==================== block 1
===== src/rtl/seq_display_ctrl.sv =====
// seq_display_ctrl: captures a sequence value and drives NUM_DIGITS active-low 7-seg digits in hex or BCD.
// Defining SEQ_DISPLAY_BLINK_EN makes led blink while a non-zero, non-overflowed value is shown.
module seq_display_ctrl #(
  parameter int IN_W = 7,
  parameter int NUM_DIGITS = 8,
  parameter int BLINK_DIV = 25000000
) (
  input  logic                    clk,
  input  logic                    nRst,
  input  logic [IN_W-1:0]         m_sequence,
  input  logic                    load,
  input  logic                    dec_mode,
  output logic [7*NUM_DIGITS-1:0] hex_out,
  output logic                    busy,
  output logic                    done,
  output logic                    led
);
  // floor(IN_W*log10(2))+1 decimal digits always cover 2^IN_W-1
  localparam int BD = IN_W * 30103 / 100000 + 1;
  localparam int NA = BD + (IN_W + 3) / 4 + NUM_DIGITS;
  localparam int CW = $clog2(IN_W + 1);
  localparam logic [CW-1:0] LAST = CW'(IN_W - 1);
  localparam logic [6:0] DASH = 7'b0111111;
  localparam logic [6:0] SEG [16] = '{
    7'b1000000, 7'b1111001, 7'b0100100, 7'b0110000,
    7'b0011001, 7'b0010010, 7'b0000010, 7'b1111000,
    7'b0000000, 7'b0010000, 7'b0001000, 7'b0000011,
    7'b1000110, 7'b0100001, 7'b0000110, 7'b0001110
  };

  if (IN_W < 1 || IN_W > 32 || NUM_DIGITS < 1 || NUM_DIGITS > 8 || BLINK_DIV < 1) begin : g_bad_cfg
    $error("seq_display_ctrl: parameter out of range");
  end

  typedef enum logic [1:0] {IDLE, START, CONVERT, UPDATE} state_t;

  state_t                  state;
  logic [IN_W-1:0]         val;
  logic [IN_W-1:0]         sh;
  logic                    dec;
  logic [4*BD-1:0]         bcd;
  logic [4*BD-1:0]         adj;
  logic [CW-1:0]           cnt;
  logic [4*NA-1:0]         digs;
  logic                    ovf;
  logic                    lead;
  logic [7*NUM_DIGITS-1:0] seg_next;
`ifdef SEQ_DISPLAY_BLINK_EN
  localparam int BW = $clog2(BLINK_DIV + 1);
  logic [BW-1:0] bcnt;
  logic          blink;
`endif

  always_comb begin
    adj = bcd;
    for (int i = 0; i < BD; i++)
      adj[4*i +: 4] = bcd[4*i +: 4] >= 4'd5 ? bcd[4*i +: 4] + 4'd3 : bcd[4*i +: 4];
  end

  // Digits are widened past NUM_DIGITS so any non-zero spill-over flags overflow
  always_comb begin
    digs = dec ? {{(4*NA-4*BD){1'b0}}, bcd} : {{(4*NA-IN_W){1'b0}}, val};
    ovf = |digs[4*NA-1:4*NUM_DIGITS];
    seg_next = '1;
    lead = 1'b1;
    for (int k = NUM_DIGITS - 1; k >= 0; k--) begin
      lead = lead & (digs[4*k +: 4] == 4'd0) & (k != 0);
      seg_next[7*k +: 7] = ovf ? DASH : lead ? 7'h7f : SEG[digs[4*k +: 4]];
    end
  end

  always_ff @(posedge clk or negedge nRst) begin
    if (!nRst) begin
      state <= IDLE;
      val <= '0;
      sh <= '0;
      dec <= 1'b0;
      bcd <= '0;
      cnt <= '0;
      hex_out <= '1;
      busy <= 1'b0;
      done <= 1'b0;
      led <= 1'b0;
`ifdef SEQ_DISPLAY_BLINK_EN
      bcnt <= '0;
      blink <= 1'b0;
`endif
    end else begin
      done <= 1'b0;
`ifdef SEQ_DISPLAY_BLINK_EN
      if (blink) begin
        bcnt <= bcnt == BW'(BLINK_DIV - 1) ? '0 : bcnt + BW'(1);
        if (bcnt == BW'(BLINK_DIV - 1)) led <= ~led;
      end
`endif
      case (state)
        IDLE: if (load) begin
          val <= m_sequence;
          dec <= dec_mode;
          state <= START;
        end
        START: begin
          busy <= 1'b1;
          bcd <= '0;
          sh <= val;
          cnt <= '0;
          state <= dec ? CONVERT : UPDATE;
        end
        CONVERT: begin
          {bcd, sh} <= {adj, sh} << 1;
          cnt <= cnt + CW'(1);
          if (cnt == LAST) state <= UPDATE;
        end
        UPDATE: begin
          hex_out <= seg_next;
          done <= 1'b1;
          busy <= 1'b0;
`ifdef SEQ_DISPLAY_BLINK_EN
          bcnt <= '0;
          blink <= ~ovf && val != '0;
          led <= ovf || val != '0;
`else
          led <= val != '0;
`endif
          state <= IDLE;
        end
        default: state <= IDLE;
      endcase
    end
  end
endmodule


===== config.mk =====
export PLATFORM = sky130hd
export DESIGN_NAME = seq_display_ctrl
export DESIGN_NICKNAME = d
export VERILOG_FILES = /design/src/rtl/seq_display_ctrl.sv
export SDC_FILE = /design/constraint.sdc
export NUM_CORES = 1
export LEC_CHECK = 0
export ABC_CLOCK_PERIOD_IN_PS = 2200
export CAP_MARGIN = 20
export CORE_MARGIN = 8
export CORE_UTILIZATION = 45
export DETAILED_ROUTE_END_ITERATION = 12
export PLACE_DENSITY_LB_ADDON = 0.25
export SYNTH_ARGS = -nofsm -noshare
export SYNTH_HDL_FRONTEND = slang
export SYNTH_SLANG_ARGS = --single-unit

===== constraint.sdc =====
create_clock -name clk -period 2.2 [get_ports clk]
set_input_delay 0.33 -clock clk [delete_from_list [all_inputs] [get_ports clk]]
set_output_delay 0.33 -clock clk [all_outputs]
set_load 0.05 [all_outputs]

==================== block 2
===== src/rtl/fetch_unit.sv =====
`default_nettype none
// +----------------------------------------------------------------------------+
// | Module      : fetch_unit                                                   |
// | Description : Instruction fetch stage. Issues sequential word addresses to |
// |               instruction memory, pairs in-order responses with their      |
// |               addresses in a small circular buffer and hands them to       |
// |               Decode. Redirects flush all in-flight work.                  |
// | Revision    : 1.0 - initial release                                        |
// +----------------------------------------------------------------------------+
module fetch_unit #(
  parameter int                    ADDR_WIDTH = 32,
  parameter logic [ADDR_WIDTH-3:0] BOOT_ADDR  = '0,
  parameter int                    DEPTH      = 2
) (
  input  logic                  clk,
  input  logic                  rst,
  output logic                  imem_req_valid,
  input  logic                  imem_req_ready,
  output logic [ADDR_WIDTH-3:0] imem_req_addr,
  input  logic                  imem_rsp_valid,
  input  logic [31:0]           imem_rsp_data,
  input  logic                  redirect_valid,
  input  logic [ADDR_WIDTH-3:0] redirect_addr,
  output logic                  insn_valid,
  input  logic                  insn_ready,
  output logic [ADDR_WIDTH-3:0] insn_addr,
  output logic [31:0]           insn
);

  localparam int                 c_aw      = ADDR_WIDTH - 2;
  localparam int                 c_ptr_w   = $clog2(DEPTH);
  localparam int                 c_cnt_w   = $clog2(DEPTH) + 1;
  localparam logic [c_cnt_w-1:0] c_depth   = c_cnt_w'(DEPTH);
  localparam logic [c_ptr_w-1:0] c_ptr_one = c_ptr_w'(1);

  logic [c_aw-1:0]             pc_q, pc_d;
  logic [DEPTH-1:0][c_aw-1:0]  addr_q, addr_d;
  logic [DEPTH-1:0][31:0]      data_q, data_d;
  logic [DEPTH-1:0]            filled_q, filled_d;
  logic [c_ptr_w-1:0]          alloc_ptr_q, alloc_ptr_d;
  logic [c_ptr_w-1:0]          fill_ptr_q, fill_ptr_d;
  logic [c_ptr_w-1:0]          head_ptr_q, head_ptr_d;
  logic [c_cnt_w-1:0]          count_q, count_d;
  logic [c_cnt_w-1:0]          drop_cnt_q, drop_cnt_d;

  logic                        w_req_fire;
  logic                        w_insn_fire;
  logic                        w_rsp_fill;
  logic                        w_rsp_drop;
  logic [c_cnt_w-1:0]          w_filled_cnt;
  logic [c_cnt_w-1:0]          w_unanswered;

  // Request channel, head-of-buffer presentation and handshake decode
  always_comb begin
    imem_req_valid = !rst && (count_q < c_depth);
    imem_req_addr  = pc_q;
    insn_valid     = (count_q != '0) && filled_q[head_ptr_q];
    insn_addr      = addr_q[head_ptr_q];
    insn           = data_q[head_ptr_q];
    w_req_fire     = imem_req_valid && imem_req_ready;
    w_insn_fire    = insn_valid && insn_ready;
    w_rsp_drop     = imem_rsp_valid && (drop_cnt_q != '0);
    w_rsp_fill     = imem_rsp_valid && (drop_cnt_q == '0);
  end

  // Allocated-but-unfilled entries are exactly the live outstanding requests
  always_comb begin
    w_filled_cnt = '0;
    for (int i = 0; i < DEPTH; i++) begin
      w_filled_cnt = w_filled_cnt + c_cnt_w'(filled_q[i]);
    end
    w_unanswered = count_q - w_filled_cnt;
  end

  // Next-state: allocate on request, fill or drop on response, free on consume, flush on redirect
  always_comb begin
    pc_d        = pc_q;
    addr_d      = addr_q;
    data_d      = data_q;
    filled_d    = filled_q;
    alloc_ptr_d = alloc_ptr_q;
    fill_ptr_d  = fill_ptr_q;
    head_ptr_d  = head_ptr_q;
    drop_cnt_d  = drop_cnt_q;
    count_d     = count_q + c_cnt_w'(w_req_fire) - c_cnt_w'(w_insn_fire);

    if (w_req_fire) begin
      addr_d[alloc_ptr_q]   = pc_q;
      filled_d[alloc_ptr_q] = 1'b0;
      alloc_ptr_d           = alloc_ptr_q + c_ptr_one;
      pc_d                  = pc_q + 1'b1;
    end

    if (w_rsp_fill) begin
      data_d[fill_ptr_q]   = imem_rsp_data;
      filled_d[fill_ptr_q] = 1'b1;
      fill_ptr_d           = fill_ptr_q + c_ptr_one;
    end

    if (w_rsp_drop) begin
      drop_cnt_d = drop_cnt_q - 1'b1;
    end

    if (w_insn_fire) begin
      filled_d[head_ptr_q] = 1'b0;
      head_ptr_d           = head_ptr_q + c_ptr_one;
    end

    // Every request still owed a response becomes a drop, including one accepted
    // right now; a response arriving now (kept or dropped) settles one of them.
    if (redirect_valid) begin
      pc_d        = redirect_addr;
      filled_d    = '0;
      alloc_ptr_d = '0;
      fill_ptr_d  = '0;
      head_ptr_d  = '0;
      count_d     = '0;
      drop_cnt_d  = drop_cnt_q + w_unanswered + c_cnt_w'(w_req_fire)
                  - c_cnt_w'(imem_rsp_valid);
    end
  end

  // State registers with asynchronous clear
  always_ff @(posedge clk or posedge rst) begin
    if (rst) begin
      pc_q        <= BOOT_ADDR;
      addr_q      <= '0;
      data_q      <= '0;
      filled_q    <= '0;
      alloc_ptr_q <= '0;
      fill_ptr_q  <= '0;
      head_ptr_q  <= '0;
      count_q     <= '0;
      drop_cnt_q  <= '0;
    end else begin
      pc_q        <= pc_d;
      addr_q      <= addr_d;
      data_q      <= data_d;
      filled_q    <= filled_d;
      alloc_ptr_q <= alloc_ptr_d;
      fill_ptr_q  <= fill_ptr_d;
      head_ptr_q  <= head_ptr_d;
      count_q     <= count_d;
      drop_cnt_q  <= drop_cnt_d;
    end
  end

endmodule
`default_nettype wire

===== config.mk =====
export PLATFORM = sky130hd
export DESIGN_NAME = fetch_unit
export DESIGN_NICKNAME = d
export VERILOG_FILES = /design/src/rtl/fetch_unit.sv
export SDC_FILE = /design/constraint.sdc
export NUM_CORES = 1
export LEC_CHECK = 0
export ABC_AREA = 1
export ABC_CLOCK_PERIOD_IN_PS = 8100
export CAP_MARGIN = 20
export CORE_ASPECT_RATIO = 0.5
export CORE_MARGIN = 3
export CORE_UTILIZATION = 26
export DETAILED_ROUTE_END_ITERATION = 8
export PLACE_DENSITY_LB_ADDON = 0.1
export SLEW_MARGIN = 25
export SYNTH_ARGS = -nofsm -noshare
export SYNTH_HDL_FRONTEND = slang
export SYNTH_SLANG_ARGS = --single-unit

===== constraint.sdc =====
create_clock -name clk -period 8.1 [get_ports clk]
set_clock_uncertainty 0.2 [all_clocks]
set_input_delay 1.215 -clock clk [delete_from_list [all_inputs] [get_ports clk]]
set_output_delay 1.215 -clock clk [all_outputs]
set_load 0.01 [all_outputs]

block_1/pinout.png
Scale: 4 px per um. Pins as bars across the die edge, other pins in grey.
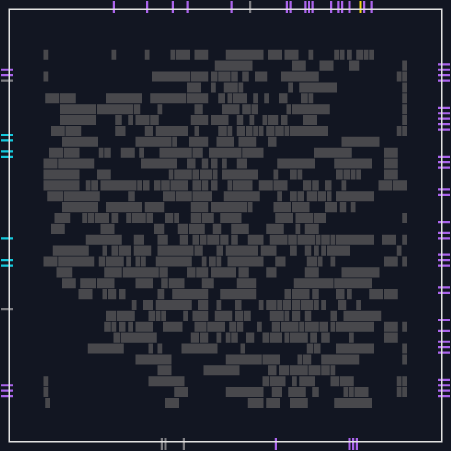
Key: cyan = m_sequence [pins 7, direction input, edge left]; yellow = nRst [pins 1, direction input, edge top]; purple = hex_out [pins 56, direction output, edge 31 right, 16 top, 5 left, 4 bottom]
All pins by edge: 31 right, 18 top, 14 left, 7 bottom.

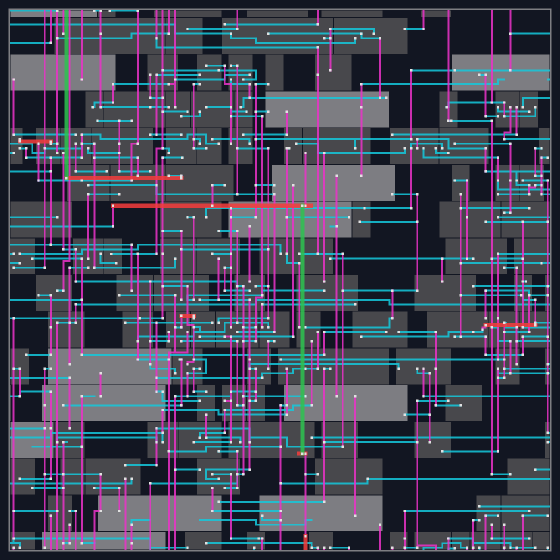
block_1/closeup.png
Region (34, 34) to (74, 74) um. Cells in grey, sequential cells in the stronger grey; small squares are vias.
Key: magenta = M2; cyan = M1; red = M3; green = M4
Sequential cells in the window: 11. 106 logic cells have their middle in the window. Most frequent: ha_1 (11), dfrtp_1 (10), buf_4 (10). Netlist names of flops here include bcd (8).

==> summary.txt, block 1 <==
Latest figures from synthesis and place and route.

The via total after detailed routing is 2,723. In the post-route report, total wirelength is listed as 7.30 mm. The number of pins with negative max-slew slack in the final report is 0. The run finished with clean final reports.

Per the area breakdown, the dominant cell category is multi-input combinational cells. The area fraction of the largest cell type after synthesis is ~23%. The number of maximum-capacitance constraint violations is 0. The final setup skew is roughly 0.0022 ns. The overall overflow remaining after global route is 0. The final-report setup violation count is 0. Clock cells make up 1.97% of the layout cell area.

The biggest area contributor in the post-synthesis netlist is sky130_fd_sc_hd__dfrtp_1. Across the whole layout, storage elements make up between 30 and 40% of the cell area. The area of the core region is 8180 um2. Total power for the finished layout comes to 5.65 mW. CTS reports a maximum clock tree buffer depth of 2. The setup total negative slack is 0 ns.

The source-to-sink clock delay at the later pin of the worst-skew pair is roughly 0.30 ns.
[block 1: where the power goes]
group          switching, mW  internal (mW)  total (mW)
combinational           2.09           1.28        3.37
sequential             0.284           1.47        1.75
clock                  0.311          0.217       0.528
total                   2.68           2.97        5.65
[block 1: per-layer routing]
metal | up-vias | global-route usage [%] | part of all wire [%]
li1 | 1339 | - | -
met2 | 76 | 21.5 | 46
met3 | 4 | 2.69 | 6.2
met1 | 1304 | 16.3 | 47
met5 | - | 0 | 0
met4 | 0 | 2.97 | 0.64
[block 1: cell families after synthesis]
group	after synthesis	share of synthesized area [%]
buffers and inverters	78	12.3
muxes	34	11.2
xor gates and xnor gates	5	1.16
DFF	56	37.7
other	1	0.0990
and+or+nand+nor	92	11.7
AOI/OAI and AO/OA	88	15.4
adders and majority gates	32	10.6
[block 1: flip-flops by register name (all words and copies together) (netlist names)]
register and cells:
cnt 3, hex_out 21, state 2, dec 1
done 1, led 1, busy 1, sh 7
bcd 12, val 7
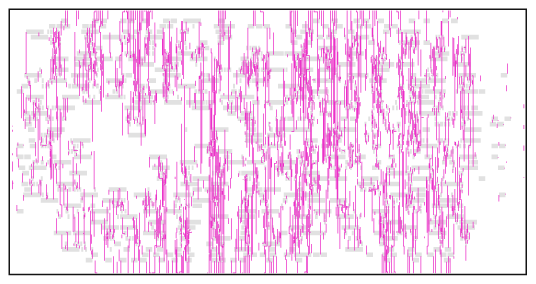
block_2/m2.png
Scale: 2 px per um. Cells faint in the background.
The layer holds 50% of the routed length. The wires run mostly vertical. 1,022 nets have wire on it. The layer carries 12,800 um of wire.

==> summary.txt, block 2 <==
Latest figures from synthesis and place and route.

The power report attributes to the clock group a share of about a quarter. Following the worst setup path forward leads to its endpoint at drop_cnt_q[1]. The number of pins with negative max-slew slack in the final report is 0.

The run finished with clean final reports. The number of cells upsized or downsized after cts is 0. The number of buffers inserted for hold repair after clock tree synthesis is 0. The fraction of layout instances using a drive strength above 1 is ~5.6%. The buffering stage count on the worst path with inverters included is 2. The synthesized netlist cell count is between 1,000 and 1,500. The most popular library cell in the synthesized design by count is sky130_fd_sc_hd__nand2_1.

The standby leakage power is 5.04 nW. The beginning of the critical path is imem_rsp_valid. The required time at the worst endpoint is listed as about 8 ns.

Counting the warning lines in the Yosys log gives 0. Averaged over all synthesized cells, the footprint is 7.55 um2. The timing report attributes the biggest portion of critical-path delay to adder cells. The dominant cell type by count on the critical path is sky130_fd_sc_hd__nand2_1. Counting instances, the worst hold path has a depth of 2. The top cell type in the final layout, fill and taps aside, is sky130_fd_sc_hd__nand2_1. The timing report gives the biggest stage delay along the critical path as 0.49 ns.

Of the combinational cells, the family taking the most area is simple AND/OR/NAND/NOR gates. The transition time at the pin with the least slew margin is ~1.0 ns. Multiplexer cells account for 0% of the synthesized area.

The length of routed wiring on met1 is between 10 and 15 mm. The cell internal power dissipation is 1.96 mW.
==> block 2: cell type report <==
| class | instances | area (um2) | share of cell area, % |
|---|---|---|---|
| timing repair buffer | 165 | 1650 | 15.3 |
| sequential | 163 | 4080 | 38.0 |
| multi-input combinational | 770 | 3500 | 32.6 |
| clock buffer | 22 | 474 | 4.41 |
| inverter | 111 | 434 | 4.04 |
| tap | 423 | 529 | 4.93 |
| clock inverter | 10 | 82.6 | 0.769 |
==> block 2: per-stage QoR <==
step	setup slack [ns]	hold WS, ns	area, um2	total power, mW	std cells
CTS	4.10	0.275	10700	3.00	1664
global route	3.95	0.295	10700	3.18	1664
global placement	3.74	0.253	10200	2.16	1632
finish	4.13	0.271	10700	2.94	1664
floorplan	2.28	0.242	8240	1.73	1091
detailed placement	3.66	0.261	10200	2.19	1632
==> block 2: flip-flops by register name, indices dropped and copies added (netlist names) <==
register / flops
data_q: 64
addr_q: 60
imem_req_addr: 30
count_q: 2
drop_cnt_q: 2
filled_q: 2
alloc_ptr_q: 1
fill_ptr_q: 1
head_ptr_q: 1

==================== block 3
block_3/m2.png
Scale: 4 px per um. Cells faint in the background.
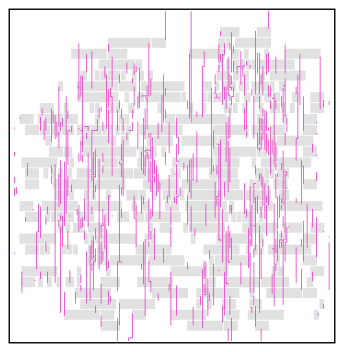

**config.mk**
```make
export PLATFORM = sky130hd
export DESIGN_NAME = ram_bist_ctrl
export DESIGN_NICKNAME = d
export VERILOG_FILES = /design/src/rtl/ram_bist_pkg.sv /design/src/rtl/ram_bist_cmp_pipe.sv /design/src/rtl/ram_bist_ctrl.sv
export SDC_FILE = /design/constraint.sdc
export NUM_CORES = 1
export LEC_CHECK = 0
export ABC_AREA = 1
export CAP_MARGIN = 15
export CORE_AREA = 2 2 79 81
export DETAILED_ROUTE_END_ITERATION = 7
export DIE_AREA = 0 0 81 83
export GPL_ROUTABILITY_DRIVEN = 0
export PLACE_DENSITY = 0.64
export SYNTH_ARGS = -nofsm -noshare
export SYNTH_HDL_FRONTEND = slang
export SYNTH_HIERARCHICAL = 1
export SYNTH_SLANG_ARGS = --single-unit
export TNS_END_PERCENT = 5
```
**constraint.sdc**
```tcl
create_clock -name i_clk -period 2.1 [get_ports i_clk]
set_input_delay 0.315 -clock i_clk [delete_from_list [all_inputs] [get_ports i_clk]]
set_output_delay 0.315 -clock i_clk [all_outputs]
set_load 0.02 [all_outputs]
```
**src/rtl/ram_bist_pkg.sv**
```systemverilog
// ---------------------------------------------------------------------------
// ram_bist_pkg
// Shared definitions for the RAM BIST controller:
//   - bist_state_e : controller state encoding
//   - RD_LAT       : request-to-data latency seen by the BIST. One cycle for
//                    the registered ram_* outputs, one for the RAM read register.
//   - pat()        : march data pattern for a given address, seed and phase.
// ---------------------------------------------------------------------------
package ram_bist_pkg;

    localparam int RD_LAT = 2;

    typedef enum logic [2:0] {
        IDLE  = 3'd0,
        WRITE = 3'd1,
        READ  = 3'd2,
        DRAIN = 3'd3,
        DONE  = 3'd4
    } bist_state_e;

    // The caller passes zero-extended address/seed and truncates the result
    // to its data width. This handles AW > DW and AW < DW without extra logic.
    // Phase 1 is the bitwise inverse of phase 0, so every stored bit is
    // exercised in both polarities.
    function automatic logic [31:0] pat(input logic [31:0] addr,
                                        input logic [31:0] seed,
                                        input logic        phase);
        logic [31:0] x;
        x = addr ^ seed;
        return phase ? ~x : x;
    endfunction

endpackage

```
**src/rtl/ram_bist_cmp_pipe.sv**
```systemverilog
// ---------------------------------------------------------------------------
// ram_bist_cmp_pipe
// Compare pipeline for the RAM BIST. Each read request pushes {addr, expected}.
// The entry leaves the pipe RD_LAT cycles later, in the same cycle that the
// RAM's read data for that address is on i_ram_q. On exit the masked read data
// is compared with the expected value. A mismatch bumps a saturating error
// counter, and the first mismatch of a run is captured.
//
// Ports:
//   i_clk, i_rstn   clock, async active-low reset
//   i_clr           start of run: flush the pipe, clear counter and capture
//   i_push          a read request is issued this cycle
//   i_addr, i_exp   address and masked expected data of that request
//   i_phase         current march phase, recorded with the first failure
//   i_ram_q         RAM read data
//   o_miscmp        exiting entry miscompares this cycle (not yet counted)
//   o_err_cnt       saturating miscompare count
//   o_fail_addr/_data/_phase   first-failure capture
// ---------------------------------------------------------------------------
module ram_bist_cmp_pipe
    import ram_bist_pkg::*;
#(
    parameter int              AW   = 4,
    parameter int              DW   = 4,
    parameter logic [DW-1:0]   MASK = DW'(3)
) (
    input  logic            i_clk,
    input  logic            i_rstn,
    input  logic            i_clr,
    input  logic            i_push,
    input  logic [AW-1:0]   i_addr,
    input  logic [DW-1:0]   i_exp,
    input  logic            i_phase,
    input  logic [DW-1:0]   i_ram_q,
    output logic            o_miscmp,
    output logic [AW+1:0]   o_err_cnt,
    output logic [AW-1:0]   o_fail_addr,
    output logic [DW-1:0]   o_fail_data,
    output logic            o_fail_phase
);

    logic [RD_LAT-1:0]  r_vld;
    logic [AW-1:0]      r_addr [RD_LAT];
    logic [DW-1:0]      r_exp  [RD_LAT];
    logic [AW+1:0]      r_err_cnt;
    logic               r_have_fail;
    logic [AW-1:0]      r_fail_addr;
    logic [DW-1:0]      r_fail_data;
    logic               r_fail_phase;
    logic [DW-1:0]      w_q_masked;
    logic               w_miscmp;

    always_ff @(posedge i_clk or negedge i_rstn) begin
        if (!i_rstn) begin
            r_vld <= '0;
            for (int i = 0; i < RD_LAT; i++) begin
                r_addr[i] <= '0;
                r_exp[i]  <= '0;
            end
        end else begin
            r_vld[0]  <= i_push & ~i_clr;
            r_addr[0] <= i_addr;
            r_exp[0]  <= i_exp;
            for (int i = 1; i < RD_LAT; i++) begin
                r_vld[i]  <= r_vld[i-1] & ~i_clr;
                r_addr[i] <= r_addr[i-1];
                r_exp[i]  <= r_exp[i-1];
            end
        end
    end

    // i_ram_q is only looked at when the exit stage is valid, so an
    // undriven RAM output while idle cannot reach the counters.
    assign w_q_masked = i_ram_q & MASK;
    assign w_miscmp   = r_vld[RD_LAT-1] && (w_q_masked != r_exp[RD_LAT-1]);

    always_ff @(posedge i_clk or negedge i_rstn) begin
        if (!i_rstn) begin
            r_err_cnt    <= '0;
            r_have_fail  <= 1'b0;
            r_fail_addr  <= '0;
            r_fail_data  <= '0;
            r_fail_phase <= 1'b0;
        end else if (i_clr) begin
            r_err_cnt    <= '0;
            r_have_fail  <= 1'b0;
            r_fail_addr  <= '0;
            r_fail_data  <= '0;
            r_fail_phase <= 1'b0;
        end else if (w_miscmp) begin
            if (r_err_cnt != '1) begin
                r_err_cnt <= r_err_cnt + (AW+2)'(1);
            end
            if (!r_have_fail) begin
                r_have_fail  <= 1'b1;
                r_fail_addr  <= r_addr[RD_LAT-1];
                r_fail_data  <= w_q_masked;
                r_fail_phase <= i_phase;
            end
        end
    end

    assign o_miscmp     = w_miscmp;
    assign o_err_cnt    = r_err_cnt;
    assign o_fail_addr  = r_fail_addr;
    assign o_fail_data  = r_fail_data;
    assign o_fail_phase = r_fail_phase;

endmodule

```
**src/rtl/ram_bist_ctrl.sv**
```systemverilog
// ---------------------------------------------------------------------------
// ram_bist_ctrl
// BIST initiator for a single-port synchronous RAM with a 1-cycle registered
// read. A run consists of two march passes: the seeded pattern, then its
// inverse. Each pass writes every address, then reads every address back and
// compares the data. The block owns the RAM port while o_busy is high. An
// external mux selects between BIST and functional access.
//
// Ports:
//   i_clk, i_rstn        clock, async active-low reset (aborts a run at once)
//   i_start              run request, honoured only in IDLE
//   i_seed               pattern seed, latched when a start is accepted
//   o_busy               run in progress (WRITE..DONE)
//   o_done               one-cycle end-of-run pulse
//   o_pass               result of the last run, held until the next start
//   o_err_cnt            saturating miscompare count
//   o_fail_addr/_data/_phase   first miscompare of the run
//   o_ram_en/_wr/_a/_d   registered RAM request
//   i_ram_q              RAM read data
//
// State | meaning
// ------+---------------------------------------------------------------
// IDLE  | waiting for start; RAM port released
// WRITE | write pat(addr) to every address, one per cycle
// READ  | read every address, one per cycle; expected data enters pipe
// DRAIN | RD_LAT cycles for the last reads to be compared
// DONE  | one cycle: done pulse, pass valid
// ---------------------------------------------------------------------------
module ram_bist_ctrl
    import ram_bist_pkg::*;
#(
    parameter int              AW   = 4,
    parameter int              DW   = 4,
    parameter logic [DW-1:0]   MASK = DW'(3)
) (
    input  logic            i_clk,
    input  logic            i_rstn,
    input  logic            i_start,
    input  logic [DW-1:0]   i_seed,
    output logic            o_busy,
    output logic            o_done,
    output logic            o_pass,
    output logic [AW+1:0]   o_err_cnt,
    output logic [AW-1:0]   o_fail_addr,
    output logic [DW-1:0]   o_fail_data,
    output logic            o_fail_phase,
    output logic            o_ram_en,
    output logic            o_ram_wr,
    output logic [AW-1:0]   o_ram_a,
    output logic [DW-1:0]   o_ram_d,
    input  logic [DW-1:0]   i_ram_q
);

    localparam int DCW = $clog2(RD_LAT + 1);

    bist_state_e    r_state;
    bist_state_e    w_state_nxt;

    logic [AW-1:0]  r_addr;
    logic           r_phase;
    logic [DW-1:0]  r_seed;
    logic [DCW-1:0] r_drain_cnt;
    logic           r_pass;
    logic           r_ram_en;
    logic           r_ram_wr;
    logic [AW-1:0]  r_ram_a;
    logic [DW-1:0]  r_ram_d;

    logic           w_accept;
    logic           w_wr_cyc;
    logic           w_rd_cyc;
    logic           w_addr_last;
    logic           w_drain_ld;
    logic           w_phase_flip;
    logic           w_finish;
    logic [DW-1:0]  w_pat;
    logic [DW-1:0]  w_exp;
    logic           w_miscmp;
    logic [AW+1:0]  w_err_cnt;

    assign w_addr_last = (r_addr == '1);
    assign w_pat       = DW'(pat(32'(r_addr), 32'(r_seed), r_phase));
    assign w_exp       = w_pat & MASK;

    always_ff @(posedge i_clk or negedge i_rstn) begin
        if (!i_rstn) begin
            r_state <= IDLE;
        end else begin
            r_state <= w_state_nxt;
        end
    end

    always_comb begin
        w_state_nxt  = r_state;
        w_accept     = 1'b0;
        w_wr_cyc     = 1'b0;
        w_rd_cyc     = 1'b0;
        w_drain_ld   = 1'b0;
        w_phase_flip = 1'b0;
        w_finish     = 1'b0;
        case (r_state)
            IDLE: begin
                if (i_start) begin
                    w_accept    = 1'b1;
                    w_state_nxt = WRITE;
                end
            end
            WRITE: begin
                w_wr_cyc = 1'b1;
                if (w_addr_last) begin
                    w_state_nxt = READ;
                end
            end
            READ: begin
                w_rd_cyc = 1'b1;
                if (w_addr_last) begin
                    w_drain_ld  = 1'b1;
                    w_state_nxt = DRAIN;
                end
            end
            DRAIN: begin
                if (r_drain_cnt == '0) begin
                    if (!r_phase) begin
                        w_phase_flip = 1'b1;
                        w_state_nxt  = WRITE;
                    end else begin
                        w_finish     = 1'b1;
                        w_state_nxt  = DONE;
                    end
                end
            end
            DONE: begin
                w_state_nxt = IDLE;
            end
            default: begin
                w_state_nxt = IDLE;
            end
        endcase
    end

    always_ff @(posedge i_clk or negedge i_rstn) begin
        if (!i_rstn) begin
            r_addr      <= '0;
            r_phase     <= 1'b0;
            r_seed      <= '0;
            r_drain_cnt <= '0;
            r_pass      <= 1'b0;
        end else begin
            if (w_accept) begin
                r_seed  <= i_seed;
                r_phase <= 1'b0;
                r_addr  <= '0;
                r_pass  <= 1'b0;
            end
            // The address wraps to 0 after the last location, which is
            // exactly the start address of the next sweep.
            if (w_wr_cyc || w_rd_cyc) begin
                r_addr <= r_addr + AW'(1);
            end
            // Down-counter for the drain time. Loaded with RD_LAT-1 so that
            // DRAIN lasts RD_LAT cycles, then exits on terminal count 0.
            if (w_drain_ld) begin
                r_drain_cnt <= DCW'(RD_LAT - 1);
            end else if (r_drain_cnt != '0) begin
                r_drain_cnt <= r_drain_cnt - DCW'(1);
            end
            if (w_phase_flip) begin
                r_phase <= 1'b1;
                r_addr  <= '0;
            end
            // The last compare retires on the same edge that enters DONE.
            // Its result is therefore not yet in the counter and has to be
            // folded in here.
            if (w_finish) begin
                r_pass <= (w_err_cnt == '0) && !w_miscmp;
            end
        end
    end

    always_ff @(posedge i_clk or negedge i_rstn) begin
        if (!i_rstn) begin
            r_ram_en <= 1'b0;
            r_ram_wr <= 1'b0;
            r_ram_a  <= '0;
            r_ram_d  <= '0;
        end else begin
            r_ram_en <= w_wr_cyc | w_rd_cyc;
            r_ram_wr <= w_wr_cyc;
            if (w_wr_cyc || w_rd_cyc) begin
                r_ram_a <= r_addr;
            end
            if (w_wr_cyc) begin
                r_ram_d <= w_pat;
            end
        end
    end

    ram_bist_cmp_pipe #(
        .AW   (AW),
        .DW   (DW),
        .MASK (MASK)
    ) u_cmp (
        .i_clk        (i_clk),
        .i_rstn       (i_rstn),
        .i_clr        (w_accept),
        .i_push       (w_rd_cyc),
        .i_addr       (r_addr),
        .i_exp        (w_exp),
        .i_phase      (r_phase),
        .i_ram_q      (i_ram_q),
        .o_miscmp     (w_miscmp),
        .o_err_cnt    (w_err_cnt),
        .o_fail_addr  (o_fail_addr),
        .o_fail_data  (o_fail_data),
        .o_fail_phase (o_fail_phase)
    );

    assign o_busy    = (r_state != IDLE);
    assign o_done    = (r_state == DONE);
    assign o_pass    = r_pass;
    assign o_err_cnt = w_err_cnt;
    assign o_ram_en  = r_ram_en;
    assign o_ram_wr  = r_ram_wr;
    assign o_ram_a   = r_ram_a;
    assign o_ram_d   = r_ram_d;

endmodule

```
==================== block 4
File: config.mk
export PLATFORM = sky130hd
export DESIGN_NAME = spi_rx_deser_flat
export DESIGN_NICKNAME = d
export VERILOG_FILES = /design/src/rtl/spi_rx_deser_pkg.sv /design/src/rtl/spi_rx_deser_if.sv /design/src/rtl/spi_rx_deser_buf.sv /design/src/rtl/spi_rx_deser.sv /design/src/flat_wrapper.sv
export SDC_FILE = /design/constraint.sdc
export NUM_CORES = 1
export LEC_CHECK = 0
export ABC_AREA = 1
export CORE_ASPECT_RATIO = 0.9
export CORE_UTILIZATION = 45
export DETAILED_ROUTE_END_ITERATION = 7
export PLACE_DENSITY = 0.7
export SLEW_MARGIN = 20
export SYNTH_ARGS = -nofsm -noshare
export SYNTH_HDL_FRONTEND = slang
export SYNTH_HIERARCHICAL = 1
export SYNTH_SLANG_ARGS = --single-unit
File: constraint.sdc
create_clock -name clk_i -period 3.3 [get_ports clk_i]
set_input_delay 0.66 -clock clk_i [delete_from_list [all_inputs] [get_ports clk_i]]
set_output_delay 0.66 -clock clk_i [all_outputs]
set_load 0.01 [all_outputs]
File: src/rtl/spi_rx_deser_pkg.sv
// Shared encodings for the SPI receive deserializer: IO mode, word size, beat helpers.
// Imported by the deserializer top and its holding buffer.
package spi_rx_deser_pkg;

   localparam logic [1:0] SPI_STD_SPI  = 2'd0;
   localparam logic [1:0] SPI_DUAL_SPI = 2'd1;
   localparam logic [1:0] SPI_QUAD_SPI = 2'd2;

   localparam logic [1:0] SPI_SIZE_8  = 2'd0;
   localparam logic [1:0] SPI_SIZE_16 = 2'd1;
   localparam logic [1:0] SPI_SIZE_24 = 2'd2;
   localparam logic [1:0] SPI_SIZE_32 = 2'd3;

   // Mode 3 is reserved and behaves as std.
   function automatic logic [2:0] beat_width(input logic [1:0] mode);
      case (mode)
         SPI_DUAL_SPI: return 3'd2;
         SPI_QUAD_SPI: return 3'd4;
         default:      return 3'd1;
      endcase
   endfunction

   function automatic logic [5:0] word_bits(input logic [1:0] size);
      case (size)
         SPI_SIZE_8:  return 6'd8;
         SPI_SIZE_16: return 6'd16;
         SPI_SIZE_24: return 6'd24;
         SPI_SIZE_32: return 6'd32;
         default:     return 6'd32;
      endcase
   endfunction

endpackage

File: src/rtl/spi_rx_deser_if.sv
// Valid/ready word channel from the RX deserializer to the RX FIFO / register side.
// master drives the word, slave drives ready.
interface spi_rx_deser_if;
   logic        rx_valid_o;
   logic        rx_ready_i;
   logic [31:0] rx_data_o;

   modport master (output rx_valid_o, output rx_data_o, input rx_ready_i);
   modport slave  (input rx_valid_o, input rx_data_o, output rx_ready_i);
endinterface

File: src/rtl/spi_rx_deser_buf.sv
// spi_rx_buf: valid/ready word holding buffer, depth 2 with SPI_RX_BUF2_EN else depth 1.
// Pop frees a slot before a same-cycle push; a push into a full buffer is dropped (drop_o).
module spi_rx_buf (
   input  logic        clk_i,
   input  logic        rst_n_i,
   input  logic        clr_i,
   input  logic        push_i,
   input  logic [31:0] push_dat_i,
   input  logic        rdy_i,
   output logic        vld_o,
   output logic [31:0] dat_o,
   output logic        drop_o
);

`ifdef SPI_RX_BUF2_EN
   logic [1:0]  r_cnt;
   logic [31:0] r_dat0;
   logic [31:0] r_dat1;
   logic        w_pop;
   logic        w_wr;
   logic [1:0]  w_cnt_aft;

   assign w_pop     = (r_cnt != 2'd0) & rdy_i;
   assign w_cnt_aft = r_cnt - {1'b0, w_pop};
   assign drop_o    = push_i & (w_cnt_aft == 2'd2);
   assign w_wr      = push_i & ~drop_o;

   // r_dat0 is always the head; a pop shifts the tail forward, a write lands after it.
   always_ff @(posedge clk_i or negedge rst_n_i) begin
      if (!rst_n_i) begin
         r_cnt  <= 2'd0;
         r_dat0 <= 32'd0;
         r_dat1 <= 32'd0;
      end else if (clr_i) begin
         r_cnt  <= 2'd0;
         r_dat0 <= 32'd0;
         r_dat1 <= 32'd0;
      end else begin
         if (w_pop)
            r_dat0 <= r_dat1;
         if (w_wr && (w_cnt_aft == 2'd0))
            r_dat0 <= push_dat_i;
         if (w_wr && (w_cnt_aft == 2'd1))
            r_dat1 <= push_dat_i;
         r_cnt <= w_cnt_aft + {1'b0, w_wr};
      end
   end

   assign vld_o = (r_cnt != 2'd0);
   assign dat_o = r_dat0;
`else
   logic        r_vld;
   logic [31:0] r_dat;
   logic        w_pop;

   assign w_pop  = r_vld & rdy_i;
   assign drop_o = push_i & r_vld & ~w_pop;

   always_ff @(posedge clk_i or negedge rst_n_i) begin
      if (!rst_n_i) begin
         r_vld <= 1'b0;
         r_dat <= 32'd0;
      end else if (clr_i) begin
         r_vld <= 1'b0;
         r_dat <= 32'd0;
      end else if (push_i && !drop_o) begin
         r_vld <= 1'b1;
         r_dat <= push_dat_i;
      end else if (w_pop) begin
         r_vld <= 1'b0;
      end
   end

   assign vld_o = r_vld;
   assign dat_o = r_dat;
`endif

endmodule

File: src/rtl/spi_rx_deser.sv
// SPI RX deserializer: packs std/dual/quad beats into 8..32-bit words, word valid 1 cycle after last beat.
// Backpressure via rx_ready_i into a 1-entry (or 2-entry with SPI_RX_BUF2_EN) buffer; drops set sticky ovf_o.
module spi_rx_deser
   import spi_rx_deser_pkg::*;
(
   input  logic                  clk_i,
   input  logic                  rst_n_i,
   input  logic                  clr_i,
   input  logic                  en_i,
   input  logic                  smp_i,
   input  logic [1:0]            mode_i,
   input  logic [1:0]            size_i,
   input  logic                  lsb_i,
   input  logic [3:0]            spi_io_in_i,
   spi_rx_deser_if.master        rx_if,
   output logic                  ovf_o,
   output logic [5:0]            bit_cnt_o
);

   logic [31:0] r_shreg;
   logic [5:0]  r_bit_cnt;
   logic        r_ovf;

   logic [2:0]  w_beat_w;
   logic [3:0]  w_beat;
   logic [5:0]  w_word_bits;
   logic [5:0]  w_cnt_nxt;
   logic        w_cap;
   logic        w_done;
   logic        w_push;
   logic        w_drop;
   logic [31:0] w_sh_nxt;
   logic [31:0] w_mask;
   logic [31:0] w_word;

   always_comb begin
      case (mode_i)
         SPI_DUAL_SPI: w_beat = {2'b00, spi_io_in_i[1:0]};
         SPI_QUAD_SPI: w_beat = spi_io_in_i;
         default:      w_beat = {3'b000, spi_io_in_i[1]};
      endcase
   end

   assign w_beat_w    = beat_width(mode_i);
   assign w_word_bits = word_bits(size_i);
   assign w_cap       = en_i & smp_i;
   assign w_cnt_nxt   = r_bit_cnt + {3'b000, w_beat_w};
   // >= rather than == keeps the counter bounded if the config is changed mid-word.
   assign w_done      = (w_cnt_nxt >= w_word_bits);
   assign w_sh_nxt    = lsb_i ? (r_shreg | ({28'd0, w_beat} << r_bit_cnt))
                              : ((r_shreg << w_beat_w) | {28'd0, w_beat});
   assign w_mask      = ~(32'hFFFF_FFFF << w_word_bits);
   assign w_word      = w_sh_nxt & w_mask;
   assign w_push      = w_cap & w_done;

   always_ff @(posedge clk_i or negedge rst_n_i) begin
      if (!rst_n_i) begin
         r_shreg   <= 32'd0;
         r_bit_cnt <= 6'd0;
         r_ovf     <= 1'b0;
      end else if (clr_i) begin
         r_shreg   <= 32'd0;
         r_bit_cnt <= 6'd0;
         r_ovf     <= 1'b0;
      end else begin
         if (!en_i) begin
            r_shreg   <= 32'd0;
            r_bit_cnt <= 6'd0;
         end else if (w_cap) begin
            r_shreg   <= w_done ? 32'd0 : w_sh_nxt;
            r_bit_cnt <= w_done ? 6'd0  : w_cnt_nxt;
         end
         if (w_drop)
            r_ovf <= 1'b1;
      end
   end

   spi_rx_buf u_buf (
      .clk_i      (clk_i),
      .rst_n_i    (rst_n_i),
      .clr_i      (clr_i),
      .push_i     (w_push),
      .push_dat_i (w_word),
      .rdy_i      (rx_if.rx_ready_i),
      .vld_o      (rx_if.rx_valid_o),
      .dat_o      (rx_if.rx_data_o),
      .drop_o     (w_drop)
   );

   assign ovf_o     = r_ovf;
   assign bit_cnt_o = r_bit_cnt;

endmodule

File: src/flat_wrapper.sv
// flat-port wrapper written by rule: the top's interface ports become plain ports
module spi_rx_deser_flat import spi_rx_deser_pkg::*;
  (clk_i, rst_n_i, clr_i, en_i, smp_i, mode_i, size_i, lsb_i, spi_io_in_i, ovf_o, bit_cnt_o, rx_if_rx_valid_o, rx_if_rx_data_o, rx_if_rx_ready_i);
  spi_rx_deser_if rx_if_i ();
  input  logic clk_i;
  input  logic rst_n_i;
  input  logic clr_i;
  input  logic en_i;
  input  logic smp_i;
  input  logic [1:0] mode_i;
  input  logic [1:0] size_i;
  input  logic lsb_i;
  input  logic [3:0] spi_io_in_i;
  output logic ovf_o;
  output logic [5:0] bit_cnt_o;
  output wire logic [$bits(rx_if_i.rx_valid_o)-1:0] rx_if_rx_valid_o;
  output wire logic [$bits(rx_if_i.rx_data_o)-1:0] rx_if_rx_data_o;
  input wire logic [$bits(rx_if_i.rx_ready_i)-1:0] rx_if_rx_ready_i;
  assign rx_if_rx_valid_o = rx_if_i.rx_valid_o;
  assign rx_if_rx_data_o = rx_if_i.rx_data_o;
  assign rx_if_i.rx_ready_i = rx_if_rx_ready_i;
  spi_rx_deser u_core (.clk_i(clk_i), .rst_n_i(rst_n_i), .clr_i(clr_i), .en_i(en_i), .smp_i(smp_i), .mode_i(mode_i), .size_i(size_i), .lsb_i(lsb_i), .spi_io_in_i(spi_io_in_i), .rx_if(rx_if_i), .ovf_o(ovf_o), .bit_cnt_o(bit_cnt_o));
endmodule
==================== block 5
--- src/rtl/hwag_pkg.sv ---
// Shared types and constants for the HWAG crank tooth-period/sync path.
package hwag_pkg;

  typedef enum logic [1:0] {
    STOP = 2'd0,
    ARM  = 2'd1,
    HUNT = 2'd2,
    SYNC = 2'd3
  } hwag_state_e;

  // All-ones timer ceiling; users slice it to their own timer width (up to 64).
  localparam logic [63:0] TMR_MAX = '1;

endpackage

--- src/rtl/hwag_sat_timer.sv ---
// Saturating up-counter with synchronous load-to-1 and an at-ceiling flag.
module hwag_sat_timer #(
  parameter int WIDTH = 24
) (
  input  logic             clk_i,
  input  logic             rst_i,
  input  logic             inc_i,
  input  logic             load1_i,
  output logic [WIDTH-1:0] cnt_o,
  output logic             at_max_o
);
  import hwag_pkg::*;

  logic [WIDTH-1:0] cnt_q, cnt_d;
  logic             at_max;

  assign at_max = (cnt_q == TMR_MAX[WIDTH-1:0]);

  always_comb begin
    cnt_d = cnt_q;
    if (load1_i) begin
      cnt_d = WIDTH'(1);
    end else if (inc_i && !at_max) begin
      cnt_d = cnt_q + WIDTH'(1);
    end
  end

  always_ff @(posedge clk_i) begin
    if (rst_i) begin
      cnt_q <= '0;
    end else begin
      cnt_q <= cnt_d;
    end
  end

  assign cnt_o    = cnt_q;
  assign at_max_o = at_max;

endmodule

--- src/rtl/hwag_tooth_period_sync.sv ---
// Tooth period measurement, missing-tooth gap detection and tooth index tracking
// for the crank trigger wheel, with wheel-stop detection on timer saturation.
module hwag_tooth_period_sync #(
  parameter int WIDTH  = 24,
  parameter int TEETH  = 58,
  parameter int TWIDTH = 6
) (
  input  logic              clk,
  input  logic              rst,
  input  logic              ena,
  input  logic              cap_edge,
  output logic [WIDTH-1:0]  per_cur,
  output logic [WIDTH-1:0]  per_prev,
  output logic [TWIDTH-1:0] tooth_cnt,
  output logic              sync,
  output logic              gap_det,
  output logic              err,
  output logic              ovf
);
  import hwag_pkg::*;

  localparam logic [TWIDTH-1:0] LAST_TOOTH = TWIDTH'(TEETH - 1);

  hwag_state_e       state_q, state_d;
  logic [WIDTH-1:0]  per_cur_q, per_cur_d;
  logic [WIDTH-1:0]  per_prev_q, per_prev_d;
  logic [TWIDTH-1:0] tooth_q, tooth_d;
  logic              ovf_q, ovf_d;
  logic              gap_det_q, gap_det_d;
  logic              err_q, err_d;

  logic [WIDTH-1:0]  tmr;
  logic              tmr_at_max;
  logic              gap;
  logic              edge_v;

  assign edge_v = ena && cap_edge;

  hwag_sat_timer #(.WIDTH(WIDTH)) u_tmr (
    .clk_i    (clk),
    .rst_i    (rst),
    .inc_i    (ena && (state_q != STOP)),
    .load1_i  (edge_v),
    .cnt_o    (tmr),
    .at_max_o (tmr_at_max)
  );

  // One extra bit so doubling the previous period never wraps.
  assign gap = ({1'b0, tmr} >= {per_cur_q, 1'b0});

  always_comb begin
    state_d    = state_q;
    per_cur_d  = per_cur_q;
    per_prev_d = per_prev_q;
    tooth_d    = tooth_q;
    ovf_d      = ovf_q;
    gap_det_d  = 1'b0;
    err_d      = 1'b0;

    if (edge_v) begin
      ovf_d = 1'b0;
      if (state_q != STOP) begin
        per_prev_d = per_cur_q;
        per_cur_d  = tmr;
      end
      unique case (state_q)
        STOP: state_d = ARM;
        ARM:  state_d = HUNT;
        HUNT: begin
          if (gap) begin
            state_d   = SYNC;
            tooth_d   = '0;
            gap_det_d = 1'b1;
          end
        end
        SYNC: begin
          if (tooth_q == LAST_TOOTH) begin
            tooth_d = '0;
            if (gap) begin
              gap_det_d = 1'b1;
            end else begin
              err_d   = 1'b1;
              state_d = HUNT;
            end
          end else if (gap) begin
            err_d   = 1'b1;
            state_d = HUNT;
            tooth_d = '0;
          end else begin
            tooth_d = tooth_q + TWIDTH'(1);
          end
        end
        default: state_d = STOP;
      endcase
    end else if (ena && (state_q != STOP) && tmr_at_max) begin
      ovf_d   = 1'b1;
      state_d = STOP;
      tooth_d = '0;
    end
  end

  always_ff @(posedge clk) begin
    if (rst) begin
      state_q    <= STOP;
      per_cur_q  <= '0;
      per_prev_q <= '0;
      tooth_q    <= '0;
      ovf_q      <= 1'b0;
      gap_det_q  <= 1'b0;
      err_q      <= 1'b0;
    end else begin
      state_q    <= state_d;
      per_cur_q  <= per_cur_d;
      per_prev_q <= per_prev_d;
      tooth_q    <= tooth_d;
      ovf_q      <= ovf_d;
      gap_det_q  <= gap_det_d;
      err_q      <= err_d;
    end
  end

  assign per_cur   = per_cur_q;
  assign per_prev  = per_prev_q;
  assign tooth_cnt = tooth_q;
  assign sync      = (state_q == SYNC);
  assign gap_det   = gap_det_q;
  assign err       = err_q;
  assign ovf       = ovf_q;

endmodule

--- config.mk ---
export PLATFORM = sky130hd
export DESIGN_NAME = hwag_tooth_period_sync
export DESIGN_NICKNAME = d
export VERILOG_FILES = /design/src/rtl/hwag_pkg.sv /design/src/rtl/hwag_sat_timer.sv /design/src/rtl/hwag_tooth_period_sync.sv
export SDC_FILE = /design/constraint.sdc
export NUM_CORES = 1
export LEC_CHECK = 0
export ABC_AREA = 1
export CAP_MARGIN = 20
export CORE_MARGIN = 10
export CORE_UTILIZATION = 49
export DETAILED_ROUTE_END_ITERATION = 7
export PLACE_DENSITY = 0.82
export SYNTH_ARGS = -nofsm -noshare
export SYNTH_HDL_FRONTEND = slang
export SYNTH_SLANG_ARGS = --single-unit
--- constraint.sdc ---
create_clock -name clk -period 1.84 [get_ports clk]
set_clock_uncertainty 0.15 [all_clocks]
set_input_delay 0.368 -clock clk [delete_from_list [all_inputs] [get_ports clk]]
set_output_delay 0.368 -clock clk [all_outputs]
set_load 0.03 [all_outputs]
block_5/m2.png
Scale: 3 px per um. Cells faint in the background.
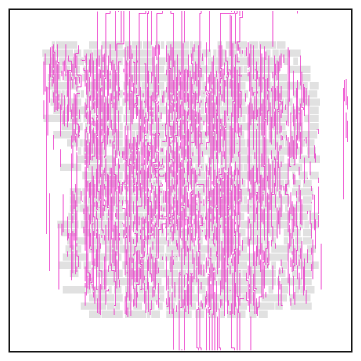
The longest straight run is 51.7 um. 717 nets have wire on it. The layer carries 8,850 um of wire.

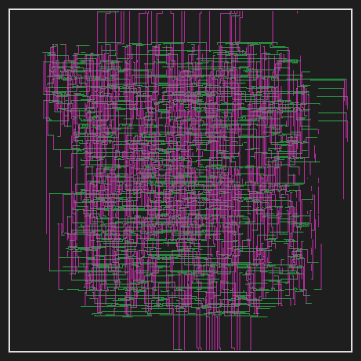
block_5/layers.png
Scale: 3 px per um. Two of the layers only.
Key: green = M1 [wire length 6,380 um]; magenta = M2 [wire length 8,850 um]

==> summary.txt, block 5 <==
Latest figures from synthesis and place and route.

Across the run, the number of max-cap violations was 0. The final-report setup violation count is 34. The final reports fail on negative setup slack. Ranked by instance count, the synthesized netlist is headed by sky130_fd_sc_hd__nand2_1 (112), sky130_fd_sc_hd__dfxtp_1 (83), sky130_fd_sc_hd__a21oi_1 (79), sky130_fd_sc_hd__inv_1 (63). The detailed-routing iteration count for the pre-antenna-repair pass is 6.

Among cell families on the critical path, the largest total delay comes from simple AND/OR/NAND/NOR gates. The worst supply voltage drop on vdd is 0.000472 V. As logged by OpenROAD, the buffers inserted on ports number between 60 and 70. The XOR/XNOR share of the synthesized area is between 3 and 4%. The flow ran to the end, but the final reports show violations. The sequential cell count of the final layout is 83. The clock network accounts for between 30% and 40% of the total power. The top cell types in the final layout, fill and taps aside, are sky130_fd_sc_hd__buf_4 (85), sky130_fd_sc_hd__nand2_1 (68), sky130_fd_sc_hd__a21oi_1 (57). Sorting the synthesized cells by area gives the leading types as sky130_fd_sc_hd__dfxtp_1 (39%), sky130_fd_sc_hd__nand2_1 (9.8%), sky130_fd_sc_hd__a21oi_1 (9.2%). The peak clock frequency supported by timing is about 0.44 GHz.

After synthesis the cells add up to approximately 4300 um2. The critical path is of the flop to flop type. Once layout is complete, the cells apart from fillers number approximately 860.

Of the total power, combinational logic draws 21.3%. The post-placement worst setup slack is -0.267 ns. After detailed routing, the average wire length per cell comes to between 20 and 25 um.

The flow reports power dissipated in the clock network as roughly 1.5 mW. The number of buffers inserted for hold repair after clock tree synthesis is 0. The fraction of area in clock buffers and inverters is under 10%.

Entering global routing, the biggest net connects roughly 52 pins. In the global route stage, met3 resource usage came out at under 10%. The minimum setup slack in the final design is -0.448 ns. Post-synth the commonest register cell is sky130_fd_sc_hd__dfxtp_1.

The number of sinks driven by the clock tree is around 83. The worst setup path is launched from a flop. The count of buffers not belonging to the clock network in the layout is 169.
[block 5: how the worst min path moves through the flow]
stage | to | cells past startpoint
after global routing | per_prev[23] | 2
after CTS | ovf | 2
after detailed placement | ovf | 2
final | ovf | 2
after global placement | ovf | 2
after floorplan | u_tmr.cnt_o[8] | 2
[block 5: tightest hold or removal path: cells and delay by family (launching register included)]
kind / cells / cell delay, ns
AOI/OAI and AO/OA: 1 / 0.07
DFF: 1 / 0.33
buffers and inverters: 1 / 0.05
[block 5: repair_timing]
item	CTS	global route
setup buffers	8	11
pin swaps	23	49
gates resized	112	145
gates cloned	0	2
endpoints found under the hold margin	0	0
setup endpoints to repair	92	36
[block 5: flip-flops by register name (all words and copies together) (netlist names)]
name	count
err	1
u_tmr.cnt_o	24
state_q	2
ovf	1
gap_det	1
per_prev	24
tooth_cnt	6
per_cur	24
[block 5: metal layers]
layer	routed length [um]	vias up
li1	-	2236
met1	6380	2406
met2	8850	314
met3	1460	93
met4	979	0
met5	0	-
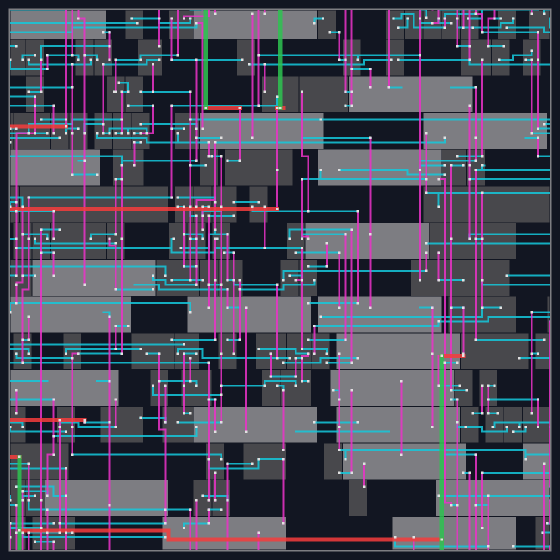
block_3/closeup.png
Region (20, 22) to (60, 62) um. Cells in grey, sequential cells in the stronger grey; small squares are vias.
Key: magenta = M2; cyan = M1; green = M4; red = M3
Sequential cells in the window: 22. Netlist names of flops here include u_cmp/r_exp (6), r_seed (4), o_ram_d (3). 117 logic cells have their middle in the window. Most frequent: nand2_1 (38), dfrtp_1 (22), inv_1 (15).

About block_3/m2.png:
The wires run mostly vertical. The layer holds 45% of the routed length. 257 nets have wire on it.

==> summary.txt, block 3 <==
Latest figures from synthesis and place and route.

The final-report setup violation count is 0. The total half-perimeter wirelength after legalization and detailed placement is between 3 and 4 mm. The maximum net fanout on the critical path is 6. The relative contribution of combinational cells to total power is between 30% and 40%.

The area fraction in mux cells is 0%. For this run, the detailed router reports a per-instance via density of ~4.6. The area enclosed by the die boundary is around 6700 um2. The length in cells of the worst reg-to-reg path is 8. Warnings reported by Yosys during synthesis add up to 6.

The largest net degree at the start of global routing is 26. At the worst endpoint, the required time is about 1.8 ns. The share of Yosys cell area claimed by the top area cell type is about 56%. The remaining number of nets flagged by the antenna check after routing is 0. The endpoint of the most critical register-to-register path is u_cmp/o_err_cnt[1]. The power attributed to combinational cells is 2.03 mW. Counting instances, the worst hold path has a depth of 0. The run finished with clean final reports. The time the final worst path needs with I/O delays and setup is about 1.9 ns. Prior to clock tree synthesis, the placed netlist has a worst setup slack of about 0.27 ns. The number of placed instances, taps included, is between 300 and 400. Input and output buffers added on the ports amount to 34. The count of antenna diodes in the layout is 0. The run reported a max-capacitance violation count of 0.
block 3: cell type report:
type	count	area [um2]	share of cell area, %
flip-flops and latches	57	1430	44.3
multi-input cells	193	956	29.7
repair buffers	38	380	11.8
clock buffers	10	138	4.28
inverters	32	120	3.73
clock inverters	6	105	3.26
well taps	75	93.8	2.91
block 3: how the worst max path moves through the flow:
stage	startpoint	endpoint	slack, ns
CTS	r_state[0]	o_done	0.13
global route	r_state[0]	o_busy	0.07
finish	r_state[0]	o_done	0.15
global placement	i_start	u_cmp/o_err_cnt[4]	0.30
floorplan	r_state[0]	u_cmp/o_err_cnt[1]	0.46
detailed placement	i_start	u_cmp/o_err_cnt[1]	0.27
block 3: layer usage:
layer	global-route usage (%)	share of wire, %	vias to the layer above
met5	0	0	-
met4	8.32	1.4	0
met3	5.22	5.2	10
met2	25.4	45	43
met1	23.1	48	876
li1	-	-	971
block 3: what timing repair did:
action,in CTS,in global routing
hold buffers,1,0
gates resized,0,0
endpoints found under the hold margin,17,0
block 3: worst max-delay path, stage by stage (launching register included):
cell,delay [ns]
sky130_fd_sc_hd__dfrtp_1,0.44
sky130_fd_sc_hd__nor3_1,0.22
sky130_fd_sc_hd__clkdlybuf4s50_1,0.63
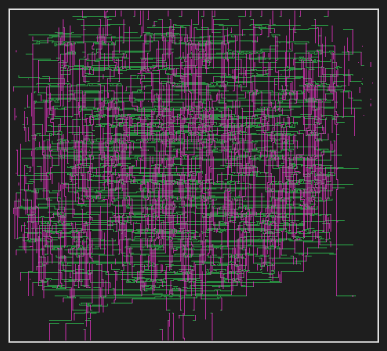
block_4/layers.png
Scale: 3 px per um. Two of the layers only.
Key: green = M1 [wire length 7,860 um]; magenta = M2 [wire length 8,080 um]

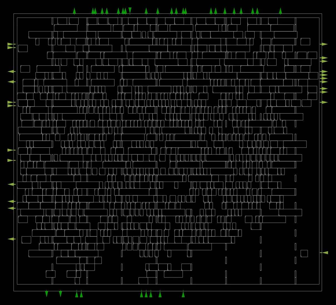
block_4/placed.png
Well Taps: 164
Core Rows: 39

==> summary.txt, block 4 <==
Latest figures from synthesis and place and route.

The global router's overall resource usage is 27.6%. 55 I/O pins were placed. Cells with a size suffix above 1 make up approximately 17% of the layout. The global placement routability congestion is roughly 0.9. After synthesis, flip-flops and latches occupy a little under a third of the total area.

The number of warnings reported in the stage logs is 32. The beginning of the critical path is mode_i[0]. The most common cell after layout, fill and taps aside is sky130_fd_sc_hd__nand2_1. The number of buffers between clock root and the deepest sink is 2. The area enclosed by the die boundary is roughly 14,000 um2.

The number of hold violations in the final report is 0. The clock tree root buffer cell is sky130_fd_sc_hd__clkbuf_16. The report shows a maximum critical-path fanout of 8. The run finished with clean final reports. The design area is 7370 um2. For this design the total switching power over the nets is ~760 uW. Summing over every cut layer, the via total after detailed routing is approximately 6,300. The average instance area after synthesis is 6.62 um2. The total length of routed wires is 18.0 mm.

Per the placement log, port buffering inserted approximately 54 buffers. The combinational gate area is 3630 um2. The net switching fraction of the power is 30.9%. The number of antenna violations at the first check in global routing was 0.
## block 4: kinds of logic after synthesis
logic type | Yosys count | synth area share, %
AOI/OAI and AO/OA | 65 | 6.00
DFF | 72 | 30.7
and+or+nand+nor | 626 | 50.2
xor gates and xnor gates | 5 | 0.745
buffers and inverters | 107 | 9.62
adders and majority gates | 13 | 2.77
## block 4: power groups by stage
stage	clock network, mW	logic [mW]	registers, mW
global route	1.07	0.600	0.918
floorplan	0	0.316	0.932
global placement	0	0.472	0.932
finish	1.01	0.547	0.917
CTS	1.02	0.520	0.916
detailed placement	0	0.474	0.932
## block 4: per-layer routing
| layer | part of all wire (%) | track usage, % | vias up |
|---|---|---|---|
| met1 | 44 | 38.2 | 2911 |
| li1 | - | - | 3040 |
| met2 | 45 | 42.0 | 273 |
| met3 | 7.9 | 5.22 | 40 |
| met5 | 0 | 0 | - |
| met4 | 3.3 | 10.7 | 0 |
## block 4: final cells by class
type,instances,area share [%]
clock buffer,10,3.24
clock inverter,6,0.900
inverter,48,2.48
multi-input combinational,710,49.3
sequential,72,24.4
tap,164,2.78
timing repair buffer,116,16.9

## Gallery

Ports around the boundary.
shot_01.png
Scale: 4 px per um. Pins as bars across the die edge, other pins in grey.
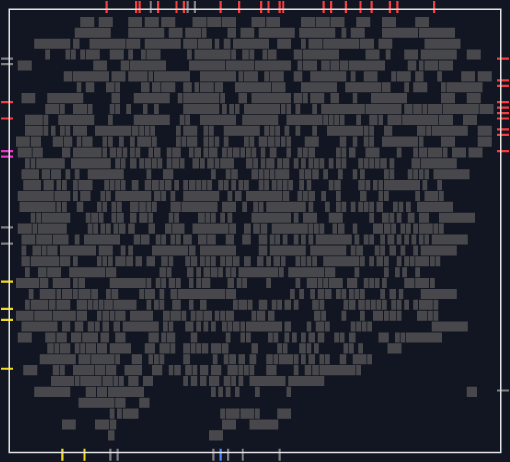
shot_02.png
Scale: 4 px per um. Pins as bars across the die edge, other pins in grey.
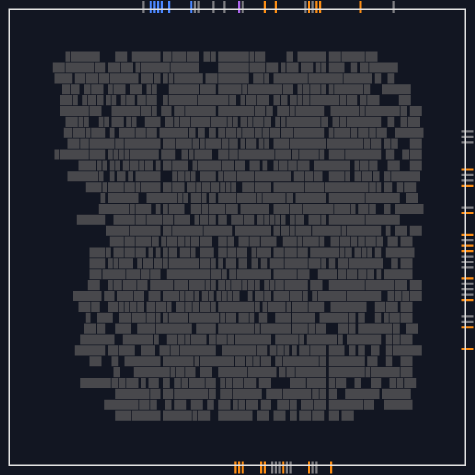
shot_03.png
Scale: 6 px per um. Pins as bars across the die edge, other pins in grey.
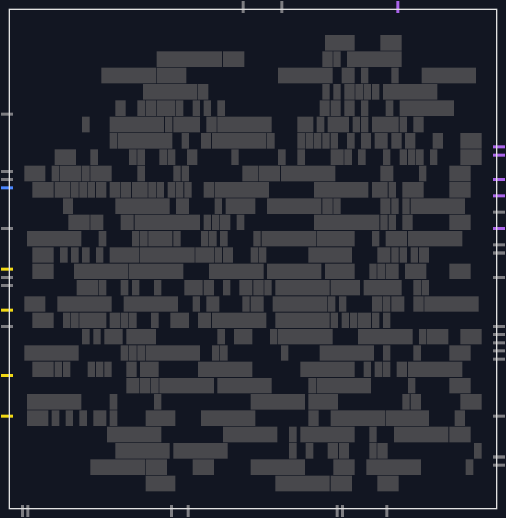
| from | picture |
|---|---|
| block 5 | shot_02.png |
| block 3 | shot_03.png |
| block 4 | shot_01.png |

Key to shot_03.png:
Key: yellow = o_ram_a [pins 4, direction output, edge left]; purple = o_err_cnt [pins 6, direction output, edge 5 right, 1 top]; blue = o_done [pins 1, direction output, edge left]


==================== block 6
block_6/m2.png
Scale: 6 px per um. Cells faint in the background.
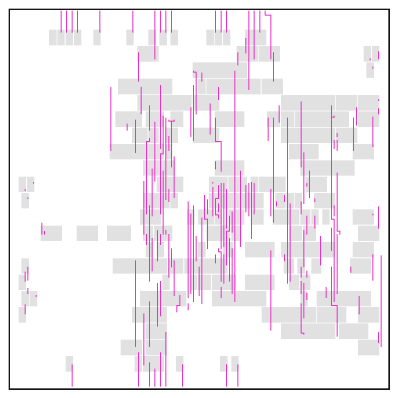

<file path="src/rtl/int_pkg.sv">
// Shared constants, FSM state type and helpers for the interrupt request controller.
package int_pkg;

    localparam int NUM_SRC   = 3;
    localparam int ID_W      = 2;
    localparam int MAX_DEPTH = 4;
    localparam int DEPTH_W   = 3;

    localparam logic [ID_W-1:0] NO_INT    = '0;
    localparam logic [31:0]     VEC_BASE  = 32'h0000_3000;
    localparam int              VEC_SHIFT = 2;

    typedef enum logic [1:0] {
        IDLE   = 2'd0,
        PUSH   = 2'd1,
        POP    = 2'd2,
        SETTLE = 2'd3
    } state_t;

    // Highest pending id; bit k of req is source id k+1, higher id wins.
    function automatic logic [ID_W-1:0] highest_id(input logic [NUM_SRC-1:0] req);
        logic [ID_W-1:0] id;
        id = NO_INT;
        for (int k = 0; k < NUM_SRC; k++) begin
            if (req[k]) id = ID_W'(k + 1);
        end
        return id;
    endfunction

    // Vector address from a zero-extended id, computed in 32 bits.
    function automatic logic [31:0] vec_of(input logic [ID_W-1:0] id);
        return VEC_BASE + ({{(32-ID_W){1'b0}}, id} << VEC_SHIFT);
    endfunction

endpackage

</file>
<file path="src/rtl/int_req_ctrl_if.sv">
// Bus between the CPU/stack side (master) and the interrupt request controller (slave).
interface int_req_ctrl_if
    import int_pkg::*;
();
    logic [NUM_SRC-1:0] irq_in;
    logic               ie;
    logic               int_allow;
    logic               eret;
    logic [ID_W-1:0]    cur_level;
    logic               take;
    logic [31:0]        vec_addr;
    logic               stack_en;
    logic               stack_sel;
    logic [ID_W-1:0]    stack_int_no;
    logic [NUM_SRC-1:0] pending;
    logic [DEPTH_W-1:0] depth;

    modport master (
        output irq_in, ie, int_allow, eret, cur_level,
        input  take, vec_addr, stack_en, stack_sel, stack_int_no, pending, depth
    );

    modport slave (
        input  irq_in, ie, int_allow, eret, cur_level,
        output take, vec_addr, stack_en, stack_sel, stack_int_no, pending, depth
    );
endinterface

</file>
<file path="src/rtl/irq_edge_sync.sv">
// Per-source synchroniser and rising-edge detect.
// Build macro IRQ_SYNC_EN: when defined a 2-flop synchroniser precedes the edge
// detect; otherwise irq_raw is assumed synchronous to clk.
module irq_edge_sync (
    input  logic clk,
    input  logic rst_n,
    input  logic irq_raw,
    output logic rise
);
    logic line;
    logic prev_reg;

`ifdef IRQ_SYNC_EN
    logic [1:0] sync_reg;

    // Two-stage metastability guard for the asynchronous request line.
    always_ff @(posedge clk or negedge rst_n) begin
        if (!rst_n) sync_reg <= 2'b00;
        else        sync_reg <= {sync_reg[0], irq_raw};
    end

    assign line = sync_reg[1];
`else
    assign line = irq_raw;
`endif

    // Remember last sampled level so a 0->1 step can be recognised.
    always_ff @(posedge clk or negedge rst_n) begin
        if (!rst_n) prev_reg <= 1'b0;
        else        prev_reg <= line;
    end

    assign rise = line & ~prev_reg;
endmodule

</file>
<file path="src/rtl/int_req_ctrl.sv">
// Interrupt request controller: pending capture, fixed-priority arbitration against
// the current stack top, push/pop commands to the nesting stack and take/vector to the CPU.
// Build macro IRQ_SYNC_EN (inside irq_edge_sync) adds two cycles of input synchronisation.
module int_req_ctrl
    import int_pkg::*;
(
    input  logic           clk,
    input  logic           rst_n,
    int_req_ctrl_if.slave  bus
);
    logic [NUM_SRC-1:0] rise;
    logic [NUM_SRC-1:0] clr;
    logic [NUM_SRC-1:0] pending_reg, pending_next;
    logic [DEPTH_W-1:0] depth_reg, depth_next;
    state_t             state_reg, state_next;
    logic               take_reg, take_next;
    logic               stack_en_reg, stack_en_next;
    logic               stack_sel_reg, stack_sel_next;
    logic [ID_W-1:0]    int_no_reg, int_no_next;
    logic [31:0]        vec_reg, vec_next;
    logic [ID_W-1:0]    best;
    logic               accept;
    logic               do_pop;
    logic               do_push;

    genvar gi;
    generate
        for (gi = 0; gi < NUM_SRC; gi++) begin : g_src
            irq_edge_sync u_sync (
                .clk     (clk),
                .rst_n   (rst_n),
                .irq_raw (bus.irq_in[gi]),
                .rise    (rise[gi])
            );
            // One-hot clear of the id being pushed this cycle.
            assign clr[gi] = do_push && (best == ID_W'(gi + 1));
        end
    endgenerate

    // Arbitration: eret wins over a new accept in the same IDLE cycle.
    always_comb begin
        best    = highest_id(pending_reg);
        accept  = bus.ie && bus.int_allow && (best != NO_INT) && (best > bus.cur_level)
                  && (depth_reg < DEPTH_W'(MAX_DEPTH));
        do_pop  = (state_reg == IDLE) && bus.eret && (depth_reg != '0);
        do_push = (state_reg == IDLE) && !do_pop && accept;
    end

    // Pending and depth bookkeeping; a new edge beats a same-cycle clear.
    always_comb begin
        pending_next = (pending_reg & ~clr) | rise;
        depth_next   = depth_reg;
        if (do_push && depth_reg < DEPTH_W'(MAX_DEPTH)) depth_next = depth_reg + 1'b1;
        else if (do_pop && depth_reg != '0)               depth_next = depth_reg - 1'b1;
    end

    // Next-state logic.
    always_comb begin
        state_next = state_reg;
        case (state_reg)
            IDLE: begin
                if (do_pop)       state_next = POP;
                else if (do_push) state_next = PUSH;
            end
            PUSH:    state_next = SETTLE;
            POP:     state_next = SETTLE;
            SETTLE:  state_next = IDLE;
            default: state_next = IDLE;
        endcase
    end

    // Output decode from the state being entered, so outputs come straight from flops.
    always_comb begin
        take_next      = 1'b0;
        stack_en_next  = 1'b0;
        stack_sel_next = 1'b0;
        int_no_next    = NO_INT;
        vec_next       = '0;
        case (state_next)
            PUSH: begin
                take_next     = 1'b1;
                stack_en_next = 1'b1;
                int_no_next   = best;
                vec_next      = vec_of(best);
            end
            POP: begin
                stack_en_next  = 1'b1;
                stack_sel_next = 1'b1;
            end
            default: ;
        endcase
    end

    // State, bookkeeping and registered outputs.
    always_ff @(posedge clk or negedge rst_n) begin
        if (!rst_n) begin
            state_reg     <= IDLE;
            pending_reg   <= '0;
            depth_reg     <= '0;
            take_reg      <= 1'b0;
            stack_en_reg  <= 1'b0;
            stack_sel_reg <= 1'b0;
            int_no_reg    <= NO_INT;
            vec_reg       <= '0;
        end else begin
            state_reg     <= state_next;
            pending_reg   <= pending_next;
            depth_reg     <= depth_next;
            take_reg      <= take_next;
            stack_en_reg  <= stack_en_next;
            stack_sel_reg <= stack_sel_next;
            int_no_reg    <= int_no_next;
            vec_reg       <= vec_next;
        end
    end

    assign bus.take         = take_reg;
    assign bus.stack_en     = stack_en_reg;
    assign bus.stack_sel    = stack_sel_reg;
    assign bus.stack_int_no = int_no_reg;
    assign bus.vec_addr     = vec_reg;
    assign bus.pending      = pending_reg;
    assign bus.depth        = depth_reg;
endmodule

</file>
<file path="src/flat_wrapper.sv">
// flat-port wrapper written by rule: the top's interface ports become plain ports
module int_req_ctrl_flat import int_pkg::*;
  (clk, rst_n, bus_irq_in, bus_ie, bus_int_allow, bus_eret, bus_cur_level, bus_take, bus_vec_addr, bus_stack_en, bus_stack_sel, bus_stack_int_no, bus_pending, bus_depth);
  int_req_ctrl_if bus_i ();
  input  logic clk;
  input  logic rst_n;
  input wire logic [$bits(bus_i.irq_in)-1:0] bus_irq_in;
  input wire logic [$bits(bus_i.ie)-1:0] bus_ie;
  input wire logic [$bits(bus_i.int_allow)-1:0] bus_int_allow;
  input wire logic [$bits(bus_i.eret)-1:0] bus_eret;
  input wire logic [$bits(bus_i.cur_level)-1:0] bus_cur_level;
  output wire logic [$bits(bus_i.take)-1:0] bus_take;
  output wire logic [$bits(bus_i.vec_addr)-1:0] bus_vec_addr;
  output wire logic [$bits(bus_i.stack_en)-1:0] bus_stack_en;
  output wire logic [$bits(bus_i.stack_sel)-1:0] bus_stack_sel;
  output wire logic [$bits(bus_i.stack_int_no)-1:0] bus_stack_int_no;
  output wire logic [$bits(bus_i.pending)-1:0] bus_pending;
  output wire logic [$bits(bus_i.depth)-1:0] bus_depth;
  assign bus_i.irq_in = bus_irq_in;
  assign bus_i.ie = bus_ie;
  assign bus_i.int_allow = bus_int_allow;
  assign bus_i.eret = bus_eret;
  assign bus_i.cur_level = bus_cur_level;
  assign bus_take = bus_i.take;
  assign bus_vec_addr = bus_i.vec_addr;
  assign bus_stack_en = bus_i.stack_en;
  assign bus_stack_sel = bus_i.stack_sel;
  assign bus_stack_int_no = bus_i.stack_int_no;
  assign bus_pending = bus_i.pending;
  assign bus_depth = bus_i.depth;
  int_req_ctrl u_core (.clk(clk), .rst_n(rst_n), .bus(bus_i));
endmodule
</file>
<file path="config.mk">
export PLATFORM = sky130hd
export DESIGN_NAME = int_req_ctrl_flat
export DESIGN_NICKNAME = d
export VERILOG_FILES = /design/src/rtl/int_pkg.sv /design/src/rtl/int_req_ctrl_if.sv /design/src/rtl/irq_edge_sync.sv /design/src/rtl/int_req_ctrl.sv /design/src/flat_wrapper.sv
export SDC_FILE = /design/constraint.sdc
export NUM_CORES = 1
export LEC_CHECK = 0
export CORE_UTILIZATION = 30
export DETAILED_ROUTE_END_ITERATION = 8
export PLACE_DENSITY_LB_ADDON = 0.2
export SLEW_MARGIN = 20
export SYNTH_ARGS = -nofsm -noshare
export SYNTH_HDL_FRONTEND = slang
export SYNTH_HIERARCHICAL = 1
export SYNTH_SLANG_ARGS = --single-unit
export TNS_END_PERCENT = 30
</file>
<file path="constraint.sdc">
create_clock -name clk -period 4.8 [get_ports clk]
set_input_delay 1.44 -clock clk [delete_from_list [all_inputs] [get_ports clk]]
set_output_delay 1.44 -clock clk [all_outputs]
set_load 0.01 [all_outputs]
</file>
==================== block 7
===== config.mk =====
export PLATFORM = sky130hd
export DESIGN_NAME = ring_counter
export DESIGN_NICKNAME = d
export VERILOG_FILES = /design/src/rtl/ring_counter.sv
export SDC_FILE = /design/constraint.sdc
export NUM_CORES = 1
export LEC_CHECK = 0
export CAP_MARGIN = 0
export CORE_AREA = 2 2 39 41
export CTS_BUF_LIST = sky130_fd_sc_hd__clkbuf_16
export CTS_CLUSTER_DIAMETER = 120
export DETAILED_ROUTE_END_ITERATION = 6
export DIE_AREA = 0 0 41 43
export SYNTH_ARGS = -nofsm -noshare
export SYNTH_HDL_FRONTEND = slang
export SYNTH_SLANG_ARGS = --single-unit

===== constraint.sdc =====
create_clock -name clk -period 1.1 [get_ports clk]
set_input_delay 0.33 -clock clk [delete_from_list [all_inputs] [get_ports clk]]
set_output_delay 0.33 -clock clk [all_outputs]
set_load 0.05 [all_outputs]

===== src/rtl/ring_counter.sv =====
// ---------------------------------------------------------------------------
// ring_counter
//   One-hot ring counter used as a rotating one-of-N slot strobe. One '1'
//   moves through an N-bit register by one position on every clock. Any
//   state that is not one-hot is detected and replaced with the initial
//   pattern. The block also gives the binary slot index, a wrap strobe and
//   an error strobe.
//
// Parameters
//   N          ring width / number of slots (2..64)
//   INIT_POS   position of the '1' after reset or after self-correction
//   SHIFT_LEFT 1: rotate toward the MSB (out[N-1] wraps to out[0])
//              0: rotate toward the LSB (out[0] wraps to out[N-1])
//
// Ports
//   clk   in   rising-edge clock
//   rst   in   synchronous, active-high reset
//   out   out  [N-1:0]  one-hot ring state (registered)
//   idx   out  [IW-1:0] binary position of the set bit in out (registered)
//   wrap  out  one-cycle strobe; a rotation has just landed on INIT_POS
//   err   out  one-cycle strobe; an illegal state was found and corrected
// ---------------------------------------------------------------------------
module ring_counter #(
  parameter int N          = 4,
  parameter int INIT_POS   = 0,
  parameter int SHIFT_LEFT = 1,
  localparam int IW        = (N > 2) ? $clog2(N) : 1
) (
  input  logic          clk,
  input  logic          rst,
  output logic [N-1:0]  out,
  output logic [IW-1:0] idx,
  output logic          wrap,
  output logic          err
);

  // One-hot pattern with the single '1' at INIT_POS.
  function automatic logic [N-1:0] f_init_pattern();
    logic [N-1:0] v;
    v = '0;
    for (int i = 0; i < N; i++) begin
      if (i == INIT_POS) begin
        v[i] = 1'b1;
      end else begin
        v[i] = 1'b0;
      end
    end
    return v;
  endfunction

  // True when exactly one bit is set: non-zero, and clearing the lowest
  // set bit leaves nothing behind.
  function automatic logic f_is_onehot(input logic [N-1:0] v);
    logic [N-1:0] v_minus_one;
    v_minus_one = v - {{(N-1){1'b0}}, 1'b1};
    return (v != '0) && ((v & v_minus_one) == '0);
  endfunction

  // One-step rotation in the configured direction.
  function automatic logic [N-1:0] f_rotate(input logic [N-1:0] v);
    logic [N-1:0] r;
    if (SHIFT_LEFT != 0) begin
      r = {v[N-2:0], v[N-1]};
    end else begin
      r = {v[0], v[N-1:1]};
    end
    return r;
  endfunction

  // Binary encoder for a one-hot vector. The result is only meaningful
  // for a one-hot input, and the encoder is only applied to one.
  function automatic logic [IW-1:0] f_encode(input logic [N-1:0] v);
    logic [IW-1:0] e;
    e = '0;
    for (int i = 0; i < N; i++) begin
      if (v[i]) begin
        e = e | IW'(i);
      end else begin
        e = e;
      end
    end
    return e;
  endfunction

  localparam logic [N-1:0]  INIT_VEC = f_init_pattern();
  localparam logic [IW-1:0] INIT_IDX = IW'(INIT_POS);

  logic [N-1:0]  r_out;
  logic [IW-1:0] r_idx;
  logic          r_wrap;
  logic          r_err;

  logic          w_legal;
  logic [N-1:0]  w_rot;
  logic [N-1:0]  w_next_out;
  logic [IW-1:0] w_next_idx;
  logic          w_next_wrap;
  logic          w_next_err;

  // Next-state selection: correct an illegal state, otherwise rotate.
  // The index is encoded from the next-state vector, so idx and out
  // always change on the same edge and never disagree.
  always_comb begin
    w_legal     = f_is_onehot(r_out);
    w_rot       = f_rotate(r_out);
    w_next_out  = INIT_VEC;
    w_next_idx  = INIT_IDX;
    w_next_wrap = 1'b0;
    w_next_err  = 1'b0;
    if (w_legal) begin
      w_next_out  = w_rot;
      w_next_idx  = f_encode(w_rot);
      w_next_wrap = w_rot[INIT_POS];
      w_next_err  = 1'b0;
    end else begin
      w_next_out  = INIT_VEC;
      w_next_idx  = INIT_IDX;
      w_next_wrap = 1'b0;
      w_next_err  = 1'b1;
    end
  end

  // State and output registers; reset has priority over everything.
  always_ff @(posedge clk) begin
    if (rst) begin
      r_out  <= INIT_VEC;
      r_idx  <= INIT_IDX;
      r_wrap <= 1'b0;
      r_err  <= 1'b0;
    end else begin
      r_out  <= w_next_out;
      r_idx  <= w_next_idx;
      r_wrap <= w_next_wrap;
      r_err  <= w_next_err;
    end
  end

  assign out  = r_out;
  assign idx  = r_idx;
  assign wrap = r_wrap;
  assign err  = r_err;

endmodule


==================== block 8
===== src/rtl/bullet_scheduler.sv =====
// Bullet slot pool controller: fire arbitration, slot allocation/release, periodic move sweep.
// Define BULLET_SCHED_STATS_EN to add saturating per-player grant counters shots0/shots1.
module bullet_scheduler #(
  parameter int MAX_BULLETS    = 8,
  parameter int MAX_PER_PLAYER = 4,
  parameter int COOLDOWN       = 800000,
  parameter int MOVE_TIME      = 80000,
  parameter int SW             = $clog2(MAX_BULLETS)
) (
  input  logic                   clk,
  input  logic                   reset_n,
  input  logic                   game_over,
  input  logic [1:0]             fire_req,
  input  logic [1:0]             fire_dir0,
  input  logic [1:0]             fire_dir1,
  input  logic [9:0]             tank0_x,
  input  logic [9:0]             tank0_y,
  input  logic [9:0]             tank1_x,
  input  logic [9:0]             tank1_y,
  input  logic                   release_valid,
  input  logic [SW-1:0]          release_slot,
  output logic                   alloc_valid,
  output logic [SW-1:0]          alloc_slot,
  output logic                   alloc_owner,
  output logic [9:0]             alloc_x,
  output logic [9:0]             alloc_y,
  output logic [1:0]             alloc_dir,
  output logic                   step_valid,
  output logic [SW-1:0]          step_slot,
  output logic [MAX_BULLETS-1:0] slot_busy,
  output logic [MAX_BULLETS-1:0] slot_owner,
  output logic                   flush
`ifdef BULLET_SCHED_STATS_EN
  ,
  output logic [15:0]            shots0,
  output logic [15:0]            shots1
`endif
);

  localparam int CW = $clog2(MAX_PER_PLAYER + 1);
  localparam int DW = $clog2(COOLDOWN + 1);
  localparam int MW = $clog2(MOVE_TIME + 1);

  typedef enum logic {ST_WAIT, ST_SWEEP} state_e;

  state_e                   state_q, state_d;
  logic [SW-1:0]            idx_q, idx_d;
  logic [MW-1:0]            mcnt_q, mcnt_d;
  logic [MAX_BULLETS-1:0]   busy_q, busy_d, owner_q, owner_d;
  logic [1:0][CW-1:0]       cnt_q, cnt_d;
  logic [1:0][DW-1:0]       cool_q, cool_d;
  logic                     rr_q, rr_d;
  logic                     go_q;
  logic                     flush_q, flush_d;
  logic                     alloc_valid_q, alloc_valid_d;
  logic [SW-1:0]            alloc_slot_q, alloc_slot_d;
  logic                     alloc_owner_q, alloc_owner_d;
  logic [9:0]               alloc_x_q, alloc_x_d, alloc_y_q, alloc_y_d;
  logic [1:0]               alloc_dir_q, alloc_dir_d;

  logic                     free_found;
  logic [SW-1:0]            free_idx;
  logic [1:0]               elig;
  logic                     grant, win, go_rise;
  logic                     rel_hit, rel_own;
  logic [9:0]               tx, ty, sx, sy;
  logic [1:0]               tdir;
  logic                     step_c;

  always_comb begin
    free_found = 1'b0;
    free_idx   = '0;
    for (int unsigned i = 0; i < MAX_BULLETS; i++) begin
      if (!free_found && !busy_q[i]) begin
        free_found = 1'b1;
        free_idx   = SW'(i);
      end
    end

    go_rise = game_over & ~go_q;
    for (int unsigned p = 0; p < 2; p++) begin
      elig[p] = fire_req[p] && (cool_q[p] == '0) && (cnt_q[p] < CW'(MAX_PER_PLAYER))
                && free_found && !game_over;
    end
    grant = |elig;
    win   = (&elig) ? rr_q : elig[1];
    rr_d  = (&elig) ? ~rr_q : rr_q;

    rel_hit = release_valid && busy_q[release_slot];
    rel_own = owner_q[release_slot];

    // Release targets a busy slot and allocation picks a free one, so both may apply together.
    busy_d  = busy_q;
    owner_d = owner_q;
    cnt_d   = cnt_q;
    if (rel_hit) begin
      busy_d[release_slot] = 1'b0;
      cnt_d[rel_own]       = cnt_d[rel_own] - CW'(1);
    end
    if (grant) begin
      busy_d[free_idx]  = 1'b1;
      owner_d[free_idx] = win;
      cnt_d[win]        = cnt_d[win] + CW'(1);
    end
    if (go_rise) begin
      busy_d  = '0;
      owner_d = '0;
      cnt_d   = '0;
    end

    for (int unsigned p = 0; p < 2; p++) begin
      cool_d[p] = cool_q[p];
      if (!game_over) begin
        if (grant && (win == 1'(p))) cool_d[p] = DW'(COOLDOWN - 1);
        else if (cool_q[p] != '0)    cool_d[p] = cool_q[p] - DW'(1);
      end
    end

    tx   = win ? tank1_x : tank0_x;
    ty   = win ? tank1_y : tank0_y;
    tdir = win ? fire_dir1 : fire_dir0;
    case (tdir)
      2'b00:   begin sx = tx + 10'd12; sy = ty - 10'd8;  end
      2'b01:   begin sx = tx + 10'd12; sy = ty + 10'd32; end
      2'b10:   begin sx = tx - 10'd8;  sy = ty + 10'd12; end
      default: begin sx = tx + 10'd32; sy = ty + 10'd12; end
    endcase

    alloc_valid_d = grant;
    alloc_slot_d  = grant ? free_idx : alloc_slot_q;
    alloc_owner_d = grant ? win      : alloc_owner_q;
    alloc_x_d     = grant ? sx       : alloc_x_q;
    alloc_y_d     = grant ? sy       : alloc_y_q;
    alloc_dir_d   = grant ? tdir     : alloc_dir_q;
    flush_d       = go_rise;
  end

  // Move counter free-runs so sweeps start every MOVE_TIME cycles regardless of sweep length.
  always_comb begin
    state_d = state_q;
    idx_d   = idx_q;
    mcnt_d  = mcnt_q;
    step_c  = 1'b0;
    if (game_over) begin
      state_d = ST_WAIT;
      idx_d   = '0;
    end else begin
      mcnt_d = (mcnt_q == '0) ? MW'(MOVE_TIME - 1) : mcnt_q - MW'(1);
      case (state_q)
        ST_WAIT: begin
          if (mcnt_q == '0) begin
            state_d = ST_SWEEP;
            idx_d   = '0;
          end
        end
        ST_SWEEP: begin
          step_c = busy_q[idx_q] && !(release_valid && (release_slot == idx_q));
          idx_d  = idx_q + SW'(1);
          if (idx_q == SW'(MAX_BULLETS - 1)) state_d = ST_WAIT;
        end
        default: state_d = ST_WAIT;
      endcase
    end
  end

  always_ff @(posedge clk or negedge reset_n) begin
    if (!reset_n) begin
      state_q       <= ST_WAIT;
      idx_q         <= '0;
      mcnt_q        <= MW'(MOVE_TIME - 1);
      busy_q        <= '0;
      owner_q       <= '0;
      cnt_q         <= '0;
      cool_q        <= '0;
      rr_q          <= 1'b0;
      go_q          <= 1'b0;
      flush_q       <= 1'b0;
      alloc_valid_q <= 1'b0;
      alloc_slot_q  <= '0;
      alloc_owner_q <= 1'b0;
      alloc_x_q     <= '0;
      alloc_y_q     <= '0;
      alloc_dir_q   <= '0;
    end else begin
      state_q       <= state_d;
      idx_q         <= idx_d;
      mcnt_q        <= mcnt_d;
      busy_q        <= busy_d;
      owner_q       <= owner_d;
      cnt_q         <= cnt_d;
      cool_q        <= cool_d;
      rr_q          <= rr_d;
      go_q          <= game_over;
      flush_q       <= flush_d;
      alloc_valid_q <= alloc_valid_d;
      alloc_slot_q  <= alloc_slot_d;
      alloc_owner_q <= alloc_owner_d;
      alloc_x_q     <= alloc_x_d;
      alloc_y_q     <= alloc_y_d;
      alloc_dir_q   <= alloc_dir_d;
    end
  end

`ifdef BULLET_SCHED_STATS_EN
  logic [1:0][15:0] shots_q, shots_d;

  always_comb begin
    for (int unsigned p = 0; p < 2; p++) begin
      shots_d[p] = shots_q[p];
      if (grant && (win == 1'(p)) && (shots_q[p] != '1)) shots_d[p] = shots_q[p] + 16'd1;
    end
  end

  always_ff @(posedge clk or negedge reset_n) begin
    if (!reset_n) shots_q <= '0;
    else          shots_q <= shots_d;
  end

  assign shots0 = shots_q[0];
  assign shots1 = shots_q[1];
`endif

  assign alloc_valid = alloc_valid_q;
  assign alloc_slot  = alloc_slot_q;
  assign alloc_owner = alloc_owner_q;
  assign alloc_x     = alloc_x_q;
  assign alloc_y     = alloc_y_q;
  assign alloc_dir   = alloc_dir_q;
  assign step_valid  = step_c;
  assign step_slot   = step_c ? idx_q : '0;
  assign slot_busy   = busy_q;
  assign slot_owner  = owner_q;
  assign flush       = flush_q;

endmodule


===== config.mk =====
export PLATFORM = sky130hd
export DESIGN_NAME = bullet_scheduler
export DESIGN_NICKNAME = d
export VERILOG_FILES = /design/src/rtl/bullet_scheduler.sv
export SDC_FILE = /design/constraint.sdc
export NUM_CORES = 1
export LEC_CHECK = 0
export CAP_MARGIN = 20
export CORE_UTILIZATION = 50
export CTS_CLUSTER_DIAMETER = 200
export DETAILED_ROUTE_END_ITERATION = 16
export PLACE_DENSITY_LB_ADDON = 0.25
export RECOVER_POWER = 50
export SLEW_MARGIN = 15
export SYNTH_ARGS = -nofsm -noshare
export SYNTH_HDL_FRONTEND = slang
export SYNTH_SLANG_ARGS = --single-unit

===== constraint.sdc =====
create_clock -name clk -period 7.5 [get_ports clk]
set_input_delay 1.125 -clock clk [delete_from_list [all_inputs] [get_ports clk]]
set_output_delay 1.125 -clock clk [all_outputs]
set_load 0.01 [all_outputs]


==> notes/layouts.md <==
Pictures saved along the way, in no particular order.

Signal wires by layer.
picture 1
Scale: 3 px per um. Two of the layers only.
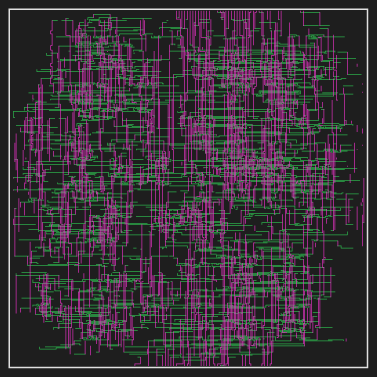
picture 2
Scale: 6 px per um. Two of the layers only.
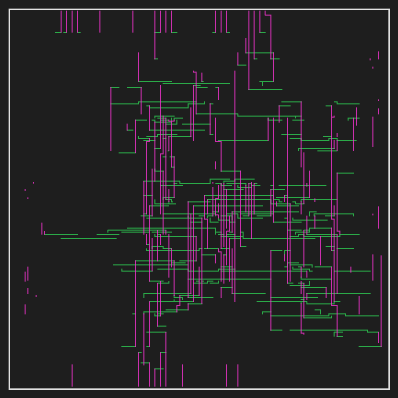
picture 3
Scale: 8 px per um. Two of the layers only.
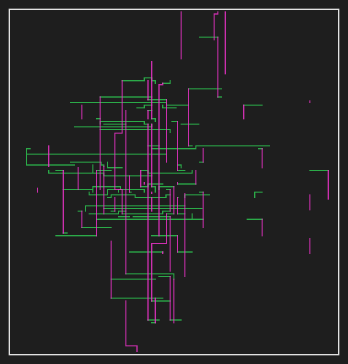
block 7: picture 3
block 6: picture 2
block 8: picture 1
Of these, smallest die: picture 3

block_8/placed.png
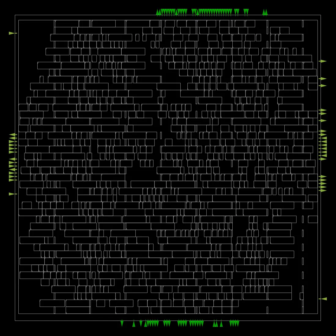
Util after Layout: 64.3%
final cell count without fillers: 1,035
fill count: 1,084
fraction of area in registers: 33.2%
core area: 13,300 um2

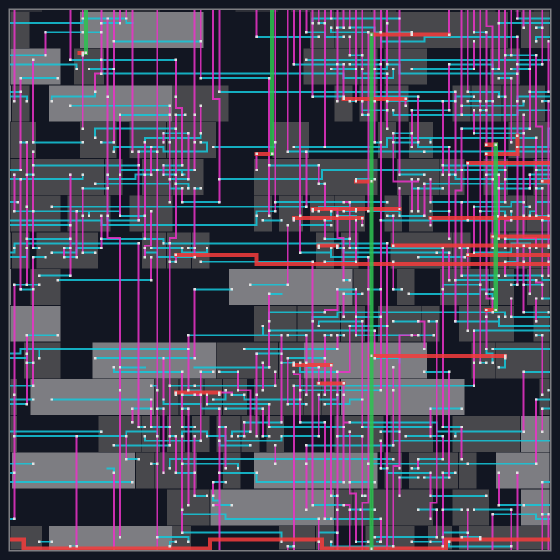
block_8/closeup.png
Region (39, 39) to (79, 79) um. Cells in grey, sequential cells in the stronger grey; small squares are vias.
Key: red = M3; green = M4; magenta = M2; cyan = M1
117 logic cells have their middle in the window. Netlist names of flops here include cnt_q (6), cool_q (2). Sequential cells in the window: 11. Most frequent: nor2_1 (20), dfrtp_1 (11), a21oi_1 (10).

==> summary.txt, block 8 <==
Latest figures from synthesis and place and route.

The final layout report lists a non-clock inverter count of 21. The fraction of area in clock buffers and inverters is around 7.1%. Across all layers, the routed design uses approximately 6,100 vias.

The portion of the layout cell area used by non-clock buffers is roughly an eighth. After layout, the worst setup slack is 2.41 ns. The number of pins with negative max-slew slack in the final report is about 59. The design area is 8550 um2.

Per the detail_route log, the uppermost layer with routed signals is met4. The floorplan utilization is a little over 50%. STA lists the startpoint of the worst register-to-register path as cool_q[20]. The post-placement worst setup slack is between 2 and 2.5 ns.

The flow ran to the end, but the final reports show violations. The final reports fail on max-capacitance violations, max-slew violations. Yosys reports that the leading cell type by area covers about 37% of the netlist area. The fraction of layout instances using a drive strength above 1 is just under 10%. The count of multi-input combinational gates is 587. Across all stage logs, warnings added up to 28. Per the run summary, max-cap violations total 1. The number of nets in the final layout is around 910.

The global routing met3 resource utilization is ~5%. In this run the core area contains around 42 standard-cell rows. The cell count in the Yosys report is between 700 and 800.
-- block 8: where the power goes --
part,switching (mW),total (mW),leakage [nW],internal [mW]
Combinational,0.263,0.508,1.98,0.245
Sequential,0.157,0.948,1.46,0.791
Clock,0.284,0.831,0.297,0.548
-- block 8: logic make-up (layout without fill, tap and decap cells) --
logic type                 after synthesis  in the layout  share of synthesized area (%)
muxes                                   48             48                           8.38
and+or+nand+nor                        334            334                           24.7
adders and majority gates               14             14                           2.56
DFF                                    113            113                           41.5
AOI/OAI and AO/OA                      136            136                           12.3
buffers and inverters                   51            159                           3.44
xor gates and xnor gates                55             55                           7.04
-- block 8: sequential cells by signal, summed over array words and instances (netlist names) --
register,count
cnt_q,6
cool_q,40
mcnt_q,17
slot_owner,8
alloc_owner,1
alloc_valid,1
state_q,1
alloc_dir,2
idx_q,3
alloc_y,10
flush,1
go_q,1
alloc_slot,3
alloc_x,10
slot_busy,8
rr_q,1
-- block 8: critical path: cells and delay by family --
kind                     cells  cell delay [ns]
AND-OR/OR-AND                3             0.52
XOR/XNOR                     1             0.18
adder cells (fa/ha/maj)      1             0.23
buffers and inverters        2             0.89
multiplexers                 2             0.67
AND/OR/NAND/NOR              4             1.73
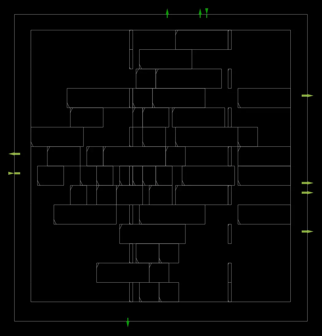
block_7/placed.png
fill count: 127
fraction of area in registers: 27.9%
final cell count without fillers: 61
core area: 1380 um2
flip-flops: 8

==> summary.txt, block 7 <==
Latest figures from synthesis and place and route.

Per the layout area report, the combinational gate area comes to roughly 140 um2. The clock buffers instantiated in the layout total 3. The peak clock frequency supported by timing is slightly above 0.9 GHz. The clock arrives with roughly 0.0017 ns of skew. The number of H-tree levels is 1. In this run the number of cells on the critical path is 1.

The final-report setup violation count is 0. The final core utilization is a little under half. The commonest cells after synthesis are sky130_fd_sc_hd__dfxtp_1 (8), sky130_fd_sc_hd__nor2_1 (3), sky130_fd_sc_hd__xor2_1 (3), sky130_fd_sc_hd__and3_1 (2), sky130_fd_sc_hd__and4bb_2 (2). The normalized max-slew margin is roughly 88%. Sorting the synthesis cell report by count puts at the top sky130_fd_sc_hd__dfxtp_1. The number of enable-type register cells in the synthesized netlist is 0. According to the hold report, the worst path is of the flop to flop type. The hold path startpoint is out[1]. The number of buffers and inverters on the critical path is 1. The synthesized design contains 8 register bits.

The length in cells of the worst reg-to-reg path is 4. The total half-perimeter wirelength after legalization and detailed placement is 379 um. The run finished with clean final reports.
block 7: registers in the layout (all words and copies together), names as in the netlist:
signal / flops
err: 1
idx: 2
out: 4
wrap: 1
block 7: power by group through the flow:
stage / Clock, mW / Combinational, mW / Sequential [mW]
after floorplan: 0 / 0.0700 / 0.468
after global placement: 0 / 0.309 / 0.385
after detailed placement: 0 / 0.309 / 0.385
after CTS: 0.606 / 0.310 / 0.379
after global routing: 0.625 / 0.381 / 0.362
final: 0.596 / 0.359 / 0.360
block 7: metrics by stage:
step,cell area [um2],hold WS (ns),instances
4_1_cts,579,0.540,55
3_3_place_gp,494,0.552,52
3_5_place_dp,494,0.550,52
5_1_grt,627,0.516,61
2_1_floorplan,315,0.450,28
6_report,627,0.506,61
block 7: per-layer routing:
metal  GRT usage, %  vias to the layer above  part of all wire (%)
met5              0                        -                     0
met4           14.0                        0                   3.4
met3           4.71                        2                   5.1
met2           7.81                       12                    45
met1           11.1                      110                    47
li1               -                      134                     -
block 7: repair_timing:
action,4_1_cts,5_1_grt
buffers inserted,0,6
hold endpoints to repair,0,0
endpoints found under the setup margin,4,5
gates resized,4,1
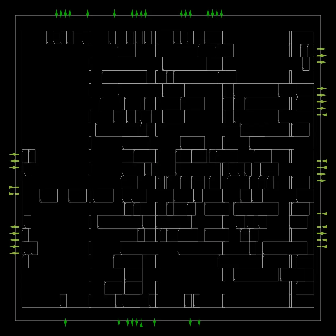
block_6/placed.png
flip-flops: 16
fill count: 351
Well Taps: 46
Util after Layout: 38.7%

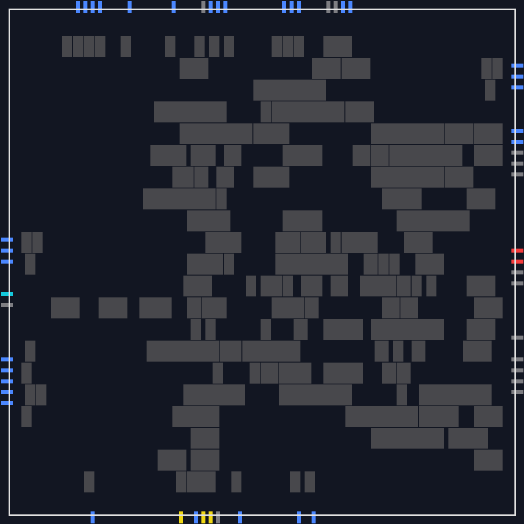
block_6/pinout.png
Scale: 8 px per um. Pins as bars across the die edge, other pins in grey.
Key: cyan = bus_int_allow [pins 1, direction input, edge left]; yellow = bus_depth [pins 3, direction output, edge bottom]; blue = bus_vec_addr [pins 32, direction output, edge 14 top, 8 left, 5 bottom, 5 right]; red = bus_cur_level [pins 2, direction input, edge right]

## Picture notes: block_6/m2.png
The wires run mostly vertical. The layer carries 920 um of wire.

==> summary.txt, block 6 <==
Latest figures from synthesis and place and route.

In the final layout, flip-flops and latches occupy roughly 400 um2. The kind of cell with the highest combined delay on the critical path is adder cells. Per the OpenROAD timing report, the critical path contains 10 cells. The script reports the combined buffer and inverter count of the critical path as 2.

According to the floorplan report, the total die area is 3980 um2. The region available for standard cell placement spans ~3400 um2. The fraction of area in clock buffers and inverters is under 10%. Clock skew on the completed layout was measured at 0.00245 ns. The run finished with clean final reports. Sorting the Yosys area breakdown by cell type puts at the top sky130_fd_sc_hd__dfrtp_1. The instance area at placement is 1280 um2.

The worst hold slack is between 0.5 and 0.6 ns. The nature of the critical path startpoint is an input port. Per the post-route antenna check, the number of violating nets is 0. The floorplan utilization is around a third. The sequential area share after synthesis is around 36%.
block 6: layer usage:
metal	track usage, %	up-vias	wire length [um]
met5	0	-	0
met3	3.26	2	133
met1	12.0	330	809
li1	-	358	-
met4	5.23	0	19
met2	15.2	29	919
block 6: report_power, final:
part	switching, mW	internal, mW
registers	0.0379	0.180
logic	0.161	0.191
clock network	0.0438	0.0726
block 6: logic make-up (layout without fill, tap and decap cells):
group / after synthesis / count (layout) / synth area share, %
AND/OR/NAND/NOR: 27 / 27 / 14.7
buffers and inverters: 37 / 33 / 23.2
adder cells (fa/ha/maj): 8 / 8 / 9.62
other: 1 / 28 / 0.335
AND-OR/OR-AND: 19 / 19 / 14.2
multiplexers: 2 / 2 / 2.24
flip-flops: 16 / 16 / 35.8
block 6: Yosys cell counts (all sizes together) (2+ instances only):
| cell | number |
|---|---|
| ha | 7 |
| inv | 5 |
| nor3 | 2 |
| dfrtp | 16 |
| nor2b | 6 |
| nand2 | 7 |
| o21ai | 2 |
| o2111ai | 2 |
| buf | 32 |
| a21oi | 5 |
| nor2 | 5 |
| and2 | 2 |


==> gallery <==
Signal wires on met2.
panel A
Scale: 3 px per um. Cells faint in the background.
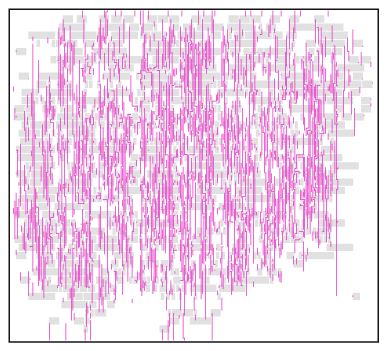
panel B
Scale: 3 px per um. Cells faint in the background.
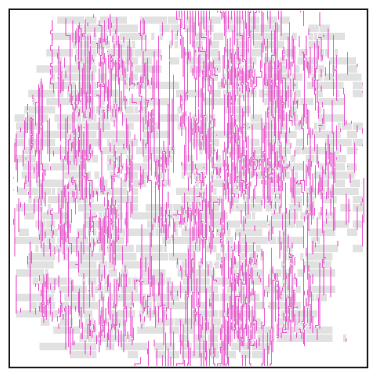
panel C
Scale: 8 px per um. Cells faint in the background.
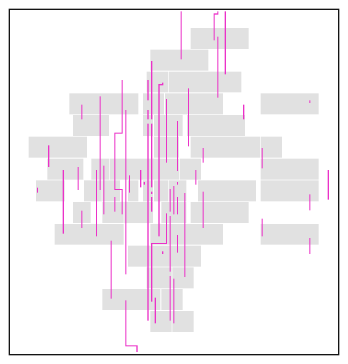
panel D
Scale: 3 px per um. Cells faint in the background.
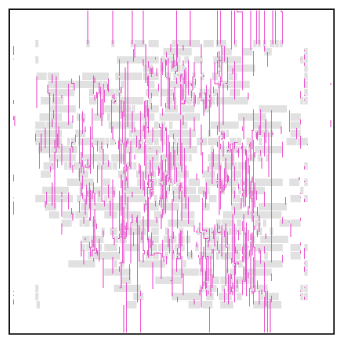
- smallest die: panel C
panel C: block 7
panel A: block 4
panel B: block 8
panel D: block 1

Key to panel C:
The layer holds 45% of the routed length. 40 nets have wire on it.


==> gallery <==
Layout detail.
(a)
Region (12, 12) to (52, 52) um. Cells in grey, sequential cells in the stronger grey; small squares are vias.
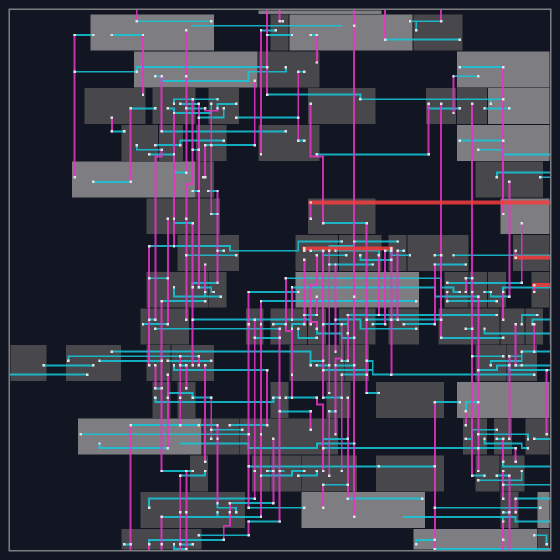
(b)
Region (41, 35) to (81, 75) um. Cells in grey, sequential cells in the stronger grey; small squares are vias.
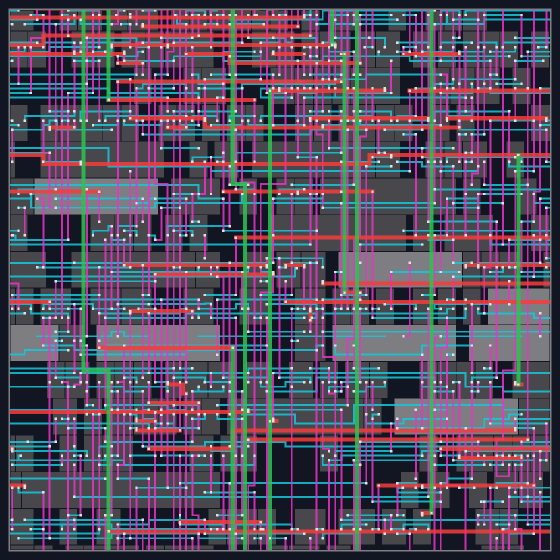
(c)
Region (109, 46) to (149, 86) um. Cells in grey, sequential cells in the stronger grey; small squares are vias.
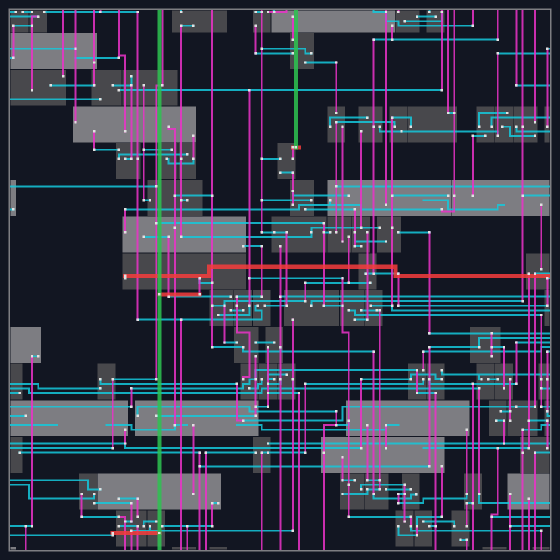
(d)
Region (37, 37) to (77, 77) um. Cells in grey, sequential cells in the stronger grey; small squares are vias.
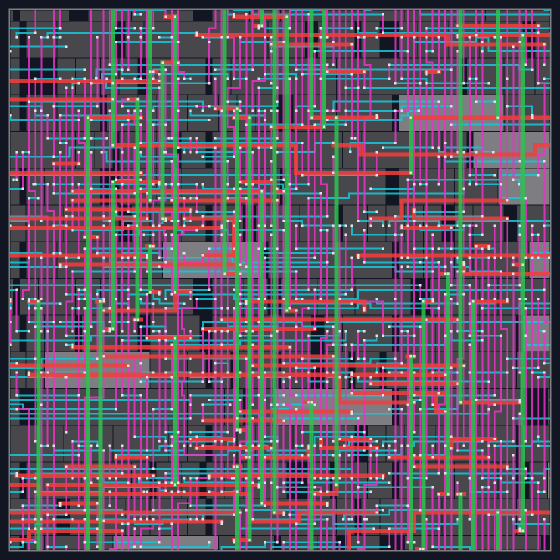
(d): block 5
(c): block 2
(a): block 6
(b): block 4

Key to (b):
Key: magenta = M2; red = M3; green = M4; cyan = M1
Netlist names of flops here include u_core/r_shreg (7). Most frequent: nand2_1 (94), nand3_1 (26), nand4_1 (12). 184 logic cells have their middle in the window. Sequential cells in the window: 7.

Power figures rest on the tool's default switching activity, not on a simulated workload.
